# block 1

Figure 1. Signal wires on met1 (block 1).
Supply wires on this layer in gray.
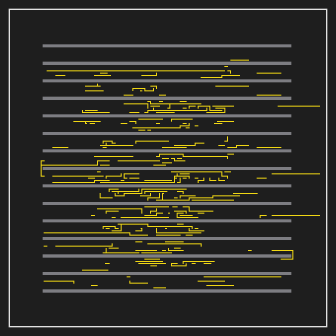

## config.mk

```make
export PLATFORM = sky130hd
export DESIGN_NAME = debounce_sync
export DESIGN_NICKNAME = d
export VERILOG_FILES = /design/src/rtl/debounce_pkg.sv /design/src/rtl/debounce_sync_2ff.sv /design/src/rtl/debounce_sync.sv
export SDC_FILE = /design/constraint.sdc
export NUM_CORES = 1
export LEC_CHECK = 0
export ABC_AREA = 1
export CORE_MARGIN = 5
export CORE_UTILIZATION = 48
export CTS_CLUSTER_SIZE = 14
export DETAILED_ROUTE_END_ITERATION = 6
export PLACE_DENSITY = 0.74
export SETUP_SLACK_MARGIN = 0.05
export SLEW_MARGIN = 10
export SYNTH_ARGS = -nofsm -noshare
export SYNTH_HDL_FRONTEND = slang
export SYNTH_HIERARCHICAL = 1
export SYNTH_SLANG_ARGS = --single-unit
```

## constraint.sdc

```tcl
create_clock -name clk -period 1.6 [get_ports clk]
set_clock_uncertainty 0.2 [all_clocks]
set_input_delay 0.4 -clock clk [delete_from_list [all_inputs] [get_ports clk]]
set_output_delay 0.4 -clock clk [all_outputs]
set_load 0.02 [all_outputs]
```

## src/rtl/debounce_pkg.sv

```systemverilog
// Shared types and default sizing for the debounce_sync input conditioner.
// No datapath of its own; latency and backpressure are properties of the users.
package debounce_pkg;

  typedef enum logic [0:0] {
    IDLE  = 1'b0,
    CHECK = 1'b1
  } state_t;

  localparam int DEF_WD         = 2;
  localparam int DEF_STABLE_CYC = 4;

endpackage

```

## src/rtl/debounce_sync_2ff.sv

```systemverilog
// sync_2ff: two-flop synchronizer for a WD-bit asynchronous word, reset to 0.
// Latency 2 clk edges; no backpressure (free-running, samples every cycle).
module sync_2ff #(
  parameter int WD = 2
) (
  input  logic          clk,
  input  logic          reset,
  input  logic [WD-1:0] d,
  output logic [WD-1:0] q
);

  logic [WD-1:0] s1;

  always_ff @(posedge clk or posedge reset) begin
    if (reset) begin
      s1 <= '0;
      q  <= '0;
    end else begin
      s1 <= d;
      q  <= s1;
    end
  end

endmodule

```

## src/rtl/debounce_sync.sv

```systemverilog
// debounce_sync: 2FF sync plus stable-count qualifier giving a clean WD-bit word and change/edge pulses.
// Latency STABLE_CYC+2 clk edges from d to q; no backpressure (never stalls, pulses are single-cycle).
module debounce_sync
  import debounce_pkg::*;
#(
  parameter int WD         = DEF_WD,
  parameter int STABLE_CYC = DEF_STABLE_CYC
) (
  input  logic          clk,
  input  logic          reset,
  input  logic [WD-1:0] d,
  output logic [WD-1:0] q,
  output logic          chg,
  output logic [WD-1:0] rise,
  output logic [WD-1:0] fall,
  output logic          busy
);

  localparam int          CW   = $clog2(STABLE_CYC) + 1;
  localparam logic [CW-1:0] LAST = CW'(STABLE_CYC - 1);

  logic [WD-1:0] d_s;
  logic [WD-1:0] cand;
  logic [CW-1:0] cnt;
  state_t        state;

  sync_2ff #(
    .WD(WD)
  ) u_sync (
    .clk  (clk),
    .reset(reset),
    .d    (d),
    .q    (d_s)
  );

  always_ff @(posedge clk or posedge reset) begin
    if (reset) begin
      state <= IDLE;
      cand  <= '0;
      cnt   <= '0;
      q     <= '0;
      chg   <= 1'b0;
      rise  <= '0;
      fall  <= '0;
    end else begin
      chg  <= 1'b0;
      rise <= '0;
      fall <= '0;
      case (state)
        IDLE: begin
          if (d_s != q) begin
            state <= CHECK;
            cand  <= d_s;
            cnt   <= CW'(1);
          end else begin
            cnt <= '0;
          end
        end
        CHECK: begin
          // Returning to the held value wins over completing qualification.
          if (d_s == q) begin
            state <= IDLE;
            cnt   <= '0;
          end else if (d_s != cand) begin
            cand <= d_s;
            cnt  <= CW'(1);
          end else if (cnt == LAST) begin
            q     <= cand;
            chg   <= 1'b1;
            rise  <= cand & ~q;
            fall  <= ~cand & q;
            cnt   <= '0;
            state <= IDLE;
          end else begin
            cnt <= cnt + CW'(1);
          end
        end
        default: begin
          state <= IDLE;
          cnt   <= '0;
        end
      endcase
    end
  end

  assign busy = (state == CHECK);

  cnt_bounded: assert property (@(posedge clk) disable iff (reset) cnt <= LAST);

endmodule

```

# block 2

### config.mk
export PLATFORM = sky130hd
export DESIGN_NAME = piso_serializer_flat
export DESIGN_NICKNAME = d
export VERILOG_FILES = /design/src/rtl/piso_serializer_if.sv /design/src/rtl/piso_serializer.sv /design/src/flat_wrapper.sv
export SDC_FILE = /design/constraint.sdc
export NUM_CORES = 1
export LEC_CHECK = 0
export CAP_MARGIN = 20
export CORE_AREA = 2 2 39 41
export CTS_BUF_LIST = sky130_fd_sc_hd__clkbuf_16
export CTS_CLUSTER_DIAMETER = 100
export DETAILED_ROUTE_END_ITERATION = 16
export DIE_AREA = 0 0 41 43
export REMOVE_ABC_BUFFERS = 1
export SKIP_CTS_REPAIR_TIMING = 1
export SYNTH_ARGS = -nofsm -noshare
export SYNTH_HDL_FRONTEND = slang
export SYNTH_SLANG_ARGS = --single-unit
### constraint.sdc
create_clock -name clk -period 1.1 [get_ports clk]
set_input_delay 0.11 -clock clk [delete_from_list [all_inputs] [get_ports clk]]
set_output_delay 0.11 -clock clk [all_outputs]
set_load 0.01 [all_outputs]
### src/rtl/piso_serializer_if.sv
// piso_serializer_if: load handshake and serial stream bundle for piso_serializer
//   din        parallel word from the producer, sampled on handshake
//   load_valid producer has a word on din
//   load_ready serializer accepts a word this cycle
//   sout       serial data bit
//   sout_valid sout carries a frame bit this cycle
//   busy       frame in progress
//   done       one-cycle pulse during the final bit of a frame
interface piso_serializer_if #(parameter int WIDTH = 4);
  logic [WIDTH-1:0] din;
  logic             load_valid;
  logic             load_ready;
  logic             sout;
  logic             sout_valid;
  logic             busy;
  logic             done;
  modport master (output din, load_valid, input load_ready, sout, sout_valid, busy, done);
  modport slave  (input din, load_valid, output load_ready, sout, sout_valid, busy, done);
endinterface

### src/rtl/piso_serializer.sv
// piso_serializer: accepts a WIDTH-bit word over valid/ready and emits it one bit per clk
//   clk    rising-edge clock
//   rst_n  asynchronous active-low reset
//   bus    piso_serializer_if.slave: din/load_valid in, load_ready/sout/sout_valid/busy/done out
//   Optional macro PARITY_EN appends one even-parity bit to every frame.
module piso_serializer #(
  parameter int WIDTH     = 4,
  parameter int MSB_FIRST = 1
) (
  input  logic                  clk,
  input  logic                  rst_n,
  piso_serializer_if.slave      bus
);
  localparam int CW = (WIDTH > 1) ? $clog2(WIDTH) : 1;
  localparam logic [CW-1:0] LAST = CW'(WIDTH - 1);
`ifdef PARITY_EN
  typedef enum logic [1:0] {IDLE, SHIFT, PAR} state_t;
`else
  typedef enum logic [1:0] {IDLE, SHIFT} state_t;
`endif
  state_t           r_state, w_st_nxt;
  logic [WIDTH-1:0] r_shift, w_shift_nxt, w_shifted;
  logic [CW-1:0]    r_cnt, w_cnt_nxt;
  logic             r_sout, r_sout_valid, r_busy, r_done;
  logic             w_sout_nxt, w_valid_nxt, w_done_nxt;
  logic             w_last, w_accept, w_ready;
`ifdef PARITY_EN
  logic             r_par;
`endif
  assign w_last    = (r_state == SHIFT) && (r_cnt == LAST);
`ifdef PARITY_EN
  assign w_ready   = (r_state == IDLE) || (r_state == PAR);
`else
  // the last data bit frees the slot so the next frame follows with no gap
  assign w_ready   = (r_state == IDLE) || w_last;
`endif
  assign w_accept  = bus.load_valid && w_ready;
  assign w_shifted = (MSB_FIRST != 0) ? {r_shift[WIDTH-2:0], 1'b0} : {1'b0, r_shift[WIDTH-1:1]};
  always_ff @(posedge clk or negedge rst_n) begin
    if (!rst_n) begin
      r_state <= IDLE;
      r_shift <= '0;
      r_cnt   <= '0;
    end else begin
      r_state <= w_st_nxt;
      r_shift <= w_shift_nxt;
      r_cnt   <= w_cnt_nxt;
    end
  end
`ifdef PARITY_EN
  always_ff @(posedge clk or negedge rst_n) begin
    if (!rst_n) r_par <= 1'b0;
    else if (w_accept) r_par <= ^bus.din;
  end
`endif
  always_comb begin
    w_st_nxt = IDLE;
`ifdef PARITY_EN
    if (w_accept) w_st_nxt = SHIFT;
    else if (r_state == SHIFT) w_st_nxt = w_last ? PAR : SHIFT;
`else
    if (w_accept) w_st_nxt = SHIFT;
    else if (r_state == SHIFT && !w_last) w_st_nxt = SHIFT;
`endif
  end
  // a fresh word loads the register; otherwise it shifts while in SHIFT and fills with 0
  assign w_shift_nxt = w_accept ? bus.din : (r_state == SHIFT) ? w_shifted : r_shift;
  assign w_cnt_nxt   = (!w_accept && r_state == SHIFT && !w_last) ? r_cnt + 1'b1 : '0;
  // next-cycle values for the registered outputs
  always_comb begin
    w_sout_nxt  = 1'b0;
    w_valid_nxt = (w_st_nxt != IDLE);
    w_done_nxt  = 1'b0;
    if (w_st_nxt == SHIFT) w_sout_nxt = (MSB_FIRST != 0) ? w_shift_nxt[WIDTH-1] : w_shift_nxt[0];
`ifdef PARITY_EN
    if (w_st_nxt == PAR) w_sout_nxt = r_par;
    w_done_nxt = (w_st_nxt == PAR);
`else
    w_done_nxt = (w_st_nxt == SHIFT) && (w_cnt_nxt == LAST);
`endif
  end
  always_ff @(posedge clk or negedge rst_n) begin
    if (!rst_n) begin
      r_sout       <= 1'b0;
      r_sout_valid <= 1'b0;
      r_busy       <= 1'b0;
      r_done       <= 1'b0;
    end else begin
      r_sout       <= w_sout_nxt;
      r_sout_valid <= w_valid_nxt;
      r_busy       <= w_valid_nxt;
      r_done       <= w_done_nxt;
    end
  end
  assign bus.load_ready = w_ready;
  assign bus.sout       = r_sout;
  assign bus.sout_valid = r_sout_valid;
  assign bus.busy       = r_busy;
  assign bus.done       = r_done;
endmodule
### src/flat_wrapper.sv
// flat-port wrapper written by rule: the top's interface ports become plain ports
module piso_serializer_flat 
#(
  parameter int WIDTH     = 4,
  parameter int MSB_FIRST = 1
)
  (clk, rst_n, bus_din, bus_load_valid, bus_load_ready, bus_sout, bus_sout_valid, bus_busy, bus_done);
  piso_serializer_if #(.WIDTH(WIDTH)) bus_i ();
  input  logic clk;
  input  logic rst_n;
  input wire logic [$bits(bus_i.din)-1:0] bus_din;
  input wire logic [$bits(bus_i.load_valid)-1:0] bus_load_valid;
  output wire logic [$bits(bus_i.load_ready)-1:0] bus_load_ready;
  output wire logic [$bits(bus_i.sout)-1:0] bus_sout;
  output wire logic [$bits(bus_i.sout_valid)-1:0] bus_sout_valid;
  output wire logic [$bits(bus_i.busy)-1:0] bus_busy;
  output wire logic [$bits(bus_i.done)-1:0] bus_done;
  assign bus_i.din = bus_din;
  assign bus_i.load_valid = bus_load_valid;
  assign bus_load_ready = bus_i.load_ready;
  assign bus_sout = bus_i.sout;
  assign bus_sout_valid = bus_i.sout_valid;
  assign bus_busy = bus_i.busy;
  assign bus_done = bus_i.done;
  piso_serializer #(.WIDTH(WIDTH), .MSB_FIRST(MSB_FIRST)) u_core (.clk(clk), .rst_n(rst_n), .bus(bus_i));
endmodule
# block 3

==> src/rtl/sub_sequencer.sv <==
// sub_sequencer: wide subtractor built from one shared 5-bit full-subtractor slice.
// Operands of 5*NUM_SLICES bits are processed one slice per clock, LSB slice first,
// with the borrow carried between slices in a register.
// Optional feature macro: SUB_SEQ_SATURATE_EN clamps an underflowed result to zero
// (b_out still reports the underflow).

// 5-bit full subtractor: {bout, d} = x - y - bin
module FiveBitFullSubtractor (
    input  logic [4:0] x_i,
    input  logic [4:0] y_i,
    input  logic       bin_i,
    output logic [4:0] d_o,
    output logic       bout_o
);
    logic [5:0] wide;

    // Borrow-out is the sign bit of the 6-bit difference
    always_comb begin
        wide   = {1'b0, x_i} - {1'b0, y_i} - {5'd0, bin_i};
        d_o    = wide[4:0];
        bout_o = wide[5];
    end
endmodule

module sub_sequencer #(
    parameter int NUM_SLICES = 4
) (
    input  logic                    clk,
    input  logic                    rst,
    input  logic                    start_valid,
    output logic                    start_ready,
    input  logic [5*NUM_SLICES-1:0] a,
    input  logic [5*NUM_SLICES-1:0] b,
    input  logic                    b_in,
    output logic                    res_valid,
    input  logic                    res_ready,
    output logic [5*NUM_SLICES-1:0] diff,
    output logic                    b_out,
    output logic                    busy
);
    localparam int W     = 5 * NUM_SLICES;
    localparam int IDX_W = (NUM_SLICES > 1) ? $clog2(NUM_SLICES) : 1;
    localparam logic [IDX_W-1:0] LAST_IDX = IDX_W'(NUM_SLICES - 1);

    typedef enum logic [1:0] {
        IDLE = 2'd0,
        RUN  = 2'd1,
        DONE = 2'd2
    } state_t;

    state_t           state_q, state_d;
    logic [W-1:0]     a_q, a_d;
    logic [W-1:0]     b_q, b_d;
    logic [W-1:0]     diff_q, diff_d;
    logic             borrow_q, borrow_d;
    logic [IDX_W-1:0] idx_q, idx_d;

    logic [4:0]       a_sl [NUM_SLICES];
    logic [4:0]       b_sl [NUM_SLICES];
    logic [4:0]       a_slice, b_slice, slice_diff;
    logic             slice_bout;
    logic             accept, last_slice;

    // Per-slice views of the latched operands
    genvar gi;
    generate
        for (gi = 0; gi < NUM_SLICES; gi++) begin : g_slice
            assign a_sl[gi] = a_q[gi*5 +: 5];
            assign b_sl[gi] = b_q[gi*5 +: 5];
        end
    endgenerate

    assign accept     = (state_q == IDLE) && start_valid;
    assign last_slice = (idx_q == LAST_IDX);

    // Select the slice addressed by the current index
    always_comb begin
        a_slice = 5'd0;
        b_slice = 5'd0;
        for (int k = 0; k < NUM_SLICES; k++) begin
            if (idx_q == IDX_W'(k)) begin
                a_slice = a_sl[k];
                b_slice = b_sl[k];
            end
        end
    end

    FiveBitFullSubtractor u_slice (
        .x_i    (a_slice),
        .y_i    (b_slice),
        .bin_i  (borrow_q),
        .d_o    (slice_diff),
        .bout_o (slice_bout)
    );

    // FSM state register
    always_ff @(posedge clk or posedge rst) begin
        if (rst) state_q <= IDLE;
        else     state_q <= state_d;
    end

    // FSM next-state logic; a request is only taken in IDLE
    always_comb begin
        state_d = state_q;
        case (state_q)
            IDLE:    if (start_valid) state_d = RUN;
            RUN:     if (last_slice)  state_d = DONE;
            DONE:    if (res_ready)   state_d = IDLE;
            default: state_d = IDLE;
        endcase
    end

    // FSM outputs decoded from the current state
    always_comb begin
        start_ready = (state_q == IDLE);
        busy        = (state_q == RUN) || (state_q == DONE);
        res_valid   = (state_q == DONE);
    end

    // Datapath next values: latch on accept, one slice per RUN cycle
    always_comb begin
        a_d      = a_q;
        b_d      = b_q;
        diff_d   = diff_q;
        borrow_d = borrow_q;
        idx_d    = idx_q;
        if (accept) begin
            a_d      = a;
            b_d      = b;
            borrow_d = b_in;
            idx_d    = '0;
        end else if (state_q == RUN) begin
            for (int k = 0; k < NUM_SLICES; k++) begin
                if (idx_q == IDX_W'(k)) diff_d[k*5 +: 5] = slice_diff;
            end
            borrow_d = slice_bout;
            idx_d    = last_slice ? '0 : idx_q + IDX_W'(1);
`ifdef SUB_SEQ_SATURATE_EN
            // Floor clamp, applied on the same edge as the last slice
            if (last_slice && slice_bout) diff_d = '0;
`endif
        end
    end

    // Datapath registers
    always_ff @(posedge clk or posedge rst) begin
        if (rst) begin
            a_q      <= '0;
            b_q      <= '0;
            diff_q   <= '0;
            borrow_q <= 1'b0;
            idx_q    <= '0;
        end else begin
            a_q      <= a_d;
            b_q      <= b_d;
            diff_q   <= diff_d;
            borrow_q <= borrow_d;
            idx_q    <= idx_d;
        end
    end

    assign diff  = diff_q;
    assign b_out = borrow_q;

endmodule
==> config.mk <==
export PLATFORM = sky130hd
export DESIGN_NAME = sub_sequencer
export DESIGN_NICKNAME = d
export VERILOG_FILES = /design/src/rtl/sub_sequencer.sv
export SDC_FILE = /design/constraint.sdc
export NUM_CORES = 1
export LEC_CHECK = 0
export CORE_MARGIN = 4
export CORE_UTILIZATION = 35
export CTS_CLUSTER_SIZE = 25
export DETAILED_ROUTE_END_ITERATION = 10
export GPL_ROUTABILITY_DRIVEN = 0
export SLEW_MARGIN = 20
export SYNTH_ARGS = -nofsm -noshare
export SYNTH_HDL_FRONTEND = slang
export SYNTH_HIERARCHICAL = 1
export SYNTH_SLANG_ARGS = --single-unit
==> constraint.sdc <==
create_clock -name clk -period 3.9 [get_ports clk]
set_clock_uncertainty 0.05 [all_clocks]
set_input_delay 0.78 -clock clk [delete_from_list [all_inputs] [get_ports clk]]
set_output_delay 0.78 -clock clk [all_outputs]
set_load 0.005 [all_outputs]
# block 4

## src/rtl/rangefinder_gpio_pkg.sv

```systemverilog
// Shared register map, command encodings and FSM states for the
// rangefinder GPIO bus master.
package rangefinder_gpio_pkg;

  localparam logic [2:0] GPIO_ADDR_DATA = 3'd0;
  localparam logic [2:0] GPIO_ADDR_DIR  = 3'd1;
  localparam logic [2:0] GPIO_ADDR_SET  = 3'd4;
  localparam logic [2:0] GPIO_ADDR_CLR  = 3'd5;

  typedef enum logic [1:0] {
    OP_DATA = 2'd0,
    OP_DIR  = 2'd1,
    OP_SET  = 2'd2,
    OP_CLR  = 2'd3
  } cmd_op_e;

  typedef enum logic [2:0] {
    INIT,
    IDLE,
    WRITE,
    RD_ADDR,
    RD_CAP
  } state_e;

  function automatic logic [2:0] op_to_addr(input cmd_op_e op);
    logic [2:0] addr;
    case (op)
      OP_DATA: addr = GPIO_ADDR_DATA;
      OP_DIR:  addr = GPIO_ADDR_DIR;
      OP_SET:  addr = GPIO_ADDR_SET;
      default: addr = GPIO_ADDR_CLR;
    endcase
    return addr;
  endfunction

endpackage

```

## src/rtl/rangefinder_gpio_poll_timer.sv

```systemverilog
// Free-running poll divider; raises poll_pending on each wrap and holds it
// until the master starts the read.
module rangefinder_gpio_poll_timer #(
  parameter int POLL_DIV = 1000
) (
  input  logic clk,
  input  logic reset_n,
  input  logic poll_en,
  input  logic clear,
  output logic poll_pending
);

  localparam int CW = (POLL_DIV > 1) ? $clog2(POLL_DIV) : 1;
  localparam logic [CW-1:0] LAST = CW'(POLL_DIV - 1);

  logic [CW-1:0] cnt_q, cnt_d;
  logic          pending_q, pending_d;
  logic          wrap;

  // A wrap while a poll is already pending simply re-sets the flag.
  always_comb begin
    cnt_d     = cnt_q;
    pending_d = pending_q;
    wrap      = poll_en && (cnt_q == LAST);
    if (poll_en) begin
      cnt_d = wrap ? '0 : cnt_q + 1'b1;
    end
    if (wrap) begin
      pending_d = 1'b1;
    end
    if (clear) begin
      pending_d = 1'b0;
    end
  end

  always_ff @(posedge clk or negedge reset_n) begin
    if (!reset_n) begin
      cnt_q     <= '0;
      pending_q <= 1'b0;
    end else begin
      cnt_q     <= cnt_d;
      pending_q <= pending_d;
    end
  end

  assign poll_pending = pending_q;

endmodule

```

## src/rtl/rangefinder_gpio_master.sv

```systemverilog
// Avalon-MM master for the rangefinder GPIO slave: programs direction at
// startup, executes queued writes and polls pins for edge events.
module rangefinder_gpio_master
  import rangefinder_gpio_pkg::*;
#(
  parameter int          POLL_DIV  = 1000,
  parameter logic [7:0]  RESET_DIR = 8'h00
) (
  input  logic        clk,
  input  logic        reset_n,
  input  logic        cmd_valid,
  output logic        cmd_ready,
  input  logic [1:0]  cmd_op,
  input  logic [7:0]  cmd_data,
  input  logic        poll_en,
  output logic [7:0]  sample,
  output logic        sample_valid,
  output logic        evt_valid,
  output logic [7:0]  evt_rise,
  output logic [7:0]  evt_fall,
  output logic [2:0]  avm_address,
  output logic        avm_chipselect,
  output logic        avm_write_n,
  output logic [31:0] avm_writedata,
  input  logic [31:0] avm_readdata
);

  state_e     state_q, state_d;
  cmd_op_e    cmd_op_q, cmd_op_d;
  logic [7:0] cmd_data_q, cmd_data_d;
  logic [7:0] sample_q, sample_d;
  logic       sample_valid_q, sample_valid_d;
  logic       evt_valid_q, evt_valid_d;
  logic [7:0] evt_rise_q, evt_rise_d;
  logic [7:0] evt_fall_q, evt_fall_d;

  logic       poll_pending;
  logic       poll_clear;
  logic       bus_cs;
  logic       bus_write_n;
  logic [2:0] bus_addr;
  logic [7:0] bus_wdata;
  logic [7:0] rd_byte;
  logic       unused_rd_hi;

  assign rd_byte      = avm_readdata[7:0];
  assign unused_rd_hi = ^avm_readdata[31:8];

  rangefinder_gpio_poll_timer #(
    .POLL_DIV (POLL_DIV)
  ) u_poll_timer (
    .clk          (clk),
    .reset_n      (reset_n),
    .poll_en      (poll_en),
    .clear        (poll_clear),
    .poll_pending (poll_pending)
  );

  // Next-state, bus drive and capture/edge logic; commands beat polls in IDLE.
  always_comb begin
    state_d        = state_q;
    cmd_op_d       = cmd_op_q;
    cmd_data_d     = cmd_data_q;
    sample_d       = sample_q;
    sample_valid_d = sample_valid_q;
    evt_valid_d    = 1'b0;
    evt_rise_d     = evt_rise_q;
    evt_fall_d     = evt_fall_q;
    cmd_ready      = 1'b0;
    poll_clear     = 1'b0;
    bus_cs         = 1'b0;
    bus_write_n    = 1'b1;
    bus_addr       = GPIO_ADDR_DATA;
    bus_wdata      = 8'h00;

    case (state_q)
      INIT: begin
        bus_cs      = 1'b1;
        bus_write_n = 1'b0;
        bus_addr    = GPIO_ADDR_DIR;
        bus_wdata   = RESET_DIR;
        state_d     = IDLE;
      end
      IDLE: begin
        cmd_ready = 1'b1;
        if (cmd_valid) begin
          cmd_op_d   = cmd_op_e'(cmd_op);
          cmd_data_d = cmd_data;
          state_d    = WRITE;
        end else if (poll_pending) begin
          poll_clear = 1'b1;
          state_d    = RD_ADDR;
        end
      end
      WRITE: begin
        bus_cs      = 1'b1;
        bus_write_n = 1'b0;
        bus_addr    = op_to_addr(cmd_op_q);
        bus_wdata   = cmd_data_q;
        state_d     = IDLE;
      end
      RD_ADDR: begin
        bus_cs   = 1'b1;
        bus_addr = GPIO_ADDR_DATA;
        state_d  = RD_CAP;
      end
      RD_CAP: begin
        sample_d       = rd_byte;
        sample_valid_d = 1'b1;
        if (sample_valid_q) begin
          evt_rise_d  = rd_byte & ~sample_q;
          evt_fall_d  = ~rd_byte & sample_q;
          evt_valid_d = (rd_byte != sample_q);
        end
        state_d = IDLE;
      end
      default: state_d = INIT;
    endcase
  end

  always_ff @(posedge clk or negedge reset_n) begin
    if (!reset_n) begin
      state_q        <= INIT;
      cmd_op_q       <= OP_DATA;
      cmd_data_q     <= 8'h00;
      sample_q       <= 8'h00;
      sample_valid_q <= 1'b0;
      evt_valid_q    <= 1'b0;
      evt_rise_q     <= 8'h00;
      evt_fall_q     <= 8'h00;
    end else begin
      state_q        <= state_d;
      cmd_op_q       <= cmd_op_d;
      cmd_data_q     <= cmd_data_d;
      sample_q       <= sample_d;
      sample_valid_q <= sample_valid_d;
      evt_valid_q    <= evt_valid_d;
      evt_rise_q     <= evt_rise_d;
      evt_fall_q     <= evt_fall_d;
    end
  end

  // The state register sits in INIT during reset, so the bus is forced idle
  // by reset_n itself rather than waiting for the first clock edge.
  assign avm_chipselect = bus_cs & reset_n;
  assign avm_write_n    = bus_write_n | ~reset_n;
  assign avm_address    = reset_n ? bus_addr : GPIO_ADDR_DATA;
  assign avm_writedata  = {24'h000000, (reset_n ? bus_wdata : 8'h00)};

  assign sample       = sample_q;
  assign sample_valid = sample_valid_q;
  assign evt_valid    = evt_valid_q;
  assign evt_rise     = evt_rise_q;
  assign evt_fall     = evt_fall_q;

endmodule

```

## config.mk

```make
export PLATFORM = sky130hd
export DESIGN_NAME = rangefinder_gpio_master
export DESIGN_NICKNAME = d
export VERILOG_FILES = /design/src/rtl/rangefinder_gpio_pkg.sv /design/src/rtl/rangefinder_gpio_poll_timer.sv /design/src/rtl/rangefinder_gpio_master.sv
export SDC_FILE = /design/constraint.sdc
export NUM_CORES = 1
export LEC_CHECK = 0
export ABC_AREA = 1
export CORE_MARGIN = 1
export CORE_UTILIZATION = 44
export DETAILED_ROUTE_END_ITERATION = 7
export PLACE_DENSITY = 0.86
export SLEW_MARGIN = 20
export SYNTH_ARGS = -nofsm -noshare
export SYNTH_HDL_FRONTEND = slang
export SYNTH_SLANG_ARGS = --single-unit
```

## constraint.sdc

```tcl
create_clock -name clk -period 1.45 [get_ports clk]
set_clock_uncertainty 0.2 [all_clocks]
set_input_delay 0.145 -clock clk [delete_from_list [all_inputs] [get_ports clk]]
set_output_delay 0.145 -clock clk [all_outputs]
set_load 0.01 [all_outputs]
```

Figure 2. A small window of the routed layout (block 3).
Bar = 10 µm. Region (36, 36) to (66, 66) µm. Cells in gray, sequential cells in the stronger gray; small squares are vias.
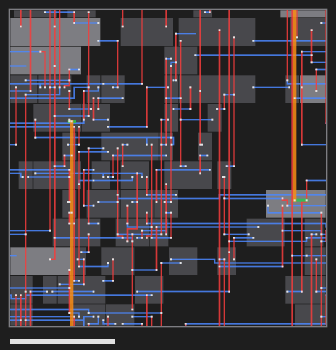
- red: met2
- green: met3
- blue: met1
- orange: met4
- netlist names of flops here include: b_q (2)
- cells with their middle in the window: 51
- most frequent: inv_1 (11), ha_1 (6), dfrtp_1 (4)
- sequential cells in the window: 4

==> results.txt, block 3 <==
flow finished, numbers: status=finished clean, startpoint types=flop, Synth Cell Area=3130 µm², Commonest cells post-synth=dfrtp_1 (65), mux2_2 (62), inv_1 (21), Final Slew Violations=0, tool warning count=33, hold path depth=1, flop share of the area=0.392, Cell Chain, Critical Path=inv_1 -> ha_1 -> a221oi_1 -> o31ai_1 -> inv_1 -> fa_1 -> ha_1 -> and4_1 -> a221oi_2 -> xor2_1 -> mux2i_1 -> a21oi_1, cycle use final=0.882, r2r endpoint=b_out, warnings from Yosys=6, grt met3 use=0.0440, Seq power=1220 µW, yosys adder share=0.0728, Syn Inst Count=245, Commonest Layout Cell=clkdlybuf4s50_1, Fmax=291 MHz, Critical Path Sink=b_out, P_leak=0.00179 µW
Figure 3. Metal 4 (block 4).
Supply wires on this layer in gray.
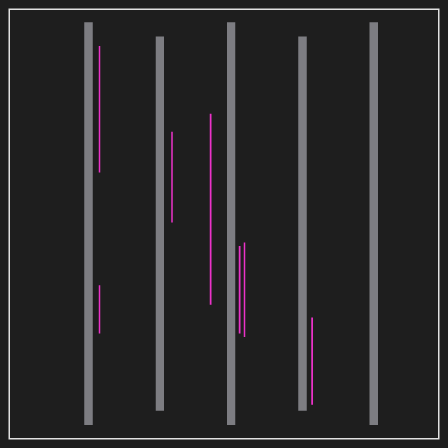
- share of all routed wire: 1.9%
- main direction: vertical
- nets with wire on the layer: 7
- longest straight run: 36.0 µm
vias after detailed routing: 2,419
Post-Route WL: 7.30 mm

==> results.txt, block 4 <==
flow finished, numbers: violated checks=setup timing, R2R cell count=7, Seq power=2530 µW, Yosys top cell by area=dfrtp_1, Yosys Chip Area=2780 µm², # DRC=0, status=finished with violations, pin count of the biggest net entering global routing=51, worst setup margin=-0.256 ns, Worst EP required=1.11 ns, sequential power share=0.336, crit path DAT=1.36 ns, pre-CTS WS=-0.390 ns, Final setup viols=53, clock share of power=0.132
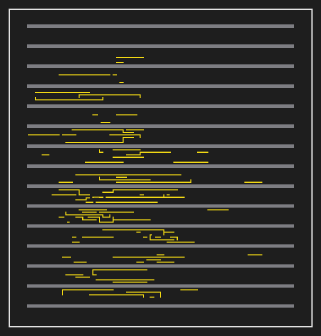
Figure 4: block 2, signal wires on met1.
Supply wires on this layer in gray.
- longest straight run: 14.3 µm
- share of all routed wire: 40%
- wire length on this layer: 310 µm
M1 GR Usage: 0.140
vias after detailed routing: 276
Post-Route WL: 768 µm

==> results.txt, block 2 <==
flow finished, numbers: Switch Pwr=508 µW, Final Util=0.427, post-synthesis xor/xnor area fraction=0, violated checks=setup timing, Core ar.=1380 µm², clk cell area share=0.127, DP HPWL=470 µm, Commonest Layout Cell=dfrtp_1, Clock Buffer Count=3, Hold Path Class=primary input to async pin, Crit Path Category=flop to output pin, wire length on met2=349 µm, Insertion Delay late pin=0.23 ns, flop share of the area=0.341, R2R cell count=5, fraction of area in multi-input gates=0.233, Final setup viols=5, status=finished with violations, startpoint types=flop, Top cells excl fill/tap=dfrtp_1 (7), clkdlybuf4s50_1 (6), dlymetal6s2s_1 (5), worst setup margin=-0.108 ns, Tot GR Track Use=0.114, post-placement cell area=469 µm², flip-flops=8
Figure 5. Wires at chosen ports, followed through buffers (block 1).
Bar = 10 µm.
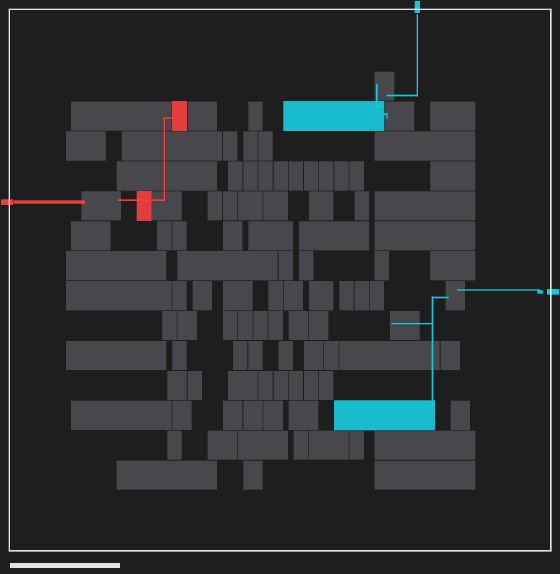
- red: reset (bits 1; direction input; edge left; end cells 2; wire 19.6 µm)
- cyan: q (bits 2; direction output; edge 1 right, 1 top; end cells 2; wire 36.0 µm)
num ports: 12
Port Buffers: 11

Notes on Figure 1 above:
- longest straight run: 27.6 µm
- nets with wire on the layer: 93
- share of all routed wire: 44%
- main direction: horizontal
Post-Route WL: 1.34 mm
vias after detailed routing: 595
M1 GR Usage: 0.161

==> results.txt, block 1 <==
flow finished, numbers: status=finished clean, DP HPWL=1.02 mm, Area leader share=0.580, Final Slew Violations=0, Top cells excl fill/tap=nand2_1 (29), dfrtp_1 (16), inv_1 (12), Hold Worst Slack=0.115 ns, most frequent cell after synthesis=nand2_1, Seq power=601 µW, Comb power=630 µW, CTS Root Cell=clkbuf_4, RD Place Congestion=0.809, comb_multi_in=52, first-pass GRT wire length=2.51 mm, Finished Layout Cells=119, Detailed Route Iter0 Violations=9, Complex Gates by Area=0.0205, crit path from=chg, critical path fanouts, max=1, 1st-pass router iterations=4, GR Util met2=0.223, Finished Cell Area=908 µm², WL met3=71 µm, Synth Cell Area=733 µm², warnings from Yosys=6, Least-Margin Pin Slew=0.317 ns, flip-flops=17

==> notes/layouts.md <==
Pictures saved along the way, in no particular order.

Wiring by layer.
Only two layers are drawn.
shot_01.png
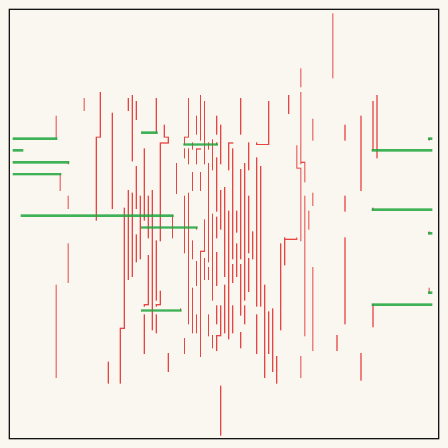
shot_02.png
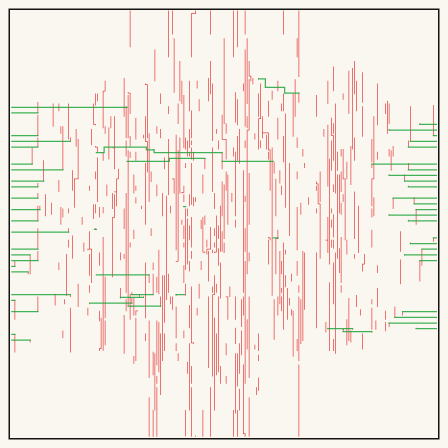
shot_03.png
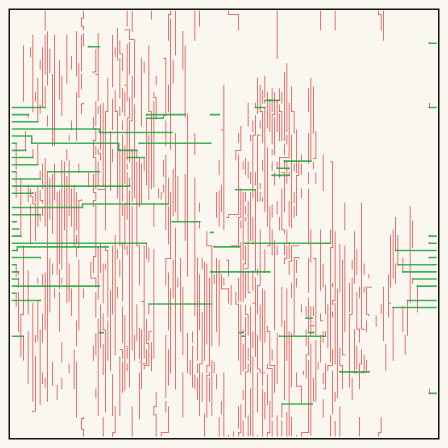
shot_04.png
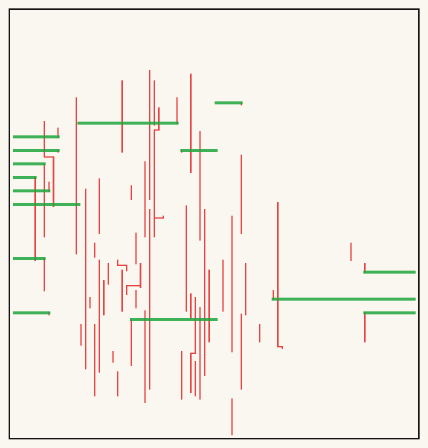
| from | picture |
|---|---|
| block 3 | shot_02.png |
| block 1 | shot_01.png |
| block 4 | shot_03.png |
| block 2 | shot_04.png |
- least wire: shot_04.png

Key to shot_01.png:
- green: met3 (wire length 71.1 µm)
- red: met2 (wire length 651 µm)


# block 5

Figure 6. Wiring by layer (block 5).
Only two layers are drawn.
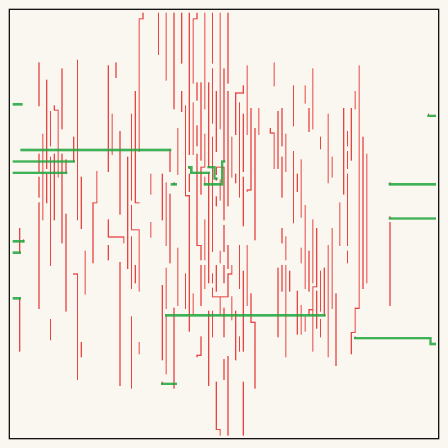

==> src/rtl/counter_sched.sv <==
// Three-requester round-robin scheduler for one shared up-counter.
// A granted job counts 0..L, pulses DONE for one cycle, and may be aborted by dropping its request.
module counter_sched #(
  parameter int W = 3
) (
  input  logic           CLK,
  input  logic           RES,
  input  logic [2:0]     REQ,
  input  logic [3*W-1:0] LEN,
  output logic [2:0]     GNT,
  output logic [W-1:0]   CNT,
  output logic [2:0]     DONE,
  output logic           BUSY
);

  typedef enum logic [1:0] {
    IDLE = 2'd0,
    RUN  = 2'd1,
    FIN  = 2'd2
  } state_t;

  state_t         state_r, state_s;
  logic [1:0]     win_r, win_s, pick_s;
  logic [1:0]     ptr_r, ptr_s;
  logic [W-1:0]   len_r, len_s;
  logic [W-1:0]   cnt_r, cnt_s;
  logic [2:0]     gnt_r, gnt_s;
  logic [2:0]     done_r, done_s;
  logic           busy_r, busy_s;

  // Round-robin: search starts just after the last served requester and wraps.
  function automatic logic [1:0] rr_pick(input logic [2:0] req, input logic [1:0] ptr);
    logic [1:0] a, b, c;
    case (ptr)
      2'd0:    begin a = 2'd1; b = 2'd2; c = 2'd0; end
      2'd1:    begin a = 2'd2; b = 2'd0; c = 2'd1; end
      default: begin a = 2'd0; b = 2'd1; c = 2'd2; end
    endcase
    if (req[a])      rr_pick = a;
    else if (req[b]) rr_pick = b;
    else             rr_pick = c;
  endfunction

  function automatic logic [2:0] onehot3(input logic [1:0] idx);
    case (idx)
      2'd0:    onehot3 = 3'b001;
      2'd1:    onehot3 = 3'b010;
      2'd2:    onehot3 = 3'b100;
      default: onehot3 = 3'b000;
    endcase
  endfunction

  // Next-state and next-output logic; outputs are computed one cycle ahead and registered.
  always_comb begin
    state_s = state_r;
    win_s   = win_r;
    ptr_s   = ptr_r;
    len_s   = len_r;
    cnt_s   = cnt_r;
    pick_s  = rr_pick(REQ, ptr_r);
    case (state_r)
      IDLE: begin
        if (|REQ) begin
          win_s   = pick_s;
          len_s   = LEN[pick_s*W +: W];
          cnt_s   = {W{1'b0}};
          state_s = RUN;
        end else begin
          state_s = IDLE;
        end
      end
      RUN: begin
        // Abort has priority over completion, even on the terminal count.
        if (!REQ[win_r]) begin
          state_s = IDLE;
          ptr_s   = win_r;
        end else if (cnt_r == len_r) begin
          state_s = FIN;
        end else begin
          cnt_s = cnt_r + {{(W-1){1'b0}}, 1'b1};
        end
      end
      FIN: begin
        state_s = IDLE;
        ptr_s   = win_r;
      end
      default: begin
        state_s = IDLE;
      end
    endcase
    if (state_s != IDLE) begin
      gnt_s  = onehot3(win_s);
      busy_s = 1'b1;
    end else begin
      gnt_s  = 3'b000;
      busy_s = 1'b0;
    end
    if (state_s == FIN) begin
      done_s = onehot3(win_s);
    end else begin
      done_s = 3'b000;
    end
  end

  // State and output registers; reset leaves requester 0 with first priority.
  always_ff @(posedge CLK or negedge RES) begin
    if (!RES) begin
      state_r <= IDLE;
      win_r   <= 2'd0;
      ptr_r   <= 2'd2;
      len_r   <= {W{1'b0}};
      cnt_r   <= {W{1'b0}};
      gnt_r   <= 3'b000;
      done_r  <= 3'b000;
      busy_r  <= 1'b0;
    end else begin
      state_r <= state_s;
      win_r   <= win_s;
      ptr_r   <= ptr_s;
      len_r   <= len_s;
      cnt_r   <= cnt_s;
      gnt_r   <= gnt_s;
      done_r  <= done_s;
      busy_r  <= busy_s;
    end
  end

  assign GNT  = gnt_r;
  assign CNT  = cnt_r;
  assign DONE = done_r;
  assign BUSY = busy_r;

endmodule

==> config.mk <==
export PLATFORM = sky130hd
export DESIGN_NAME = counter_sched
export DESIGN_NICKNAME = d
export VERILOG_FILES = /design/src/rtl/counter_sched.sv
export SDC_FILE = /design/constraint.sdc
export NUM_CORES = 1
export LEC_CHECK = 0
export CORE_MARGIN = 3
export CORE_UTILIZATION = 47
export CTS_CLUSTER_SIZE = 14
export DETAILED_ROUTE_END_ITERATION = 12
export HOLD_SLACK_MARGIN = 0.05
export PLACE_DENSITY = 0.77
export SYNTH_ARGS = -nofsm -noshare
export SYNTH_HDL_FRONTEND = slang
export SYNTH_SLANG_ARGS = --single-unit
==> constraint.sdc <==
create_clock -name CLK -period 1.7 [get_ports CLK]
set_input_delay 0.255 -clock CLK [delete_from_list [all_inputs] [get_ports CLK]]
set_output_delay 0.255 -clock CLK [all_outputs]
set_load 0.02 [all_outputs]
# block 6

`src/rtl/pc_fetch_stage.sv`:
```
// PC register and instruction-fetch handshake feeding the IF/ID register.
// Optional fetch timeout is enabled by defining FETCH_TIMEOUT_EN.
module pc_fetch_stage #(
    parameter logic [31:0] RESET_PC       = 32'h0000_0000,
    parameter logic [31:0] NOP_INSTR      = 32'h0000_0013,
    parameter int          TIMEOUT_CYCLES = 64
) (
    input  logic        Clk,
    input  logic        Reset,
    input  logic [31:0] Pc_In,
    input  logic        Do_Stall,
    input  logic        Is_Branch_Taken,
    output logic [31:0] Pc_Out,
    output logic        Imem_Req,
    output logic [31:0] Imem_Addr,
    input  logic        Imem_Gnt,
    input  logic        Imem_Rvalid,
    input  logic [31:0] Imem_Rdata,
    output logic        If_Valid,
    output logic [31:0] If_Pc,
    output logic [31:0] If_Instr,
    output logic        Fetch_Err
);

    localparam logic [1:0] S_REQ  = 2'd0;
    localparam logic [1:0] S_WAIT = 2'd1;
    localparam logic [1:0] S_HOLD = 2'd2;

    logic [1:0]  state, state_next;
    logic        kill, kill_next;
    logic        advance, load, capture, timeout;
    logic [31:0] load_pc, load_instr;
    logic [31:0] hold_pc, hold_instr;

`ifdef FETCH_TIMEOUT_EN
    logic [15:0] wait_cnt;
    logic [15:0] wait_cnt_inc;
    assign wait_cnt_inc = wait_cnt + 16'd1;
`endif

    assign Imem_Req  = (state == S_REQ);
    assign Imem_Addr = Pc_Out;

    always_comb begin
        state_next = state;
        kill_next  = kill;
        advance    = 1'b0;
        load       = 1'b0;
        capture    = 1'b0;
        timeout    = 1'b0;
        load_pc    = hold_pc;
        load_instr = hold_instr;
        case (state)
            S_REQ: begin
                if (Imem_Gnt) begin
                    state_next = S_WAIT;
                    if (Is_Branch_Taken) begin
                        advance   = 1'b1;
                        kill_next = 1'b1;
                    end
                end else if (Is_Branch_Taken) begin
                    advance = 1'b1;
                end
            end
            S_WAIT: begin
                if (Imem_Rvalid) begin
                    if (kill) begin
                        kill_next  = 1'b0;
                        state_next = S_REQ;
                        advance    = Is_Branch_Taken;
                    end else if (Is_Branch_Taken) begin
                        advance    = 1'b1;
                        state_next = S_REQ;
                    end else if (Do_Stall) begin
                        capture    = 1'b1;
                        state_next = S_HOLD;
                    end else begin
                        load       = 1'b1;
                        load_pc    = Pc_Out;
                        load_instr = Imem_Rdata;
                        advance    = 1'b1;
                        state_next = S_REQ;
                    end
                end else begin
                    // A branch while waiting marks the in-flight response as wrong-path.
                    if (Is_Branch_Taken) begin
                        kill_next = 1'b1;
                        advance   = 1'b1;
                    end
`ifdef FETCH_TIMEOUT_EN
                    if (wait_cnt_inc == 16'(TIMEOUT_CYCLES)) begin
                        timeout    = 1'b1;
                        kill_next  = 1'b1;
                        state_next = S_REQ;
                    end
`endif
                end
            end
            S_HOLD: begin
                if (Is_Branch_Taken) begin
                    advance    = 1'b1;
                    state_next = S_REQ;
                end else if (!Do_Stall) begin
                    load       = 1'b1;
                    advance    = 1'b1;
                    state_next = S_REQ;
                end
            end
            default: state_next = S_REQ;
        endcase
    end

    always_ff @(posedge Clk) begin
        if (Reset) begin
            state  <= S_REQ;
            kill   <= 1'b0;
            Pc_Out <= RESET_PC;
        end else begin
            state <= state_next;
            kill  <= kill_next;
            if (advance) Pc_Out <= Pc_In;
        end
    end

    // Response captured while decode is stalled
    always_ff @(posedge Clk) begin
        if (Reset) begin
            hold_pc    <= 32'd0;
            hold_instr <= NOP_INSTR;
        end else if (capture) begin
            hold_pc    <= Pc_Out;
            hold_instr <= Imem_Rdata;
        end
    end

    // IF/ID register: flush beats stall beats load beats bubble
    always_ff @(posedge Clk) begin
        if (Reset) begin
            If_Valid <= 1'b0;
            If_Pc    <= 32'd0;
            If_Instr <= NOP_INSTR;
        end else if (Is_Branch_Taken) begin
            If_Valid <= 1'b0;
            If_Instr <= NOP_INSTR;
        end else if (Do_Stall) begin
            If_Valid <= If_Valid;
        end else if (load) begin
            If_Valid <= 1'b1;
            If_Pc    <= load_pc;
            If_Instr <= load_instr;
        end else begin
            If_Valid <= 1'b0;
            If_Instr <= NOP_INSTR;
        end
    end

`ifdef FETCH_TIMEOUT_EN
    always_ff @(posedge Clk) begin
        if (Reset) begin
            wait_cnt  <= 16'd0;
            Fetch_Err <= 1'b0;
        end else begin
            if (state != S_WAIT) wait_cnt <= 16'd0;
            else if (!Imem_Rvalid) wait_cnt <= wait_cnt_inc;
            if (timeout) Fetch_Err <= 1'b1;
        end
    end
`else
    // Without the timeout Fetch_Err is constant zero.
    assign Fetch_Err = 1'b0 & (TIMEOUT_CYCLES != 0) & timeout;
`endif

endmodule

```
`config.mk`:
```
export PLATFORM = sky130hd
export DESIGN_NAME = pc_fetch_stage
export DESIGN_NICKNAME = d
export VERILOG_FILES = /design/src/rtl/pc_fetch_stage.sv
export SDC_FILE = /design/constraint.sdc
export NUM_CORES = 1
export LEC_CHECK = 0
export CORE_UTILIZATION = 45
export CTS_CLUSTER_SIZE = 20
export DETAILED_ROUTE_END_ITERATION = 8
export GPL_ROUTABILITY_DRIVEN = 0
export PLACE_DENSITY = 0.83
export SYNTH_ARGS = -nofsm -noshare
export SYNTH_HDL_FRONTEND = slang
export SYNTH_SLANG_ARGS = --single-unit
export TNS_END_PERCENT = 100
```
`constraint.sdc`:
```
create_clock -name Clk -period 2.8 [get_ports Clk]
set_input_delay 0.84 -clock Clk [delete_from_list [all_inputs] [get_ports Clk]]
set_output_delay 0.84 -clock Clk [all_outputs]
set_load 0.01 [all_outputs]
```
# block 7

[src/rtl/mem_arbiter.sv]
// mem_arbiter: serialises instruction fetches and data loads/stores onto one variable-latency single-port RAM.
// Optional MEM_TIMEOUT_EN: abort a stalled serve after TIMEOUT cycles with a zero-data hit and sticky err.

module mem_arbiter #(
   parameter int ADDR_W  = 32,
   parameter int DATA_W  = 32,
   parameter int TIMEOUT = 64
) (
   input  logic              CLK,
   input  logic              RST,
   input  logic              iREN,
   input  logic [ADDR_W-1:0] iaddr,
   output logic              ihit,
   output logic [DATA_W-1:0] iload,
   input  logic              dREN,
   input  logic              dWEN,
   input  logic [ADDR_W-1:0] daddr,
   input  logic [DATA_W-1:0] dstore,
   output logic              dhit,
   output logic [DATA_W-1:0] dload,
   output logic              ramREN,
   output logic              ramWEN,
   output logic [ADDR_W-1:0] ramaddr,
   output logic [DATA_W-1:0] ramstore,
   input  logic [DATA_W-1:0] ramload,
   input  logic [1:0]        ramstate,
   output logic              err
);

   typedef enum logic [1:0] {
      IDLE  = 2'd0,
      DSERV = 2'd1,
      ISERV = 2'd2,
      RESP  = 2'd3
   } state_t;

   localparam logic [1:0] RAM_ACCESS = 2'd2;

   state_t            state_r, state_s;
   logic              dside_r, dside_s;
   logic              wr_r, wr_s;
   logic [ADDR_W-1:0] addr_r, addr_s;
   logic [DATA_W-1:0] store_r, store_s;
   logic [DATA_W-1:0] iload_r, iload_s;
   logic [DATA_W-1:0] dload_r, dload_s;
   logic              ihit_r, ihit_s;
   logic              dhit_r, dhit_s;
   logic              ren_r, ren_s;
   logic              wen_r, wen_s;

`ifdef MEM_TIMEOUT_EN
   localparam int CNT_W = $clog2(TIMEOUT + 1);
   logic [CNT_W-1:0]  cnt_r, cnt_s;
   logic              err_r, err_s;
`else
   // Keeps TIMEOUT referenced when the watchdog is compiled out.
   localparam int timeout_unused = TIMEOUT;
`endif

   // Next-state, transaction latch and registered-output next values.
   always_comb begin
      state_s = state_r;
      dside_s = dside_r;
      wr_s    = wr_r;
      addr_s  = addr_r;
      store_s = store_r;
      iload_s = iload_r;
      dload_s = dload_r;
`ifdef MEM_TIMEOUT_EN
      cnt_s   = cnt_r;
      err_s   = err_r;
`endif
      case (state_r)
         IDLE: begin
`ifdef MEM_TIMEOUT_EN
            cnt_s = {CNT_W{1'b0}};
`endif
            if (dWEN || dREN) begin
               state_s = DSERV;
               dside_s = 1'b1;
               wr_s    = dWEN;
               addr_s  = daddr;
               store_s = dstore;
            end else if (iREN) begin
               state_s = ISERV;
               dside_s = 1'b0;
               wr_s    = 1'b0;
               addr_s  = iaddr;
            end else begin
               state_s = IDLE;
            end
         end
         DSERV, ISERV: begin
            // FREE, BUSY and ERROR all hold; ERROR retries with strobes still up.
            if (ramstate == RAM_ACCESS) begin
               state_s = RESP;
               if (state_r == ISERV) begin
                  iload_s = ramload;
               end else if (!wr_r) begin
                  dload_s = ramload;
               end else begin
                  dload_s = dload_r;
               end
            end
`ifdef MEM_TIMEOUT_EN
            else if (cnt_r == CNT_W'(TIMEOUT - 1)) begin
               state_s = RESP;
               err_s   = 1'b1;
               if (state_r == ISERV) begin
                  iload_s = {DATA_W{1'b0}};
               end else begin
                  dload_s = {DATA_W{1'b0}};
               end
            end else begin
               cnt_s = cnt_r + CNT_W'(1);
            end
`else
            else begin
               state_s = state_r;
            end
`endif
         end
         RESP: begin
            state_s = IDLE;
         end
         default: begin
            state_s = IDLE;
         end
      endcase

      ren_s  = (state_s == ISERV) || ((state_s == DSERV) && !wr_s);
      wen_s  = (state_s == DSERV) && wr_s;
      ihit_s = (state_s == RESP) && !dside_s;
      dhit_s = (state_s == RESP) && dside_s;
   end

   // State, latched transaction and registered outputs.
   always_ff @(posedge CLK) begin
      if (RST) begin
         state_r <= IDLE;
         dside_r <= 1'b0;
         wr_r    <= 1'b0;
         addr_r  <= {ADDR_W{1'b0}};
         store_r <= {DATA_W{1'b0}};
         iload_r <= {DATA_W{1'b0}};
         dload_r <= {DATA_W{1'b0}};
         ihit_r  <= 1'b0;
         dhit_r  <= 1'b0;
         ren_r   <= 1'b0;
         wen_r   <= 1'b0;
`ifdef MEM_TIMEOUT_EN
         cnt_r   <= {CNT_W{1'b0}};
         err_r   <= 1'b0;
`endif
      end else begin
         state_r <= state_s;
         dside_r <= dside_s;
         wr_r    <= wr_s;
         addr_r  <= addr_s;
         store_r <= store_s;
         iload_r <= iload_s;
         dload_r <= dload_s;
         ihit_r  <= ihit_s;
         dhit_r  <= dhit_s;
         ren_r   <= ren_s;
         wen_r   <= wen_s;
`ifdef MEM_TIMEOUT_EN
         cnt_r   <= cnt_s;
         err_r   <= err_s;
`endif
      end
   end

   assign ihit     = ihit_r;
   assign dhit     = dhit_r;
   assign iload    = iload_r;
   assign dload    = dload_r;
   assign ramREN   = ren_r;
   assign ramWEN   = wen_r;
   assign ramaddr  = addr_r;
   assign ramstore = store_r;
`ifdef MEM_TIMEOUT_EN
   assign err      = err_r;
`else
   assign err      = 1'b0;
`endif

endmodule

[config.mk]
export PLATFORM = sky130hd
export DESIGN_NAME = mem_arbiter
export DESIGN_NICKNAME = d
export VERILOG_FILES = /design/src/rtl/mem_arbiter.sv
export SDC_FILE = /design/constraint.sdc
export NUM_CORES = 1
export LEC_CHECK = 0
export CAP_MARGIN = 30
export CORE_MARGIN = 2
export CORE_UTILIZATION = 35
export CTS_BUF_LIST = sky130_fd_sc_hd__clkbuf_8
export CTS_CLUSTER_SIZE = 16
export DETAILED_ROUTE_END_ITERATION = 12
export HOLD_SLACK_MARGIN = 0.05
export PLACE_DENSITY = 0.81
export SYNTH_ARGS = -nofsm -noshare
export SYNTH_HDL_FRONTEND = slang
export SYNTH_SLANG_ARGS = --single-unit
[constraint.sdc]
create_clock -name CLK -period 1.9 [get_ports CLK]
set_input_delay 0.19 -clock CLK [delete_from_list [all_inputs] [get_ports CLK]]
set_output_delay 0.19 -clock CLK [all_outputs]
set_load 0.02 [all_outputs]
# block 8

<file path="config.mk">
export PLATFORM = sky130hd
export DESIGN_NAME = i2c_master_byte
export DESIGN_NICKNAME = d
export VERILOG_FILES = /design/src/rtl/i2c_pkg.sv /design/src/rtl/sync_2ff.sv /design/src/rtl/i2c_master_byte.sv
export SDC_FILE = /design/constraint.sdc
export NUM_CORES = 1
export LEC_CHECK = 0
export CAP_MARGIN = 25
export CORE_MARGIN = 2
export CORE_UTILIZATION = 48
export DETAILED_ROUTE_END_ITERATION = 12
export GPL_TIMING_DRIVEN = 0
export PLACE_DENSITY_LB_ADDON = 0.25
export SETUP_SLACK_MARGIN = 0.15
export SLEW_MARGIN = 20
export SYNTH_ARGS = -nofsm -noshare
export SYNTH_HDL_FRONTEND = slang
export SYNTH_SLANG_ARGS = --single-unit
export TNS_END_PERCENT = 10
</file>
<file path="constraint.sdc">
create_clock -name clock -period 2.1 [get_ports clock]
set_clock_uncertainty 0.15 [all_clocks]
set_input_delay 0.21 -clock clock [delete_from_list [all_inputs] [get_ports clock]]
set_output_delay 0.21 -clock clock [all_outputs]
set_load 0.02 [all_outputs]
</file>
<file path="src/rtl/i2c_pkg.sv">
// Shared types and constants for the I2C master blocks: FSM states, the
// four quarter-bit phases, and the ACK and R/W bit encodings.
package i2c_pkg;

  typedef enum logic [2:0] {
    IDLE,
    START,
    ADDR,
    ADDR_ACK,
    DATA,
    DATA_ACK,
    STOP,
    DONE
  } state_t;

  // Quarter-bit phases, advanced once per tick.
  localparam logic [1:0] PH_LOW    = 2'd0;
  localparam logic [1:0] PH_RISE   = 2'd1;
  localparam logic [1:0] PH_SAMPLE = 2'd2;
  localparam logic [1:0] PH_FALL   = 2'd3;

  localparam logic I2C_ACK  = 1'b0;
  localparam logic I2C_NACK = 1'b1;

  localparam logic RW_WRITE = 1'b0;
  localparam logic RW_READ  = 1'b1;

endpackage

</file>
<file path="src/rtl/sync_2ff.sv">
// Two-flop synchronizer for an asynchronous single-bit input such as a raw
// open-drain pin. Resets to RESET_VAL, which is the idle level of the line.
module sync_2ff #(
  parameter logic RESET_VAL = 1'b1
) (
  input  logic clock,
  input  logic reset,
  input  logic d,
  output logic q
);

  logic meta;

  always_ff @(posedge clock) begin
    if (reset) begin
      meta <= RESET_VAL;
      q    <= RESET_VAL;
    end else begin
      meta <= d;
      q    <= meta;
    end
  end

endmodule

</file>
<file path="src/rtl/i2c_master_byte.sv">
// Single-byte I2C master: START, address + R/W, ACK, one data byte, ACK/NACK,
// STOP. Each SCL bit spans four ticks. SCL and SDA are driven as pull-low enables.
module i2c_master_byte
  import i2c_pkg::*;
#(
  parameter int ADDR_W = 7,
  parameter int DATA_W = 8
) (
  input  logic              clock,
  input  logic              reset,
  input  logic              tick,
  input  logic              start,
  input  logic [ADDR_W-1:0] addr,
  input  logic              rw,
  input  logic [DATA_W-1:0] wdata,
  output logic [DATA_W-1:0] rdata,
  output logic              busy,
  output logic              done,
  output logic              ack_err,
  output logic              scl_oe,
  output logic              sda_oe,
  input  logic              sda_in
);

  localparam int CNT_W = $clog2(DATA_W);
  localparam logic [CNT_W-1:0] BIT_MSB = CNT_W'(DATA_W - 1);

  state_t            state;
  logic [1:0]        phase;
  logic [CNT_W-1:0]  bit_cnt;
  logic [ADDR_W-1:0] addr_q;
  logic              rw_q;
  logic [DATA_W-1:0] wdata_q;
  logic [DATA_W-1:0] shift_q;
  logic [ADDR_W:0]   addr_byte;
  logic              sda_s;
  logic              bit_low;

  sync_2ff #(.RESET_VAL(1'b1)) u_sda_sync (
    .clock (clock),
    .reset (reset),
    .d     (sda_in),
    .q     (sda_s)
  );

  assign addr_byte = {addr_q, rw_q};

  // Level to put on SDA for the current bit: pull low only for a driven 0.
  always_comb begin
    // NOTE: default first so every path assigns bit_low and no latch is inferred.
    bit_low = 1'b0;
    case (state)
      ADDR:    bit_low = ~addr_byte[bit_cnt];
      DATA:    bit_low = (rw_q == RW_WRITE) && !wdata_q[bit_cnt];
      default: bit_low = 1'b0;
    endcase
  end

  // NOTE: request and shift registers carry no reset; they are always loaded
  // before use, so only control state needs a known value after reset.
  always_ff @(posedge clock) begin
    if (state == IDLE && start) begin
      addr_q  <= addr;
      rw_q    <= rw;
      wdata_q <= wdata;
    end
    if (state == DATA && tick && phase == PH_SAMPLE && rw_q == RW_READ)
      shift_q <= {shift_q[DATA_W-2:0], sda_s};
  end

  // NOTE: sequential state uses non-blocking assignments throughout.
  always_ff @(posedge clock) begin
    if (reset) begin
      state   <= IDLE;
      phase   <= PH_LOW;
      bit_cnt <= BIT_MSB;
      scl_oe  <= 1'b0;
      sda_oe  <= 1'b0;
      busy    <= 1'b0;
      done    <= 1'b0;
      ack_err <= 1'b0;
      rdata   <= '0;
    end else begin
      done <= 1'b0;
      case (state)
        IDLE: begin
          if (start) begin
            ack_err <= 1'b0;
            busy    <= 1'b1;
            phase   <= PH_LOW;
            bit_cnt <= BIT_MSB;
            state   <= START;
          end
        end

        DONE: begin
          busy  <= 1'b0;
          state <= IDLE;
        end

        START: begin
          if (tick) begin
            phase <= phase + 2'd1;
            case (phase)
              PH_LOW:    begin scl_oe <= 1'b0; sda_oe <= 1'b0; end
              PH_RISE:   sda_oe <= 1'b1;
              PH_SAMPLE: ;
              PH_FALL:   begin scl_oe <= 1'b1; state <= ADDR; end
            endcase
          end
        end

        STOP: begin
          if (tick) begin
            phase <= phase + 2'd1;
            case (phase)
              PH_LOW:    begin scl_oe <= 1'b1; sda_oe <= 1'b1; end
              PH_RISE:   scl_oe <= 1'b0;
              PH_SAMPLE: sda_oe <= 1'b0;
              PH_FALL: begin
                if (rw_q == RW_READ && !ack_err) rdata <= shift_q;
                done  <= 1'b1;
                state <= DONE;
              end
            endcase
          end
        end

        // ADDR, ADDR_ACK, DATA, DATA_ACK share the generic four-phase bit.
        default: begin
          if (tick) begin
            phase <= phase + 2'd1;
            case (phase)
              PH_LOW:  begin scl_oe <= 1'b1; sda_oe <= bit_low; end
              PH_RISE: scl_oe <= 1'b0;
              PH_SAMPLE: begin
                if (state == ADDR_ACK && sda_s == I2C_NACK) ack_err <= 1'b1;
                if (state == DATA_ACK && rw_q == RW_WRITE && sda_s == I2C_NACK)
                  ack_err <= 1'b1;
              end
              PH_FALL: begin
                scl_oe <= 1'b1;
                case (state)
                  ADDR, DATA: begin
                    if (bit_cnt == '0) begin
                      bit_cnt <= BIT_MSB;
                      state   <= (state == ADDR) ? ADDR_ACK : DATA_ACK;
                    end else begin
                      bit_cnt <= bit_cnt - 1'b1;
                    end
                  end
                  ADDR_ACK: state <= ack_err ? STOP : DATA;
                  default:  state <= STOP;
                endcase
              end
            endcase
          end
        end
      endcase
    end
  end

endmodule

</file>

==> gallery <==
Wiring by layer.
Only two layers are drawn.
panel A
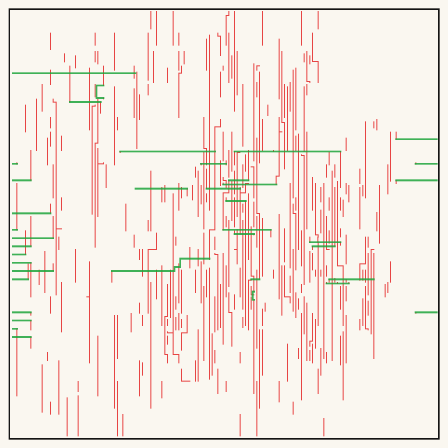
panel B
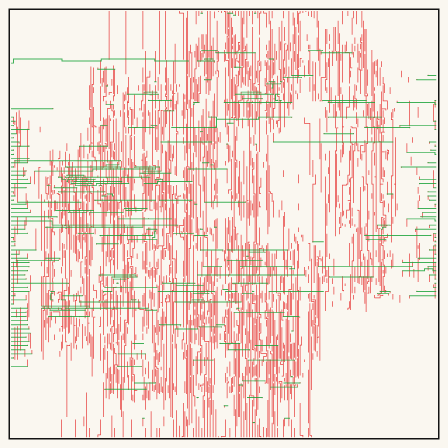
panel C
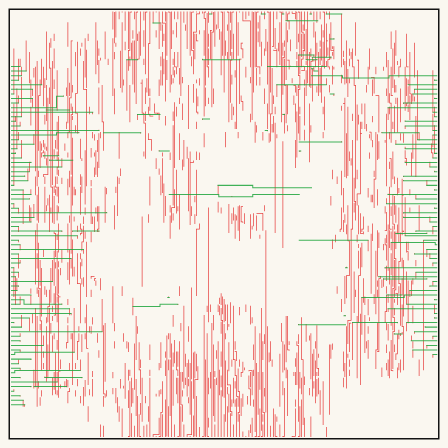
- panel B = block 6
- panel A = block 8
- panel C = block 7
The one with the most wire is panel B.

Figure 7. A small window of the routed layout (block 8).
Bar = 10 µm. Region (20, 20) to (50, 50) µm. Cells in gray, sequential cells in the stronger gray; small squares are vias.
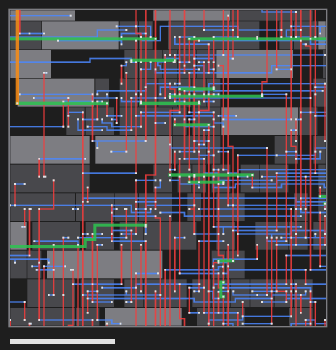
- orange: met4
- red: met2
- blue: met1
- green: met3
- cells with their middle in the window: 76
- sequential cells in the window: 8
- most frequent: nor2_1 (8), nand2_1 (7), dfxtp_1 (6)
- netlist names of flops here include: state (2)

==> results.txt, block 8 <==
flow finished, numbers: MUX area fraction=0.110, Switch Pwr=398 µW, crit path DAT=1.99 ns, FILL cells=360, Dominant flop cell=edfxtp_1, Crit Path Category=flop to flop, Comb power=144 µW, Critical Path Sink=sda_oe, status=finished clean, P_int=1500 µW, largest registers=rdata (8), shift_q (8), wdata_q (8), Post-synth ARST share=0, Initial Util=0.492, hold path depth=1, TAP cells=52, Rows=24, crit path from=bit_cnt[0], total gr overflow=0, switching share of power=0.209, GRT busiest layer=met2, Distinct lib cells used=39, wire length on met2=1.97 mm, 1st-pass router iterations=4, warnings from Yosys=0, num ports=34, clk cell area share=0.0496, Commonest Layout Cell=clkdlybuf4s50_1, placed cells=270, Gate power share=0.076, Final Util=0.630
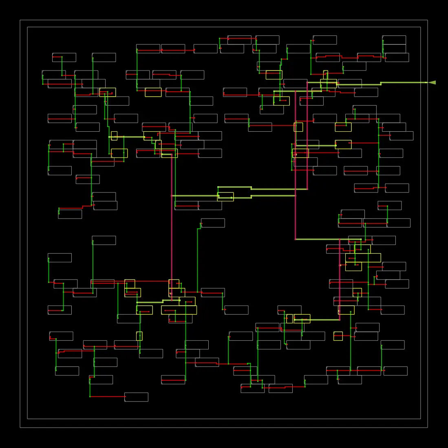
Figure 8: block 7, the clock network.
flip-flops: 136
CTS Buf Count: 17
clock sink total: 136

==> results.txt, block 7 <==
flow finished, numbers: status=finished clean, yosys adder share=0.00705, synth-to-layout area growth=61.1%, Basic Gates by Area=0.201, WL met1=6.45 mm, wire per inst=14.7 µm, Seq/Total Area, Yosys=0.512, Post-synth ARST share=0, Port Buffers=266, M1 GR Usage=0.221, Critical Path Sink=ramaddr[8], worst setup margin=0.170 ns, Least-Margin Pin Slew=0.504 ns, Complex Gates by Area=0.224, comb area leader=AND-OR/OR-AND gates, Final setup viols=0, post-placement cell area=8170 µm², Die X=127 µm, Clock Buffer Count=20, 1st-pass router iterations=5, layout net count=1,026, post-synthesis xor/xnor area fraction=0, RR Startpoint=state_r[0], comb_multi_in=450, Worst Clk Skew=0.00669 ns
Figure 9. The clock network (block 6).
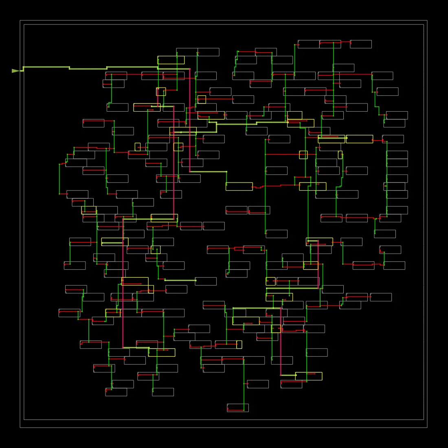
Worst Clk Skew: 0.0160 ns
P_clk: 2210 µW

==> results.txt, block 6 <==
flow finished, numbers: status=finished clean, clock share of power=0.380, Logic cell area=4540 µm², Commonest cells post-synth=dfxtp_1 (164), nand3_1 (99), a21oi_1 (68), average size of a mapped cell=8.61 µm², Comb power=1070 µW, Setup crit end kind=output pin, Final setup viols=0, wire length on met2=11.9 mm, RR Startpoint=state[1], Port Buffers=199, RSZ-0062 raised after global routing=no, 1st-pass router iterations=8, FILL cells=1,527, buffers outside the clock class=239, yosys cell count=997, Net Count, Synth=1,072, Hold Path Class=flop to flop, crit path DAT=1.88 ns
Figure 10. Wires at chosen ports, followed through buffers (block 5).
Bar = 20 µm.
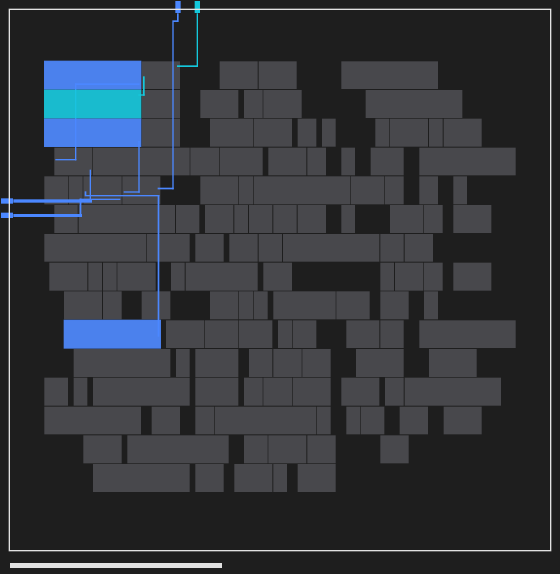
- cyan: BUSY (bits 1; direction output; edge top; end cells 1; wire 8.90 µm)
- blue: GNT (bits 3; direction output; edge 2 left, 1 top; end cells 3; wire 81.4 µm)
Port Buffers: 23
num ports: 24

About Figure 6:
- red: met2 (wire length 1,160 µm)
- green: met3 (wire length 87.0 µm)
wire per inst: 14.0 µm
vias after detailed routing: 807
Post-Route WL: 2.15 mm
Tot GR Track Use: 0.182

==> results.txt, block 5 <==
flow finished, numbers: status=finished clean, crit path from=CNT[0], switching share of power=0.389, Top Metal Used=met4, n_diodes=0, buffering overhead=0.247, top cell family by delay on the critical path=buffers and inverters, number of global-route vias before repair=808, Hold Path Class=primary input to async pin, Synth Cell Area=953 µm², cycle use final=0.959, CTS H-tree depth=1, fraction of area in multi-input gates=0.343, P_clk=227 µW, buffers outside the clock class=37, post-placement cell area=1300 µm², DP HPWL=1.75 mm, share of cells above drive strength 1=0.264, Cell Chain, Critical Path=clkdlybuf4s50_1, clk buf depth=2, 1st-pass router iterations=6, GRT busiest layer=met2, Worst Clk Skew=0.00398 ns, P_leak=0.000616 µW, Comb power=1260 µW, non-clock inverter count in the final layout=5

# block 9

Figure 11. The clock network (block 9).
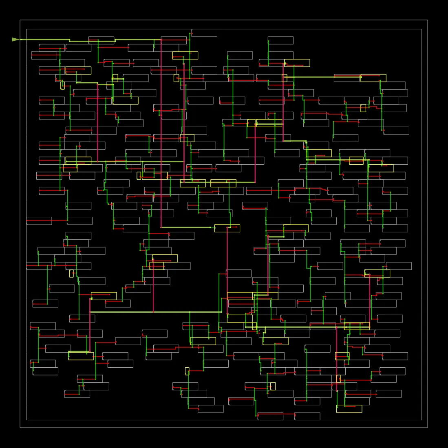

## config.mk

```make
export PLATFORM = sky130hd
export DESIGN_NAME = ddr3_cmd_sequencer
export DESIGN_NICKNAME = d
export VERILOG_FILES = /design/src/rtl/ddr3_cmd_sequencer.sv
export SDC_FILE = /design/constraint.sdc
export NUM_CORES = 1
export LEC_CHECK = 0
export CORE_MARGIN = 2
export CORE_UTILIZATION = 50
export DETAILED_ROUTE_END_ITERATION = 10
export PLACE_DENSITY = 0.79
export SLEW_MARGIN = 20
export SYNTH_ARGS = -nofsm -noshare
export SYNTH_HDL_FRONTEND = slang
export SYNTH_SLANG_ARGS = --single-unit
```

## constraint.sdc

```tcl
create_clock -name CK -period 3.15 [get_ports CK]
set_input_delay 0.315 -clock CK [delete_from_list [all_inputs] [get_ports CK]]
set_output_delay 0.315 -clock CK [all_outputs]
set_load 0.03 [all_outputs]
```

## src/rtl/ddr3_cmd_sequencer.sv

```systemverilog
`timescale 1ns/1ps
// DDR3 sequencer: power-up NOP/ZQC, then ACT -> RD/WR -> 4 beats -> PRE per request; all outputs registered, req_ready only while idle.
// Optional DDR3_SEQ_OPEN_PAGE_EN keeps the row open after a burst and precharges only on a row miss.
module ddr3_cmd_sequencer #(
  parameter int INIT_CYCLES = 16,
  parameter int T_RCD       = 2,
  parameter int T_RP        = 2
) (
  input  logic        CK,
  input  logic        RESET_N,
  input  logic        req_valid,
  output logic        req_ready,
  input  logic        req_write,
  input  logic [14:0] req_row,
  input  logic [5:0]  req_col,
  input  logic [63:0] req_wdata,
  output logic        rd_valid,
  output logic [63:0] rd_data,
  output logic        CS_N,
  output logic        RAS_N,
  output logic        CAS_N,
  output logic        WE_N,
  output logic [14:0] ADDR,
  output logic [5:0]  COL,
  output logic [15:0] WR_DATA,
  input  logic [15:0] RD_DATA
);

`ifdef DDR3_SEQ_OPEN_PAGE_EN
  localparam bit OPEN_PAGE = 1'b1;
`else
  localparam bit OPEN_PAGE = 1'b0;
`endif

  localparam int CNT_W = $clog2(INIT_CYCLES + T_RCD + T_RP + 1);
  localparam logic [CNT_W-1:0] INIT_LIM = CNT_W'(INIT_CYCLES);
  localparam logic [CNT_W-1:0] RCD_LIM  = CNT_W'(T_RCD - 1);
  localparam logic [CNT_W-1:0] RP_LIM   = CNT_W'(T_RP - 1);
  localparam logic [CNT_W-1:0] CNT_ONE  = CNT_W'(1);

  localparam logic [3:0] CMD_RST = 4'b1111;
  localparam logic [3:0] CMD_NOP = 4'b0111;
  localparam logic [3:0] CMD_ACT = 4'b0011;
  localparam logic [3:0] CMD_RD  = 4'b0101;
  localparam logic [3:0] CMD_WR  = 4'b0100;
  localparam logic [3:0] CMD_PRE = 4'b0010;
  localparam logic [3:0] CMD_ZQC = 4'b0110;

  typedef enum logic [3:0] {
    S_INIT_WAIT, S_ZQ, S_IDLE, S_ACT, S_RCD_WAIT, S_WR_CMD, S_WR_BURST,
    S_RD_CMD, S_RD_BURST, S_PRE, S_RP_WAIT, S_ACTIVE_IDLE
  } state_t;

  state_t           state_q, state_d;
  logic [CNT_W-1:0] cnt_q, cnt_d;
  logic [1:0]       beat_q, beat_d;
  logic             write_q, write_d;
  logic             pend_act_q, pend_act_d;
  logic [14:0]      row_q, row_d;
  logic [5:0]       col_q, col_d;
  logic [63:0]      wdata_q, wdata_d;
  logic [47:0]      rd_buf_q, rd_buf_d;
  logic [63:0]      rd_data_q, rd_data_d;
  logic             rd_valid_q, rd_valid_d;
  logic             req_ready_q, req_ready_d;
  logic [3:0]       cmd_q, cmd_d;
  logic [5:0]       col_out_q, col_out_d;
  logic [15:0]      wr_data_q, wr_data_d;
  logic             accept;

  always_comb begin
    state_d    = state_q;
    cnt_d      = cnt_q;
    beat_d     = beat_q;
    write_d    = write_q;
    pend_act_d = pend_act_q;
    row_d      = row_q;
    col_d      = col_q;
    wdata_d    = wdata_q;
    rd_buf_d   = rd_buf_q;
    rd_data_d  = rd_data_q;
    rd_valid_d = 1'b0;
    accept     = req_valid && req_ready_q;

    if (accept) begin
      write_d = req_write;
      row_d   = req_row;
      col_d   = req_col;
      wdata_d = req_wdata;
    end

    case (state_q)
      S_INIT_WAIT: begin
        if (cnt_q == INIT_LIM) state_d = S_ZQ;
        else                   cnt_d   = cnt_q + CNT_ONE;
      end
      S_ZQ:   state_d = S_IDLE;
      S_IDLE: if (accept) state_d = S_ACT;
      S_ACTIVE_IDLE: begin
        if (accept) begin
          // Row hit goes straight to the column command; a miss closes the row first.
          if (req_row == row_q) begin
            state_d = req_write ? S_WR_CMD : S_RD_CMD;
          end else begin
            state_d    = S_PRE;
            pend_act_d = 1'b1;
          end
        end
      end
      S_ACT: begin
        cnt_d   = CNT_ONE;
        state_d = S_RCD_WAIT;
      end
      S_RCD_WAIT: begin
        if (cnt_q == RCD_LIM) state_d = write_q ? S_WR_CMD : S_RD_CMD;
        else                  cnt_d   = cnt_q + CNT_ONE;
      end
      S_WR_CMD: begin
        beat_d  = 2'd0;
        state_d = S_WR_BURST;
      end
      S_RD_CMD: begin
        beat_d  = 2'd0;
        state_d = S_RD_BURST;
      end
      S_WR_BURST, S_RD_BURST: begin
        if (state_q == S_RD_BURST) begin
          if (beat_q == 2'd3) begin
            rd_data_d  = {RD_DATA, rd_buf_q};
            rd_valid_d = 1'b1;
          end else begin
            rd_buf_d[{beat_q, 4'b0000} +: 16] = RD_DATA;
          end
        end
        if (beat_q == 2'd3) state_d = OPEN_PAGE ? S_ACTIVE_IDLE : S_PRE;
        else                beat_d  = beat_q + 2'd1;
      end
      S_PRE: begin
        cnt_d   = CNT_ONE;
        state_d = S_RP_WAIT;
      end
      S_RP_WAIT: begin
        if (cnt_q == RP_LIM) begin
          pend_act_d = 1'b0;
          state_d    = pend_act_q ? S_ACT : S_IDLE;
        end else begin
          cnt_d = cnt_q + CNT_ONE;
        end
      end
      default: state_d = S_INIT_WAIT;
    endcase

    // Pin values are derived from the next state so they line up with it after the edge.
    cmd_d       = CMD_NOP;
    col_out_d   = col_out_q;
    wr_data_d   = 16'h0000;
    req_ready_d = (state_d == S_IDLE) || (state_d == S_ACTIVE_IDLE);
    case (state_d)
      S_ZQ:       cmd_d = CMD_ZQC;
      S_ACT:      cmd_d = CMD_ACT;
      S_PRE:      cmd_d = CMD_PRE;
      S_WR_CMD: begin
        cmd_d     = CMD_WR;
        col_out_d = col_d;
      end
      S_RD_CMD: begin
        cmd_d     = CMD_RD;
        col_out_d = col_d;
      end
      S_WR_BURST: begin
        col_out_d = col_d + {4'b0000, beat_d};
        wr_data_d = wdata_d[{beat_d, 4'b0000} +: 16];
      end
      S_RD_BURST: col_out_d = col_d + {4'b0000, beat_d};
      default:    cmd_d = CMD_NOP;
    endcase
  end

  always_ff @(posedge CK or negedge RESET_N) begin
    if (!RESET_N) begin
      state_q     <= S_INIT_WAIT;
      cnt_q       <= '0;
      beat_q      <= 2'd0;
      write_q     <= 1'b0;
      pend_act_q  <= 1'b0;
      row_q       <= 15'd0;
      col_q       <= 6'd0;
      wdata_q     <= 64'd0;
      rd_buf_q    <= 48'd0;
      rd_data_q   <= 64'd0;
      rd_valid_q  <= 1'b0;
      req_ready_q <= 1'b0;
      cmd_q       <= CMD_RST;
      col_out_q   <= 6'd0;
      wr_data_q   <= 16'h0000;
    end else begin
      state_q     <= state_d;
      cnt_q       <= cnt_d;
      beat_q      <= beat_d;
      write_q     <= write_d;
      pend_act_q  <= pend_act_d;
      row_q       <= row_d;
      col_q       <= col_d;
      wdata_q     <= wdata_d;
      rd_buf_q    <= rd_buf_d;
      rd_data_q   <= rd_data_d;
      rd_valid_q  <= rd_valid_d;
      req_ready_q <= req_ready_d;
      cmd_q       <= cmd_d;
      col_out_q   <= col_out_d;
      wr_data_q   <= wr_data_d;
    end
  end

  assign {CS_N, RAS_N, CAS_N, WE_N} = cmd_q;
  assign ADDR      = row_q;
  assign COL       = col_out_q;
  assign WR_DATA   = wr_data_q;
  assign req_ready = req_ready_q;
  assign rd_valid  = rd_valid_q;
  assign rd_data   = rd_data_q;

endmodule

```

# block 10

File: src/rtl/ip2_scanout_rx.sv
// Scan-chain readout receiver: samples scan_out at a bxclk phase, packs bits LSB-first into words.
// Optional trailing even-parity check enabled by defining IP2_SCANOUT_RX_PARITY_EN.
//   state      | meaning
//   IDLE       | waiting for start
//   WAIT_SHIFT | capture armed, waiting for scan chain to enter shift mode
//   SAMPLE     | capturing one bit per matching sample event
//   FLUSH      | all bits captured, draining final word
//   DONE       | one-cycle completion, raises status_done
module ip2_scanout_rx #(
  parameter int WORD_W = 32
) (
  input  logic              clk,
  input  logic              reset,
  input  logic              enable,
  input  logic [5:0]        clk_counter,
  input  logic [5:0]        sample_phase,
  input  logic              start,
  input  logic [10:0]       bit_cnt_max,
  input  logic              scan_load_i,
  input  logic              scan_out_i,
  input  logic              word_ready,
  output logic [WORD_W-1:0] word_data,
  output logic              word_valid,
  output logic              word_last,
  output logic [10:0]       bit_cnt,
  output logic              status_done,
  output logic              status_overrun,
`ifdef IP2_SCANOUT_RX_PARITY_EN
  output logic              parity_err,
`endif
  output logic [2:0]        state
);

  localparam int IW = (WORD_W > 1) ? $clog2(WORD_W) : 1;

  typedef enum logic [2:0] {
    IDLE       = 3'd0,
    WAIT_SHIFT = 3'd1,
    SAMPLE     = 3'd2,
    FLUSH      = 3'd3,
    DONE       = 3'd4
  } state_t;

  state_t            state_q, state_d;
  logic [10:0]       bit_cnt_q, bit_cnt_d;
  logic [IW-1:0]     widx_q, widx_d;
  logic [WORD_W-1:0] asm_q, asm_d;
  logic [WORD_W-1:0] stage_q, stage_d;
  logic              stage_last_q, stage_last_d;
  logic              xfer_q, xfer_d;
  logic [WORD_W-1:0] wdata_q, wdata_d;
  logic              wvalid_q, wvalid_d;
  logic              wlast_q, wlast_d;
  logic              last_held_q, last_held_d;
  logic              done_q, done_d;
  logic              ovr_q, ovr_d;
  logic              rdy_q;
`ifdef IP2_SCANOUT_RX_PARITY_EN
  logic              par_q, par_d;
  logic              perr_q, perr_d;
`endif

  logic              sample_ev;
  logic              start_ok;
  logic              is_data;
  logic [10:0]       cnt_inc;
  logic [10:0]       data_max;
  logic [WORD_W-1:0] asm_nx;

  // With parity enabled the last counted bit is the parity bit and never lands in a word.
`ifdef IP2_SCANOUT_RX_PARITY_EN
  assign data_max = (bit_cnt_max == 11'd0) ? 11'd0 : bit_cnt_max - 11'd1;
`else
  assign data_max = bit_cnt_max;
`endif

  assign start_ok  = start && rdy_q && enable;
  assign sample_ev = (state_q == SAMPLE) && (clk_counter == sample_phase) &&
                     !scan_load_i && (bit_cnt_q < bit_cnt_max);
  assign cnt_inc   = bit_cnt_q + 11'd1;
  assign is_data   = bit_cnt_q < data_max;

  always_comb begin
    state_d      = state_q;
    bit_cnt_d    = bit_cnt_q;
    widx_d       = widx_q;
    asm_d        = asm_q;
    stage_d      = stage_q;
    stage_last_d = stage_last_q;
    xfer_d       = 1'b0;
    wdata_d      = wdata_q;
    wvalid_d     = wvalid_q;
    wlast_d      = wlast_q;
    last_held_d  = last_held_q;
    done_d       = done_q;
    ovr_d        = ovr_q;
    asm_nx       = asm_q;
`ifdef IP2_SCANOUT_RX_PARITY_EN
    par_d        = par_q;
    perr_d       = perr_q;
`endif

    if (wvalid_q && word_ready) begin
      wvalid_d    = 1'b0;
      last_held_d = 1'b0;
    end
    if (xfer_q) begin
      if (!wvalid_q || word_ready) begin
        wdata_d     = stage_q;
        wlast_d     = stage_last_q;
        wvalid_d    = 1'b1;
        last_held_d = stage_last_q;
      end else begin
        ovr_d = 1'b1;
      end
    end

    case (state_q)
      IDLE: begin
        if (start_ok) begin
          bit_cnt_d = '0;
          widx_d    = '0;
          asm_d     = '0;
          done_d    = 1'b0;
          ovr_d     = 1'b0;
`ifdef IP2_SCANOUT_RX_PARITY_EN
          par_d     = 1'b0;
          perr_d    = 1'b0;
`endif
          state_d   = (bit_cnt_max == 11'd0) ? DONE : WAIT_SHIFT;
        end
      end
      WAIT_SHIFT: begin
        if (!scan_load_i) state_d = SAMPLE;
      end
      SAMPLE: begin
        if (sample_ev) begin
          bit_cnt_d = cnt_inc;
`ifdef IP2_SCANOUT_RX_PARITY_EN
          par_d     = par_q ^ scan_out_i;
`endif
          if (is_data) begin
            asm_nx[widx_q] = scan_out_i;
            if ((widx_q == IW'(WORD_W - 1)) || (cnt_inc == data_max)) begin
              stage_d      = asm_nx;
              stage_last_d = (cnt_inc == data_max);
              xfer_d       = 1'b1;
              asm_d        = '0;
              widx_d       = '0;
            end else begin
              asm_d  = asm_nx;
              widx_d = widx_q + 1'b1;
            end
          end
          if (cnt_inc == bit_cnt_max) state_d = FLUSH;
        end else if (bit_cnt_q >= bit_cnt_max) begin
          state_d = FLUSH;
        end
      end
      FLUSH: begin
        if (!xfer_q && (!last_held_q || word_ready)) state_d = DONE;
      end
      DONE: begin
        done_d  = 1'b1;
`ifdef IP2_SCANOUT_RX_PARITY_EN
        perr_d  = perr_q | par_q;
`endif
        state_d = IDLE;
      end
      default: state_d = IDLE;
    endcase

    // Dropping enable abandons the capture but keeps the sticky status for software.
    if (!enable) begin
      state_d     = IDLE;
      wvalid_d    = 1'b0;
      xfer_d      = 1'b0;
      asm_d       = '0;
      widx_d      = '0;
      last_held_d = 1'b0;
    end
  end

  always_ff @(posedge clk or posedge reset) begin
    if (reset) begin
      state_q      <= IDLE;
      bit_cnt_q    <= '0;
      widx_q       <= '0;
      asm_q        <= '0;
      stage_q      <= '0;
      stage_last_q <= 1'b0;
      xfer_q       <= 1'b0;
      wdata_q      <= '0;
      wvalid_q     <= 1'b0;
      wlast_q      <= 1'b0;
      last_held_q  <= 1'b0;
      done_q       <= 1'b0;
      ovr_q        <= 1'b0;
      rdy_q        <= 1'b0;
`ifdef IP2_SCANOUT_RX_PARITY_EN
      par_q        <= 1'b0;
      perr_q       <= 1'b0;
`endif
    end else begin
      state_q      <= state_d;
      bit_cnt_q    <= bit_cnt_d;
      widx_q       <= widx_d;
      asm_q        <= asm_d;
      stage_q      <= stage_d;
      stage_last_q <= stage_last_d;
      xfer_q       <= xfer_d;
      wdata_q      <= wdata_d;
      wvalid_q     <= wvalid_d;
      wlast_q      <= wlast_d;
      last_held_q  <= last_held_d;
      done_q       <= done_d;
      ovr_q        <= ovr_d;
      rdy_q        <= 1'b1;
`ifdef IP2_SCANOUT_RX_PARITY_EN
      par_q        <= par_d;
      perr_q       <= perr_d;
`endif
    end
  end

  assign word_data      = wdata_q;
  assign word_valid     = wvalid_q;
  assign word_last      = wlast_q;
  assign bit_cnt        = bit_cnt_q;
  assign status_done    = done_q;
  assign status_overrun = ovr_q;
  assign state          = state_q;
`ifdef IP2_SCANOUT_RX_PARITY_EN
  assign parity_err     = perr_q;
`endif

endmodule

File: config.mk
export PLATFORM = sky130hd
export DESIGN_NAME = ip2_scanout_rx
export DESIGN_NICKNAME = d
export VERILOG_FILES = /design/src/rtl/ip2_scanout_rx.sv
export SDC_FILE = /design/constraint.sdc
export NUM_CORES = 1
export LEC_CHECK = 0
export CORE_MARGIN = 2
export CORE_UTILIZATION = 56
export DETAILED_ROUTE_END_ITERATION = 10
export GPL_ROUTABILITY_DRIVEN = 0
export PLACE_DENSITY_LB_ADDON = 0.25
export SLEW_MARGIN = 20
export SYNTH_ARGS = -nofsm -noshare
export SYNTH_HDL_FRONTEND = slang
export SYNTH_SLANG_ARGS = --single-unit
export TNS_END_PERCENT = 50
File: constraint.sdc
create_clock -name clk -period 4.95 [get_ports clk]
set_input_delay 0.7425 -clock clk [delete_from_list [all_inputs] [get_ports clk]]
set_output_delay 0.7425 -clock clk [all_outputs]
set_load 0.005 [all_outputs]
# block 11

[config.mk]
export PLATFORM = sky130hd
export DESIGN_NAME = tx_encoder_flat
export DESIGN_NICKNAME = d
export VERILOG_FILES = /design/src/rtl/usb_tx_pkg.sv /design/src/rtl/tx_encoder_if.sv /design/src/rtl/tx_bit_stuffer.sv /design/src/rtl/tx_encoder.sv /design/src/flat_wrapper.sv
export SDC_FILE = /design/constraint.sdc
export NUM_CORES = 1
export LEC_CHECK = 0
export CAP_MARGIN = 20
export CORE_MARGIN = 2
export CORE_UTILIZATION = 56
export CTS_CLUSTER_SIZE = 24
export DETAILED_ROUTE_END_ITERATION = 16
export PLACE_DENSITY = 0.79
export SLEW_MARGIN = 10
export SYNTH_ARGS = -nofsm -noshare
export SYNTH_HDL_FRONTEND = slang
export SYNTH_HIERARCHICAL = 1
export SYNTH_SLANG_ARGS = --single-unit
[constraint.sdc]
create_clock -name clk -period 3 [get_ports clk]
set_clock_uncertainty 0.1 [all_clocks]
set_input_delay 0.45 -clock clk [delete_from_list [all_inputs] [get_ports clk]]
set_output_delay 0.45 -clock clk [all_outputs]
set_load 0.01 [all_outputs]
[src/rtl/usb_tx_pkg.sv]
// Shared types and constants for the USB full-speed transmit path.
package usb_tx_pkg;

    localparam int DEF_CLKS_PER_BIT = 8;

    localparam logic [1:0] LINE_J   = 2'b10;
    localparam logic [1:0] LINE_K   = 2'b01;
    localparam logic [1:0] LINE_SE0 = 2'b00;

    typedef enum logic [2:0] {
        IDLE,
        SEND,
        STUFF,
        EOP_SE0,
        EOP_J,
        DONE
    } tx_enc_state_t;

    // NRZI: a 0 toggles between J and K, a 1 holds the current level.
    function automatic logic [1:0] nrzi_next(input logic [1:0] line, input logic bit_val);
        return bit_val ? line : ((line == LINE_J) ? LINE_K : LINE_J);
    endfunction

endpackage

[src/rtl/tx_encoder_if.sv]
// Buffer, timer and line signals of the TX encoder, bundled for the encoder ports.
interface tx_encoder_if;
    logic       tx_start;
    logic [7:0] tx_data;
    logic       last_byte;
    logic       bit_strobe;
    logic       timer_enable;
    logic       get_byte;
    logic       dplus_out;
    logic       dminus_out;
    logic       tx_transmitting;
    logic       tx_done;

    modport master (
        output tx_start, tx_data, last_byte, bit_strobe,
        input  timer_enable, get_byte, dplus_out, dminus_out, tx_transmitting, tx_done
    );

    modport slave (
        input  tx_start, tx_data, last_byte, bit_strobe,
        output timer_enable, get_byte, dplus_out, dminus_out, tx_transmitting, tx_done
    );
endinterface

[src/rtl/tx_bit_stuffer.sv]
// Counts consecutive 1 data bits and runs the one-bit-period stall for a stuffed 0.
module tx_bit_stuffer #(
    parameter int CLKS_PER_BIT = 8,
    parameter int STUFF_LIMIT  = 6
) (
    input  logic clk,
    input  logic n_rst,
    input  logic clear,
    input  logic bit_done,
    input  logic bit_val,
    output logic stuff_req,
    output logic stall_active,
    output logic stall_done
);
    localparam int OW = $clog2(STUFF_LIMIT + 1);
    localparam int SW = (CLKS_PER_BIT > 1) ? $clog2(CLKS_PER_BIT) : 1;
    localparam logic [OW-1:0] ONES_MAX   = OW'(STUFF_LIMIT);
    localparam logic [OW-1:0] ONES_TRIG  = OW'(STUFF_LIMIT - 1);
    localparam logic [SW-1:0] STALL_LAST = SW'(CLKS_PER_BIT - 1);

    logic [OW-1:0] ones_cnt;
    logic [SW-1:0] stall_cnt;

    assign stuff_req  = bit_done && bit_val && (ones_cnt == ONES_TRIG);
    assign stall_done = stall_active && (stall_cnt == STALL_LAST);

    // NOTE: sequential state uses non-blocking assignments so every register samples pre-edge values.
    always_ff @(posedge clk or negedge n_rst) begin
        if (!n_rst) begin
            ones_cnt     <= '0;
            stall_cnt    <= '0;
            stall_active <= 1'b0;
        end else if (clear) begin
            ones_cnt     <= '0;
            stall_cnt    <= '0;
            stall_active <= 1'b0;
        end else begin
            if (bit_done) begin
                if (stuff_req || !bit_val) begin
                    ones_cnt <= '0;
                end else if (ones_cnt != ONES_MAX) begin
                    ones_cnt <= ones_cnt + 1'b1;
                end
            end
            if (stuff_req) begin
                stall_active <= 1'b1;
                stall_cnt    <= '0;
            end else if (stall_active) begin
                stall_active <= !stall_done;
                stall_cnt    <= stall_done ? '0 : stall_cnt + 1'b1;
            end
        end
    end

endmodule

[src/rtl/tx_encoder.sv]
// USB full-speed TX encoder: LSB-first serialiser, bit stuffing, NRZI line drive and EOP.
module tx_encoder
    import usb_tx_pkg::*;
#(
    parameter int CLKS_PER_BIT = DEF_CLKS_PER_BIT,
    parameter int STUFF_LIMIT  = 6,
    parameter int EOP_SE0_BITS = 2
) (
    input  logic         clk,
    input  logic         n_rst,
    tx_encoder_if.slave  bus
);
    localparam int EW = (EOP_SE0_BITS > 1) ? $clog2(EOP_SE0_BITS) : 1;
    localparam logic [EW-1:0] EOP_LAST = EW'(EOP_SE0_BITS - 1);

    tx_enc_state_t state_q, state_d;
    logic [7:0]    shift_q, shift_d;
    logic [2:0]    bit_idx_q, bit_idx_d;
    logic          last_q, last_d;
    logic [1:0]    line_q, line_d;
    logic          ten_q, ten_d;
    logic          xmit_q, xmit_d;
    logic          done_q, done_d;
    logic [EW-1:0] eop_q, eop_d;

    logic get_byte, advance, stuffer_clear;
    logic bit_done, stuff_req, stall_active, stall_done;

    assign bit_done = (state_q == SEND) && bus.bit_strobe;

    tx_bit_stuffer #(
        .CLKS_PER_BIT (CLKS_PER_BIT),
        .STUFF_LIMIT  (STUFF_LIMIT)
    ) u_stuffer (
        .clk          (clk),
        .n_rst        (n_rst),
        .clear        (stuffer_clear),
        .bit_done     (bit_done),
        .bit_val      (shift_q[0]),
        .stuff_req    (stuff_req),
        .stall_active (stall_active),
        .stall_done   (stall_done)
    );

    always_ff @(posedge clk or negedge n_rst) begin
        if (!n_rst) begin
            state_q   <= IDLE;
            shift_q   <= '0;
            bit_idx_q <= '0;
            last_q    <= 1'b0;
            line_q    <= LINE_J;
            ten_q     <= 1'b0;
            xmit_q    <= 1'b0;
            done_q    <= 1'b0;
            eop_q     <= '0;
        end else begin
            state_q   <= state_d;
            shift_q   <= shift_d;
            bit_idx_q <= bit_idx_d;
            last_q    <= last_d;
            line_q    <= line_d;
            ten_q     <= ten_d;
            xmit_q    <= xmit_d;
            done_q    <= done_d;
            eop_q     <= eop_d;
        end
    end

    // NOTE: every combinational output gets a default first, so no path can infer a latch.
    always_comb begin
        state_d       = state_q;
        shift_d       = shift_q;
        bit_idx_d     = bit_idx_q;
        last_d        = last_q;
        line_d        = line_q;
        ten_d         = ten_q;
        xmit_d        = xmit_q;
        done_d        = 1'b0;
        eop_d         = eop_q;
        get_byte      = 1'b0;
        advance       = 1'b0;
        stuffer_clear = 1'b0;

        case (state_q)
            IDLE: begin
                if (bus.tx_start) begin
                    get_byte      = 1'b1;
                    stuffer_clear = 1'b1;
                    shift_d       = bus.tx_data;
                    last_d        = bus.last_byte;
                    bit_idx_d     = '0;
                    line_d        = nrzi_next(LINE_J, bus.tx_data[0]);
                    ten_d         = 1'b1;
                    xmit_d        = 1'b1;
                    state_d       = SEND;
                end
            end
            SEND: begin
                if (bus.bit_strobe) begin
                    if (stuff_req) begin
                        state_d = STUFF;
                        line_d  = nrzi_next(line_q, 1'b0);
                        ten_d   = 1'b0;
                    end else begin
                        advance = 1'b1;
                    end
                end
            end
            STUFF: begin
                if (stall_done) begin
                    advance = 1'b1;
                    ten_d   = 1'b1;
                end
            end
            EOP_SE0: begin
                if (bus.bit_strobe) begin
                    if (eop_q == EOP_LAST) begin
                        state_d = EOP_J;
                        line_d  = LINE_J;
                    end else begin
                        eop_d = eop_q + 1'b1;
                    end
                end
            end
            EOP_J: begin
                if (bus.bit_strobe) begin
                    ten_d   = 1'b0;
                    xmit_d  = 1'b0;
                    done_d  = 1'b1;
                    state_d = DONE;
                end
            end
            DONE:    state_d = IDLE;
            default: state_d = IDLE;
        endcase

        // Move past the finished bit (or the stuffed 0 that followed it).
        if (advance) begin
            if (bit_idx_q == 3'd7) begin
                if (last_q) begin
                    state_d = EOP_SE0;
                    line_d  = LINE_SE0;
                    eop_d   = '0;
                end else begin
                    get_byte  = 1'b1;
                    shift_d   = bus.tx_data;
                    last_d    = bus.last_byte;
                    bit_idx_d = '0;
                    line_d    = nrzi_next(line_q, bus.tx_data[0]);
                    state_d   = SEND;
                end
            end else begin
                shift_d   = {1'b0, shift_q[7:1]};
                bit_idx_d = bit_idx_q + 3'd1;
                line_d    = nrzi_next(line_q, shift_q[1]);
                state_d   = SEND;
            end
        end
    end

    assign bus.get_byte        = get_byte;
    assign bus.timer_enable    = ten_q;
    assign bus.dplus_out       = line_q[1];
    assign bus.dminus_out      = line_q[0];
    assign bus.tx_transmitting = xmit_q;
    assign bus.tx_done         = done_q;

    // The timer is frozen while stuffing, so a strobe here means tx_timer is out of step.
    a_no_strobe_in_stuff: assert property (
        @(posedge clk) disable iff (!n_rst) !((state_q == STUFF) && bus.bit_strobe));
    a_stall_tracks_state: assert property (
        @(posedge clk) disable iff (!n_rst) ((state_q == STUFF) == stall_active));

endmodule

[src/flat_wrapper.sv]
// flat-port wrapper written by rule: the top's interface ports become plain ports
module tx_encoder_flat import usb_tx_pkg::*;
#(
    parameter int CLKS_PER_BIT = DEF_CLKS_PER_BIT,
    parameter int STUFF_LIMIT  = 6,
    parameter int EOP_SE0_BITS = 2
)
  (clk, n_rst, bus_tx_start, bus_tx_data, bus_last_byte, bus_bit_strobe, bus_timer_enable, bus_get_byte, bus_dplus_out, bus_dminus_out, bus_tx_transmitting, bus_tx_done);
  tx_encoder_if bus_i ();
  input  logic clk;
  input  logic n_rst;
  input wire logic [$bits(bus_i.tx_start)-1:0] bus_tx_start;
  input wire logic [$bits(bus_i.tx_data)-1:0] bus_tx_data;
  input wire logic [$bits(bus_i.last_byte)-1:0] bus_last_byte;
  input wire logic [$bits(bus_i.bit_strobe)-1:0] bus_bit_strobe;
  output wire logic [$bits(bus_i.timer_enable)-1:0] bus_timer_enable;
  output wire logic [$bits(bus_i.get_byte)-1:0] bus_get_byte;
  output wire logic [$bits(bus_i.dplus_out)-1:0] bus_dplus_out;
  output wire logic [$bits(bus_i.dminus_out)-1:0] bus_dminus_out;
  output wire logic [$bits(bus_i.tx_transmitting)-1:0] bus_tx_transmitting;
  output wire logic [$bits(bus_i.tx_done)-1:0] bus_tx_done;
  assign bus_i.tx_start = bus_tx_start;
  assign bus_i.tx_data = bus_tx_data;
  assign bus_i.last_byte = bus_last_byte;
  assign bus_i.bit_strobe = bus_bit_strobe;
  assign bus_timer_enable = bus_i.timer_enable;
  assign bus_get_byte = bus_i.get_byte;
  assign bus_dplus_out = bus_i.dplus_out;
  assign bus_dminus_out = bus_i.dminus_out;
  assign bus_tx_transmitting = bus_i.tx_transmitting;
  assign bus_tx_done = bus_i.tx_done;
  tx_encoder #(.CLKS_PER_BIT(CLKS_PER_BIT), .STUFF_LIMIT(STUFF_LIMIT), .EOP_SE0_BITS(EOP_SE0_BITS)) u_core (.clk(clk), .n_rst(n_rst), .bus(bus_i));
endmodule
# block 12

## src/rtl/cpu_fetch.sv

```systemverilog
// ---------------------------------------------------------------------------
// cpu_fetch -- instruction fetch stage with IF/ID pipeline register.
//
// Holds the program counter and drives it straight to instruction memory.
// The memory answers combinationally. Each unstalled edge does one of three
// things: it takes a decode-stage redirect, it inserts a bubble while halted,
// or it latches the fetched word into IF/ID. Fetching an HLT (opcode 4'hF)
// freezes the PC on the HLT address until the next redirect.
//
// Ports
//   clk        : clock; all state updates on the rising edge
//   rst_n      : asynchronous active-low reset
//   stall      : hazard hold; freezes PC and IF/ID (has priority over redirect)
//   branchTake : redirect request from decode
//   pcBranch   : redirect target, used as given (bit 0 is not corrected)
//   imemData   : instruction memory read data for imemAddr
//   imemAddr   : current PC
//   instrOut   : IF/ID instruction (16'h0000 for a bubble)
//   pcOut      : IF/ID PC+2 of instrOut
//   validOut   : IF/ID holds a real instruction
//   halted     : HLT fetched, PC frozen
//   fetchCnt   : number of instruction loads, saturating  (IF_PERF_CNT_EN only)
//   stallCnt   : number of stalled edges, saturating      (IF_PERF_CNT_EN only)
//
// Build option
//   IF_PERF_CNT_EN : when defined, adds fetchCnt/stallCnt and their counters.
// ---------------------------------------------------------------------------
module cpu_fetch (
    input  logic        clk,
    input  logic        rst_n,
    input  logic        stall,
    input  logic        branchTake,
    input  logic [15:0] pcBranch,
    input  logic [15:0] imemData,
    output logic [15:0] imemAddr,
    output logic [15:0] instrOut,
    output logic [15:0] pcOut,
    output logic        validOut,
    output logic        halted
`ifdef IF_PERF_CNT_EN
    ,
    output logic [15:0] fetchCnt,
    output logic [15:0] stallCnt
`endif
);

    localparam logic [3:0] OPC_HLT = 4'hF;

    logic [15:0] pc_q,     pc_d;
    logic [15:0] instr_q,  instr_d;
    logic [15:0] pc_out_q, pc_out_d;
    logic        valid_q,  valid_d;
    logic        halted_q, halted_d;

    logic [15:0] pc_plus2;
    logic        fetch_en;
    logic        is_hlt;

    assign pc_plus2 = pc_q + 16'd2;   // wraps naturally from 16'hFFFE to 16'h0000
    assign is_hlt   = (imemData[15:12] == OPC_HLT);
    // A real fetch happens only when nothing of higher priority claims the edge.
    assign fetch_en = !stall && !branchTake && !halted_q;

    always_comb begin
        pc_d     = pc_q;
        instr_d  = instr_q;
        pc_out_d = pc_out_q;
        valid_d  = valid_q;
        halted_d = halted_q;
        if (stall) begin
            // Hold everything. A redirect arriving on this edge is dropped;
            // decode re-presents it once the hazard clears.
        end else if (branchTake) begin
            pc_d     = pcBranch;
            instr_d  = 16'h0000;
            valid_d  = 1'b0;
            halted_d = 1'b0;
        end else if (halted_q) begin
            instr_d  = 16'h0000;
            valid_d  = 1'b0;
        end else begin
            instr_d  = imemData;
            pc_out_d = pc_plus2;
            valid_d  = 1'b1;
            // The HLT itself still goes down the pipe. The PC stays on it.
            if (is_hlt) begin
                halted_d = 1'b1;
            end else begin
                pc_d = pc_plus2;
            end
        end
    end

    always_ff @(posedge clk or negedge rst_n) begin
        if (!rst_n) begin
            pc_q     <= 16'h0000;
            instr_q  <= 16'h0000;
            pc_out_q <= 16'h0000;
            valid_q  <= 1'b0;
            halted_q <= 1'b0;
        end else begin
            pc_q     <= pc_d;
            instr_q  <= instr_d;
            pc_out_q <= pc_out_d;
            valid_q  <= valid_d;
            halted_q <= halted_d;
        end
    end

    assign imemAddr = pc_q;
    assign instrOut = instr_q;
    assign pcOut    = pc_out_q;
    assign validOut = valid_q;
    assign halted   = halted_q;

`ifdef IF_PERF_CNT_EN
    logic [15:0] fetch_cnt_q, fetch_cnt_d;
    logic [15:0] stall_cnt_q, stall_cnt_d;

    always_comb begin
        fetch_cnt_d = fetch_cnt_q;
        stall_cnt_d = stall_cnt_q;
        if (fetch_en && (fetch_cnt_q != 16'hFFFF)) begin
            fetch_cnt_d = fetch_cnt_q + 16'd1;
        end
        if (stall && (stall_cnt_q != 16'hFFFF)) begin
            stall_cnt_d = stall_cnt_q + 16'd1;
        end
    end

    always_ff @(posedge clk or negedge rst_n) begin
        if (!rst_n) begin
            fetch_cnt_q <= 16'h0000;
            stall_cnt_q <= 16'h0000;
        end else begin
            fetch_cnt_q <= fetch_cnt_d;
            stall_cnt_q <= stall_cnt_d;
        end
    end

    assign fetchCnt = fetch_cnt_q;
    assign stallCnt = stall_cnt_q;
`endif

endmodule

```

## config.mk

```make
export PLATFORM = sky130hd
export DESIGN_NAME = cpu_fetch
export DESIGN_NICKNAME = d
export VERILOG_FILES = /design/src/rtl/cpu_fetch.sv
export SDC_FILE = /design/constraint.sdc
export NUM_CORES = 1
export LEC_CHECK = 0
export CAP_MARGIN = 20
export CORE_UTILIZATION = 40
export DETAILED_ROUTE_END_ITERATION = 12
export PLACE_DENSITY = 0.76
export SLEW_MARGIN = 5
export SYNTH_ARGS = -nofsm -noshare
export SYNTH_HDL_FRONTEND = slang
export SYNTH_SLANG_ARGS = --single-unit
```

## constraint.sdc

```tcl
create_clock -name clk -period 1.75 [get_ports clk]
set_input_delay 0.35 -clock clk [delete_from_list [all_inputs] [get_ports clk]]
set_output_delay 0.35 -clock clk [all_outputs]
set_load 0.02 [all_outputs]
```

Figure 12. A small window of the routed layout (block 11).
Bar = 10 µm. Region (15, 15) to (45, 45) µm. Cells in gray, sequential cells in the stronger gray; small squares are vias.
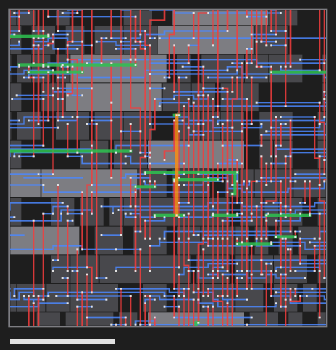
- red: met2
- blue: met1
- green: met3
- orange: met4
- sequential cells in the window: 7
- cells with their middle in the window: 78
- most frequent: inv_1 (8), a21oi_1 (7), dfrtp_1 (7)
- netlist names of flops here include: u_core/shift_q (3)

Figure 13. Wiring by layer (block 11).
Only two layers are drawn.
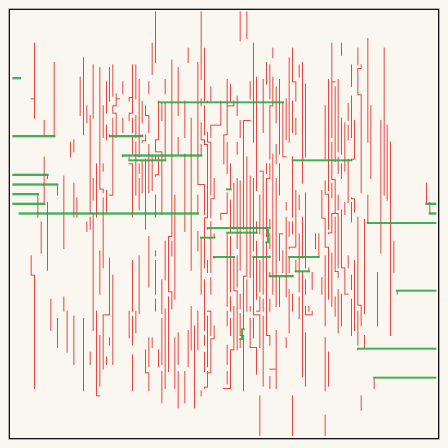
- red: met2 (wire length 1,970 µm)
- green: met3 (wire length 167 µm)
Tot GR Track Use: 0.232
vias after detailed routing: 1,462
wire per inst: 15.8 µm
Post-Route WL: 3.86 mm

==> results.txt, block 11 <==
flow finished, numbers: Syn Inst Count=175, Final Slew Violations=0, status=finished clean, Switch Pwr=766 µW, share of cells above drive strength 1=0.174, Slew headroom=0.590, Initial Util=0.586, Setup crit end kind=output pin, Yosys top cell by area=dfrtp_1, CP max stage delay=0.48 ns, CP Depth=9, num ports=19, tool warning count=28, Hold-fix buffers, CTS=0, Via density=5.97, Pwr Density=943 nW/µm², Cell Chain, Critical Path=clkdlybuf4s50_1 -> inv_1 -> nor2_1 -> nand4_1 -> inv_1 -> nand4bb_4 -> a21oi_2 -> a31o_2 -> dlymetal6s2s_1, Fin Setup TNS=0 ns, critical path fanouts, max=3, synth-to-layout area growth=19.9%, number of global-route vias before repair=1,474
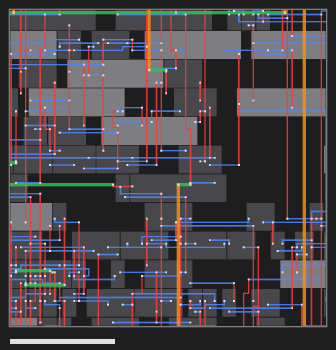
Figure 14: block 9, a small window of the routed layout.
Bar = 10 µm. Region (59, 59) to (89, 89) µm. Cells in gray, sequential cells in the stronger gray; small squares are vias.
- orange: met4
- red: met2
- green: met3
- blue: met1
- most frequent: nand2_1 (13), dfrtp_1 (6)
- cells with their middle in the window: 52
- netlist names of flops here include: wdata_q (4), rd_data (2)
- sequential cells in the window: 6

Figure 15. Signal wires on met1 (block 9).
Supply wires on this layer in gray.
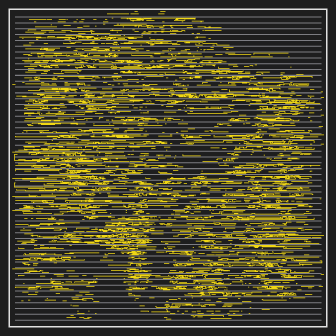
- wire length on this layer: 10,700 µm
- main direction: horizontal
- longest straight run: 35.0 µm
- nets with wire on the layer: 1,114
- share of all routed wire: 43%
M1 GR Usage: 0.317
Post-Route WL: 24.7 mm

Notes on Figure 11 above:
flip-flops: 238
Worst Clk Skew: 0.0119 ns
CTS Buf Count: 24
Insertion Delay late pin: 0.51 ns

==> results.txt, block 9 <==
flow finished, numbers: Commonest Layout Cell=nand2_1, flop share of the area=0.442, Top cells by area=dfrtp_1 (57%), nand2_1 (11%), mux2_2 (9.1%), mux2i_1 (3.5%), o21ai_0 (2.7%), cts repair resizes=0, Hold-fix buffers, CTS=1, Die Size=21,700 µm², total gr overflow=0, cycle use final=0.910, number of enable flip-flop cells=0, CTS Root Cell=clkbuf_16, comb area leader=simple AND/OR/NAND/NOR gates, placed cells=1,414, pre-CTS WS=0.223 ns, status=finished clean, post-placement cell area=12,700 µm²
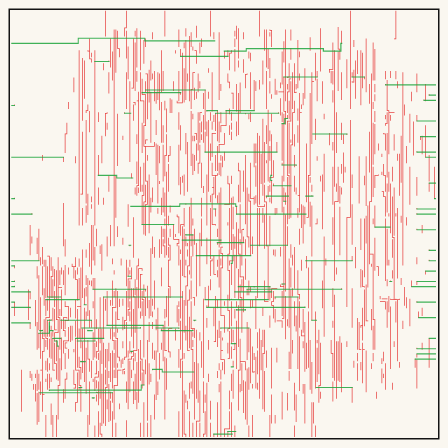
Figure 16: block 10, wiring by layer.
Only two layers are drawn.
- red: met2 (wire length 7,170 µm)
- green: met3 (wire length 790 µm)
vias after detailed routing: 5,288
Tot GR Track Use: 0.249
wire per inst: 16.5 µm
Post-Route WL: 15.1 mm

Figure 17. The clock network (block 10).
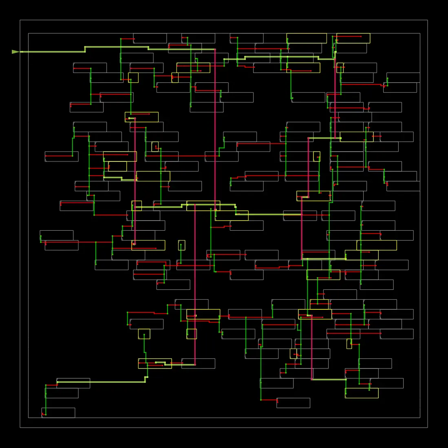
Clock Buffer Count: 20
Worst Clk Skew: 0.00498 ns
CTS Buf Count: 17

==> results.txt, block 10 <==
flow finished, numbers: status=finished clean, crit path DAT=3.90 ns, Rows=39, P_clk=1210 µW, TAP cells=143, fin crit period=3.60 ns, clock share of power=0.508, buffering overhead=0.106, post-route ant nets=0, switching share of power=0.226, CTS H-tree depth=4, Setup crit end kind=flop, post-synthesis xor/xnor area fraction=0.0279, P_int=1840 µW, Top cells by area=dfrtp_1 (47%), nand2_1 (8.0%), mux2_4 (6.6%), mux2_2 (5.3%), a31oi_1 (3.3%)
Figure 18. Wires at chosen ports, followed through buffers (block 12).
Bar = 20 µm.
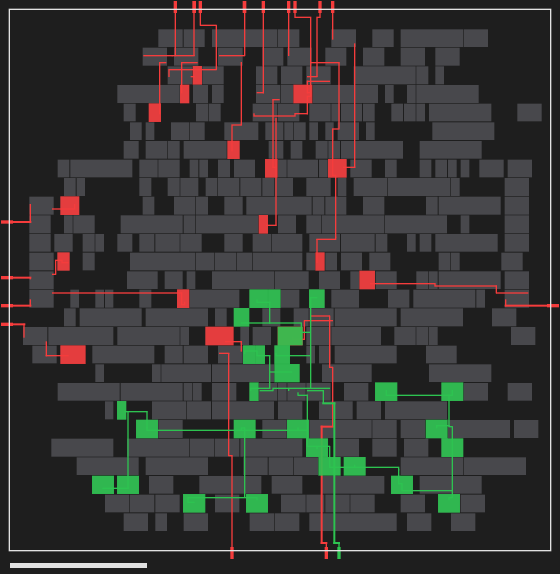
- red: pcBranch (bits 16; direction input; edge 9 top, 4 left, 2 bottom, 1 right; end cells 16; wire 392 µm)
- green: stall (bits 1; direction input; edge bottom; end cells 27; wire 226 µm)
Port Buffers: 85
num ports: 86

==> results.txt, block 12 <==
flow finished, numbers: Core ar.=5610 µm², Die X=78.9 µm, Yosys top cell by area=dfrtp_1, wire length on met2=2.87 mm, worst setup margin=0.0335 ns, synth-to-layout area growth=49.7%, share of cells above drive strength 1=0.136, RR Startpoint=imemAddr[4], clock share of power=0.216, status=finished clean, largest class=flip-flops and latches, post-synthesis xor/xnor area fraction=0.0481, Hold-fix buffers, CTS=0, Slew headroom=0.719, Area leader share=0.529, Crit Path Category=flop to output pin, Final Slew Violations=0, Syn Inst Count=238, Cell Chain, Critical Path=clkdlybuf4s50_1, Clock Buffer Count=6, wire per inst=15.1 µm, Worst VDD drop=0.535 mV, Finished Cell Area=3540 µm², fraction of area in multi-input gates=0.295, Yosys Chip Area=2370 µm², Detailed Route Iter0 Violations=118, RSZ-0062 raised after global routing=yes, Commonest Layout Cell=clkdlybuf4s50_1, warnings from Yosys=0

# block 13

Figure 19. The clock network (block 13).
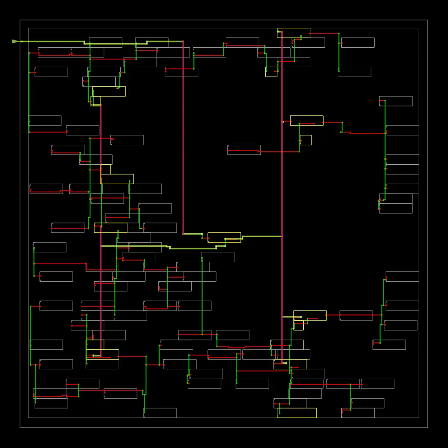
Figure 20. Wiring by layer (block 13).
Only two layers are drawn.
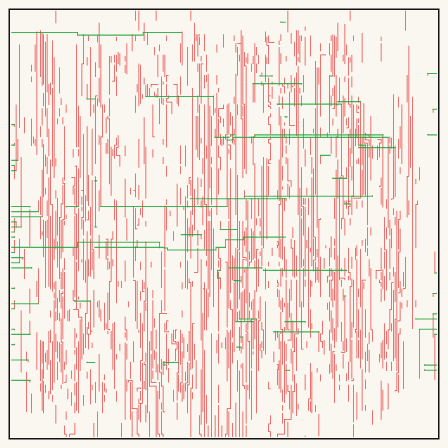
[src/rtl/fusion_seq.sv]
// fusion_seq: drives one fusion_unit over a stream of operand pairs and accumulates
// a dot product. 8-bit elements are decomposed into four nibble passes whose psums
// are shifted and sign-interpreted on return.
module fusion_seq #(
    parameter int unsigned ACC_W  = 24,
    parameter int unsigned FU_LAT = 2
) (
    input  logic             clk,
    input  logic             rst,
    input  logic             start,
    input  logic             cfg_prec,
    input  logic             cfg_s_in,
    input  logic             cfg_s_weight,
    input  logic             op_valid,
    output logic             op_ready,
    input  logic [7:0]       op_in,
    input  logic [7:0]       op_weight,
    input  logic             op_last,
    output logic [3:0]       fu_in,
    output logic [3:0]       fu_weight,
    output logic [2:0]       fu_in_width,
    output logic [2:0]       fu_weight_width,
    output logic             fu_s_in,
    output logic             fu_s_weight,
    input  logic [7:0]       fu_psum,
    output logic             busy,
    output logic             res_valid,
    input  logic             res_ready,
    output logic [ACC_W-1:0] res_data
);

    typedef enum logic [1:0] {StIdle, StRun, StDrain, StDone} state_e;

    // One entry per issued pass, aligned with the fusion_unit pipeline.
    typedef struct packed {
        logic       valid;
        logic [3:0] shift;
        logic       sgn;
    } tag_t;

    state_e           state_q, state_d;
    logic             prec_q, prec_d;
    logic             s_in_q, s_in_d;
    logic             s_w_q, s_w_d;
    logic [7:0]       in_q, in_d;
    logic [7:0]       w_q, w_d;
    logic             last_q, last_d;
    logic [1:0]       pass_q, pass_d;
    logic [3:0]       fu_in_q, fu_in_d;
    logic [3:0]       fu_weight_q, fu_weight_d;
    logic             fu_s_in_q, fu_s_in_d;
    logic             fu_s_weight_q, fu_s_weight_d;
    logic [ACC_W-1:0] acc_q, acc_d;
    logic             res_valid_q, res_valid_d;
    logic [ACC_W-1:0] res_data_q, res_data_d;
    tag_t             tag_q [FU_LAT];
    tag_t             tag_d [FU_LAT];

    logic             issue;
    logic             acc_clr;
    logic             final_pass;
    logic [7:0]       src_in;
    logic [7:0]       src_w;
    logic             src_last;
    logic [3:0]       iss_shift;
    logic             iss_sgn;
    logic             tags_busy;
    tag_t             tag_exit;
    logic [ACC_W-1:0] psum_ext;

    assign op_ready        = (state_q == StRun) && (pass_q == 2'd0);
    assign busy            = (state_q != StIdle);
    assign fu_in           = fu_in_q;
    assign fu_weight       = fu_weight_q;
    assign fu_s_in         = fu_s_in_q;
    assign fu_s_weight     = fu_s_weight_q;
    assign fu_in_width     = 3'b100;
    assign fu_weight_width = 3'b100;
    assign res_valid       = res_valid_q;
    assign res_data        = res_data_q;
    assign tag_exit        = tag_q[FU_LAT-1];

    // Control FSM: accept, pass decomposition, drain and result handshake.
    always_comb begin
        state_d       = state_q;
        prec_d        = prec_q;
        s_in_d        = s_in_q;
        s_w_d         = s_w_q;
        in_d          = in_q;
        w_d           = w_q;
        last_d        = last_q;
        pass_d        = pass_q;
        fu_in_d       = fu_in_q;
        fu_weight_d   = fu_weight_q;
        fu_s_in_d     = fu_s_in_q;
        fu_s_weight_d = fu_s_weight_q;
        res_valid_d   = res_valid_q;
        res_data_d    = res_data_q;
        acc_clr       = 1'b0;
        issue         = 1'b0;
        final_pass    = 1'b0;
        src_in        = in_q;
        src_w         = w_q;
        src_last      = last_q;
        iss_shift     = 4'd0;
        iss_sgn       = 1'b0;

        unique case (state_q)
            StIdle: begin
                if (start) begin
                    prec_d  = cfg_prec;
                    s_in_d  = cfg_s_in;
                    s_w_d   = cfg_s_weight;
                    acc_clr = 1'b1;
                    state_d = StRun;
                end
            end
            StRun: begin
                if (pass_q != 2'd0) begin
                    issue = 1'b1;
                end else if (op_valid) begin
                    // Pass 0 issues straight from the bus in the accept cycle.
                    issue    = 1'b1;
                    in_d     = op_in;
                    w_d      = op_weight;
                    last_d   = op_last;
                    src_in   = op_in;
                    src_w    = op_weight;
                    src_last = op_last;
                end
                if (issue) begin
                    if (prec_q) begin
                        // pass[1] selects the in hi nibble, pass[0] the weight hi nibble.
                        fu_in_d       = pass_q[1] ? src_in[7:4] : src_in[3:0];
                        fu_weight_d   = pass_q[0] ? src_w[7:4] : src_w[3:0];
                        fu_s_in_d     = pass_q[1] & s_in_q;
                        fu_s_weight_d = pass_q[0] & s_w_q;
                        iss_shift     = {pass_q[1] & pass_q[0], pass_q[1] ^ pass_q[0], 2'b00};
                        pass_d        = pass_q + 2'd1;
                        final_pass    = (pass_q == 2'd3);
                    end else begin
                        fu_in_d       = src_in[3:0];
                        fu_weight_d   = src_w[3:0];
                        fu_s_in_d     = s_in_q;
                        fu_s_weight_d = s_w_q;
                        final_pass    = 1'b1;
                    end
                    iss_sgn = fu_s_in_d | fu_s_weight_d;
                    if (final_pass && src_last) begin
                        state_d = StDrain;
                    end
                end
            end
            StDrain: begin
                if (!tags_busy) begin
                    state_d     = StDone;
                    res_valid_d = 1'b1;
                    res_data_d  = acc_q;
                end
            end
            StDone: begin
                if (res_ready) begin
                    res_valid_d = 1'b0;
                    state_d     = StIdle;
                end
            end
            default: state_d = StIdle;
        endcase
    end

    // Tag pipeline shift and accumulation of the returning psum.
    always_comb begin
        tag_d[0] = '{valid: issue, shift: iss_shift, sgn: iss_sgn};
        for (int i = 1; i < FU_LAT; i++) begin
            tag_d[i] = tag_q[i-1];
        end
        tags_busy = 1'b0;
        for (int i = 0; i < FU_LAT; i++) begin
            tags_busy = tags_busy | tag_q[i].valid;
        end
        psum_ext = tag_exit.sgn ? {{(ACC_W-8){fu_psum[7]}}, fu_psum}
                                : {{(ACC_W-8){1'b0}}, fu_psum};
        acc_d = acc_q;
        if (acc_clr) begin
            acc_d = '0;
        end else if (tag_exit.valid) begin
            acc_d = acc_q + (psum_ext << tag_exit.shift);
        end
    end

    // State registers.
    always_ff @(posedge clk or posedge rst) begin
        if (rst) begin
            state_q       <= StIdle;
            prec_q        <= 1'b0;
            s_in_q        <= 1'b0;
            s_w_q         <= 1'b0;
            in_q          <= 8'd0;
            w_q           <= 8'd0;
            last_q        <= 1'b0;
            pass_q        <= 2'd0;
            fu_in_q       <= 4'd0;
            fu_weight_q   <= 4'd0;
            fu_s_in_q     <= 1'b0;
            fu_s_weight_q <= 1'b0;
            acc_q         <= '0;
            res_valid_q   <= 1'b0;
            res_data_q    <= '0;
            for (int i = 0; i < FU_LAT; i++) begin
                tag_q[i] <= '0;
            end
        end else begin
            state_q       <= state_d;
            prec_q        <= prec_d;
            s_in_q        <= s_in_d;
            s_w_q         <= s_w_d;
            in_q          <= in_d;
            w_q           <= w_d;
            last_q        <= last_d;
            pass_q        <= pass_d;
            fu_in_q       <= fu_in_d;
            fu_weight_q   <= fu_weight_d;
            fu_s_in_q     <= fu_s_in_d;
            fu_s_weight_q <= fu_s_weight_d;
            acc_q         <= acc_d;
            res_valid_q   <= res_valid_d;
            res_data_q    <= res_data_d;
            for (int i = 0; i < FU_LAT; i++) begin
                tag_q[i] <= tag_d[i];
            end
        end
    end

endmodule

[config.mk]
export PLATFORM = sky130hd
export DESIGN_NAME = fusion_seq
export DESIGN_NICKNAME = d
export VERILOG_FILES = /design/src/rtl/fusion_seq.sv
export SDC_FILE = /design/constraint.sdc
export NUM_CORES = 1
export LEC_CHECK = 0
export ABC_AREA = 1
export CAP_MARGIN = 25
export CORE_MARGIN = 2
export CORE_UTILIZATION = 47
export CTS_CLUSTER_SIZE = 12
export DETAILED_ROUTE_END_ITERATION = 12
export PLACE_DENSITY = 0.7
export SYNTH_ARGS = -nofsm -noshare
export SYNTH_HDL_FRONTEND = slang
export SYNTH_SLANG_ARGS = --single-unit
[constraint.sdc]
create_clock -name clk -period 5.48 [get_ports clk]
set_input_delay 0.822 -clock clk [delete_from_list [all_inputs] [get_ports clk]]
set_output_delay 0.822 -clock clk [all_outputs]
set_load 0.03 [all_outputs]
==> results.txt <==
flow finished, numbers: CP bufs+invs=3, crit path from=fu_psum[7], Crit Path Category=primary input to flop, Final setup viols=0, WL met1=6.94 mm, hold path depth=0, Final Hold Vio Count=0, pre-CTS WS=1.98 ns, status=finished clean, buffers outside the clock class=71, Basic Gates by Area=0.263, buffering overhead=0.105, Initial Util=0.477, r2r endpoint=pass_q[0], Hold-fix buffers, CTS=0, wire length on met2=7.48 mm, Switch Pwr=1670 µW, Fin Setup TNS=0 ns, clock share of power=0.178, clk buf depth=2, CTS Root Cell=clkbuf_16, crit path DAT=3.39 ns, RR Startpoint=state_q[1]
## Picture notes: Figure 19
Worst Clk Skew: 0.00735 ns
Insertion Delay late pin: 0.35 ns
flip-flops: 91

## Picture notes: Figure 20
- green: met3 (wire length 574 µm)
- red: met2 (wire length 7,480 µm)
Post-Route WL: 15.3 mm
wire per inst: 15.4 µm
Tot GR Track Use: 0.251
vias after detailed routing: 5,062



==> gallery <==
A small window of the routed layout.
image #1
Bar = 10 µm. Region (24, 24) to (54, 54) µm. Cells in gray, sequential cells in the stronger gray; small squares are vias.
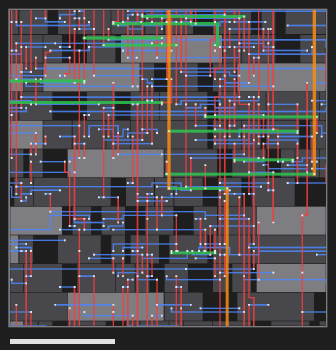
image #2
Bar = 10 µm. Region (11, 11) to (41, 41) µm. Cells in gray, sequential cells in the stronger gray; small squares are vias.
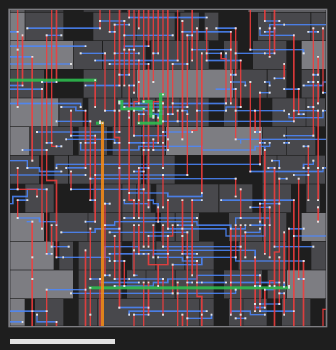
image #3
Bar = 10 µm. Region (55, 55) to (85, 85) µm. Cells in gray, sequential cells in the stronger gray; small squares are vias.
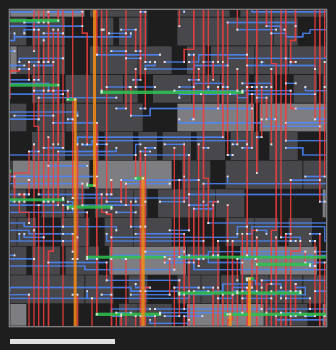
image #4
Bar = 10 µm. Region (42, 42) to (72, 72) µm. Cells in gray, sequential cells in the stronger gray; small squares are vias.
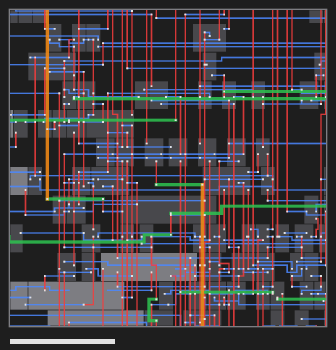
image #5
Bar = 10 µm. Region (49, 49) to (79, 79) µm. Cells in gray, sequential cells in the stronger gray; small squares are vias.
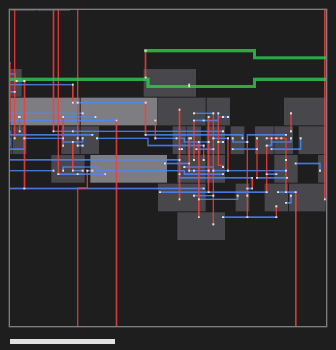
image #6
Bar = 10 µm. Region (10, 10) to (40, 40) µm. Cells in gray, sequential cells in the stronger gray; small squares are vias.
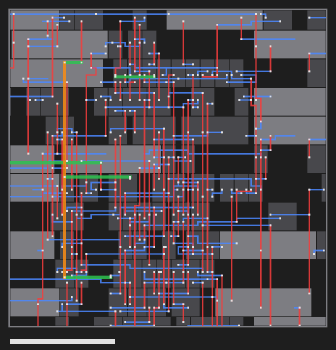
Of these, largest die: image #3
For block 12, see image #1.
For block 1, see image #6.
For block 7, see image #5.
For block 13, see image #4.
For block 6, see image #3.
For block 5, see image #2.


==> layout pictures side by side <==
The clock network.
Plate I
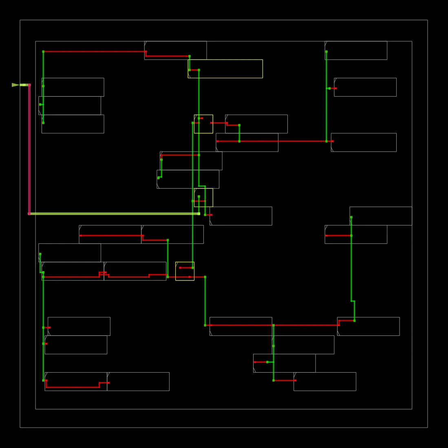
Plate II
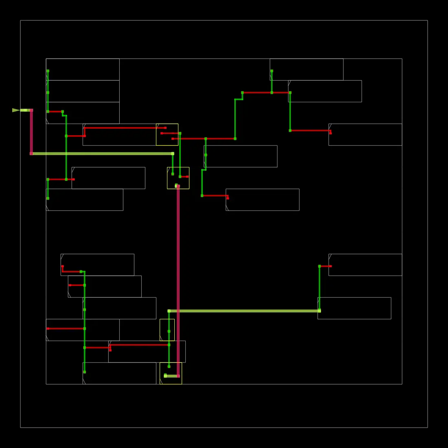
Plate III
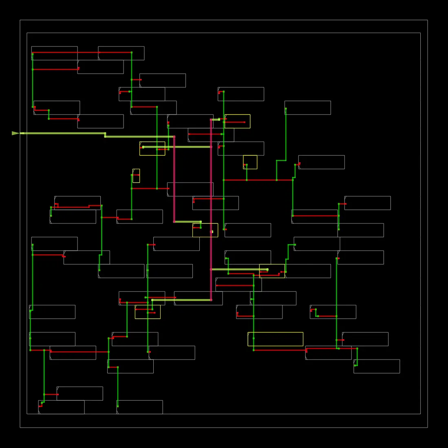
Plate IV
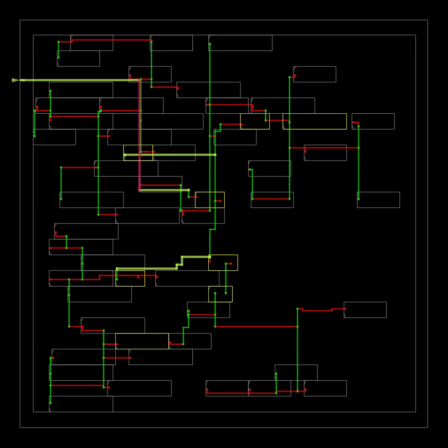
Plate V
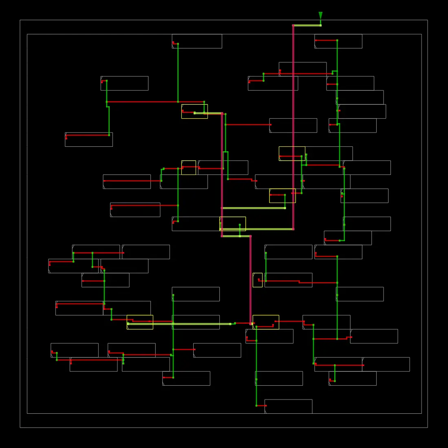
Plate VI
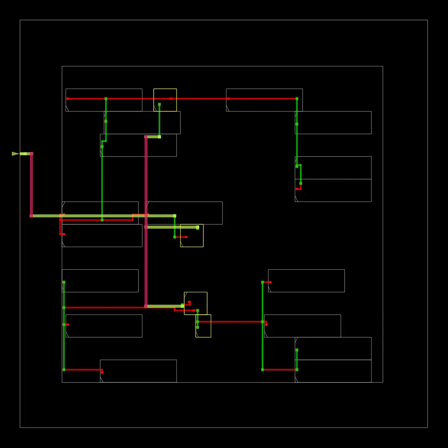
- block 5 = Plate II
- block 1 = Plate VI
- block 11 = Plate I
- block 4 = Plate III
- block 12 = Plate V
- block 8 = Plate IV

Power is estimated from default activity; no workload was simulated.
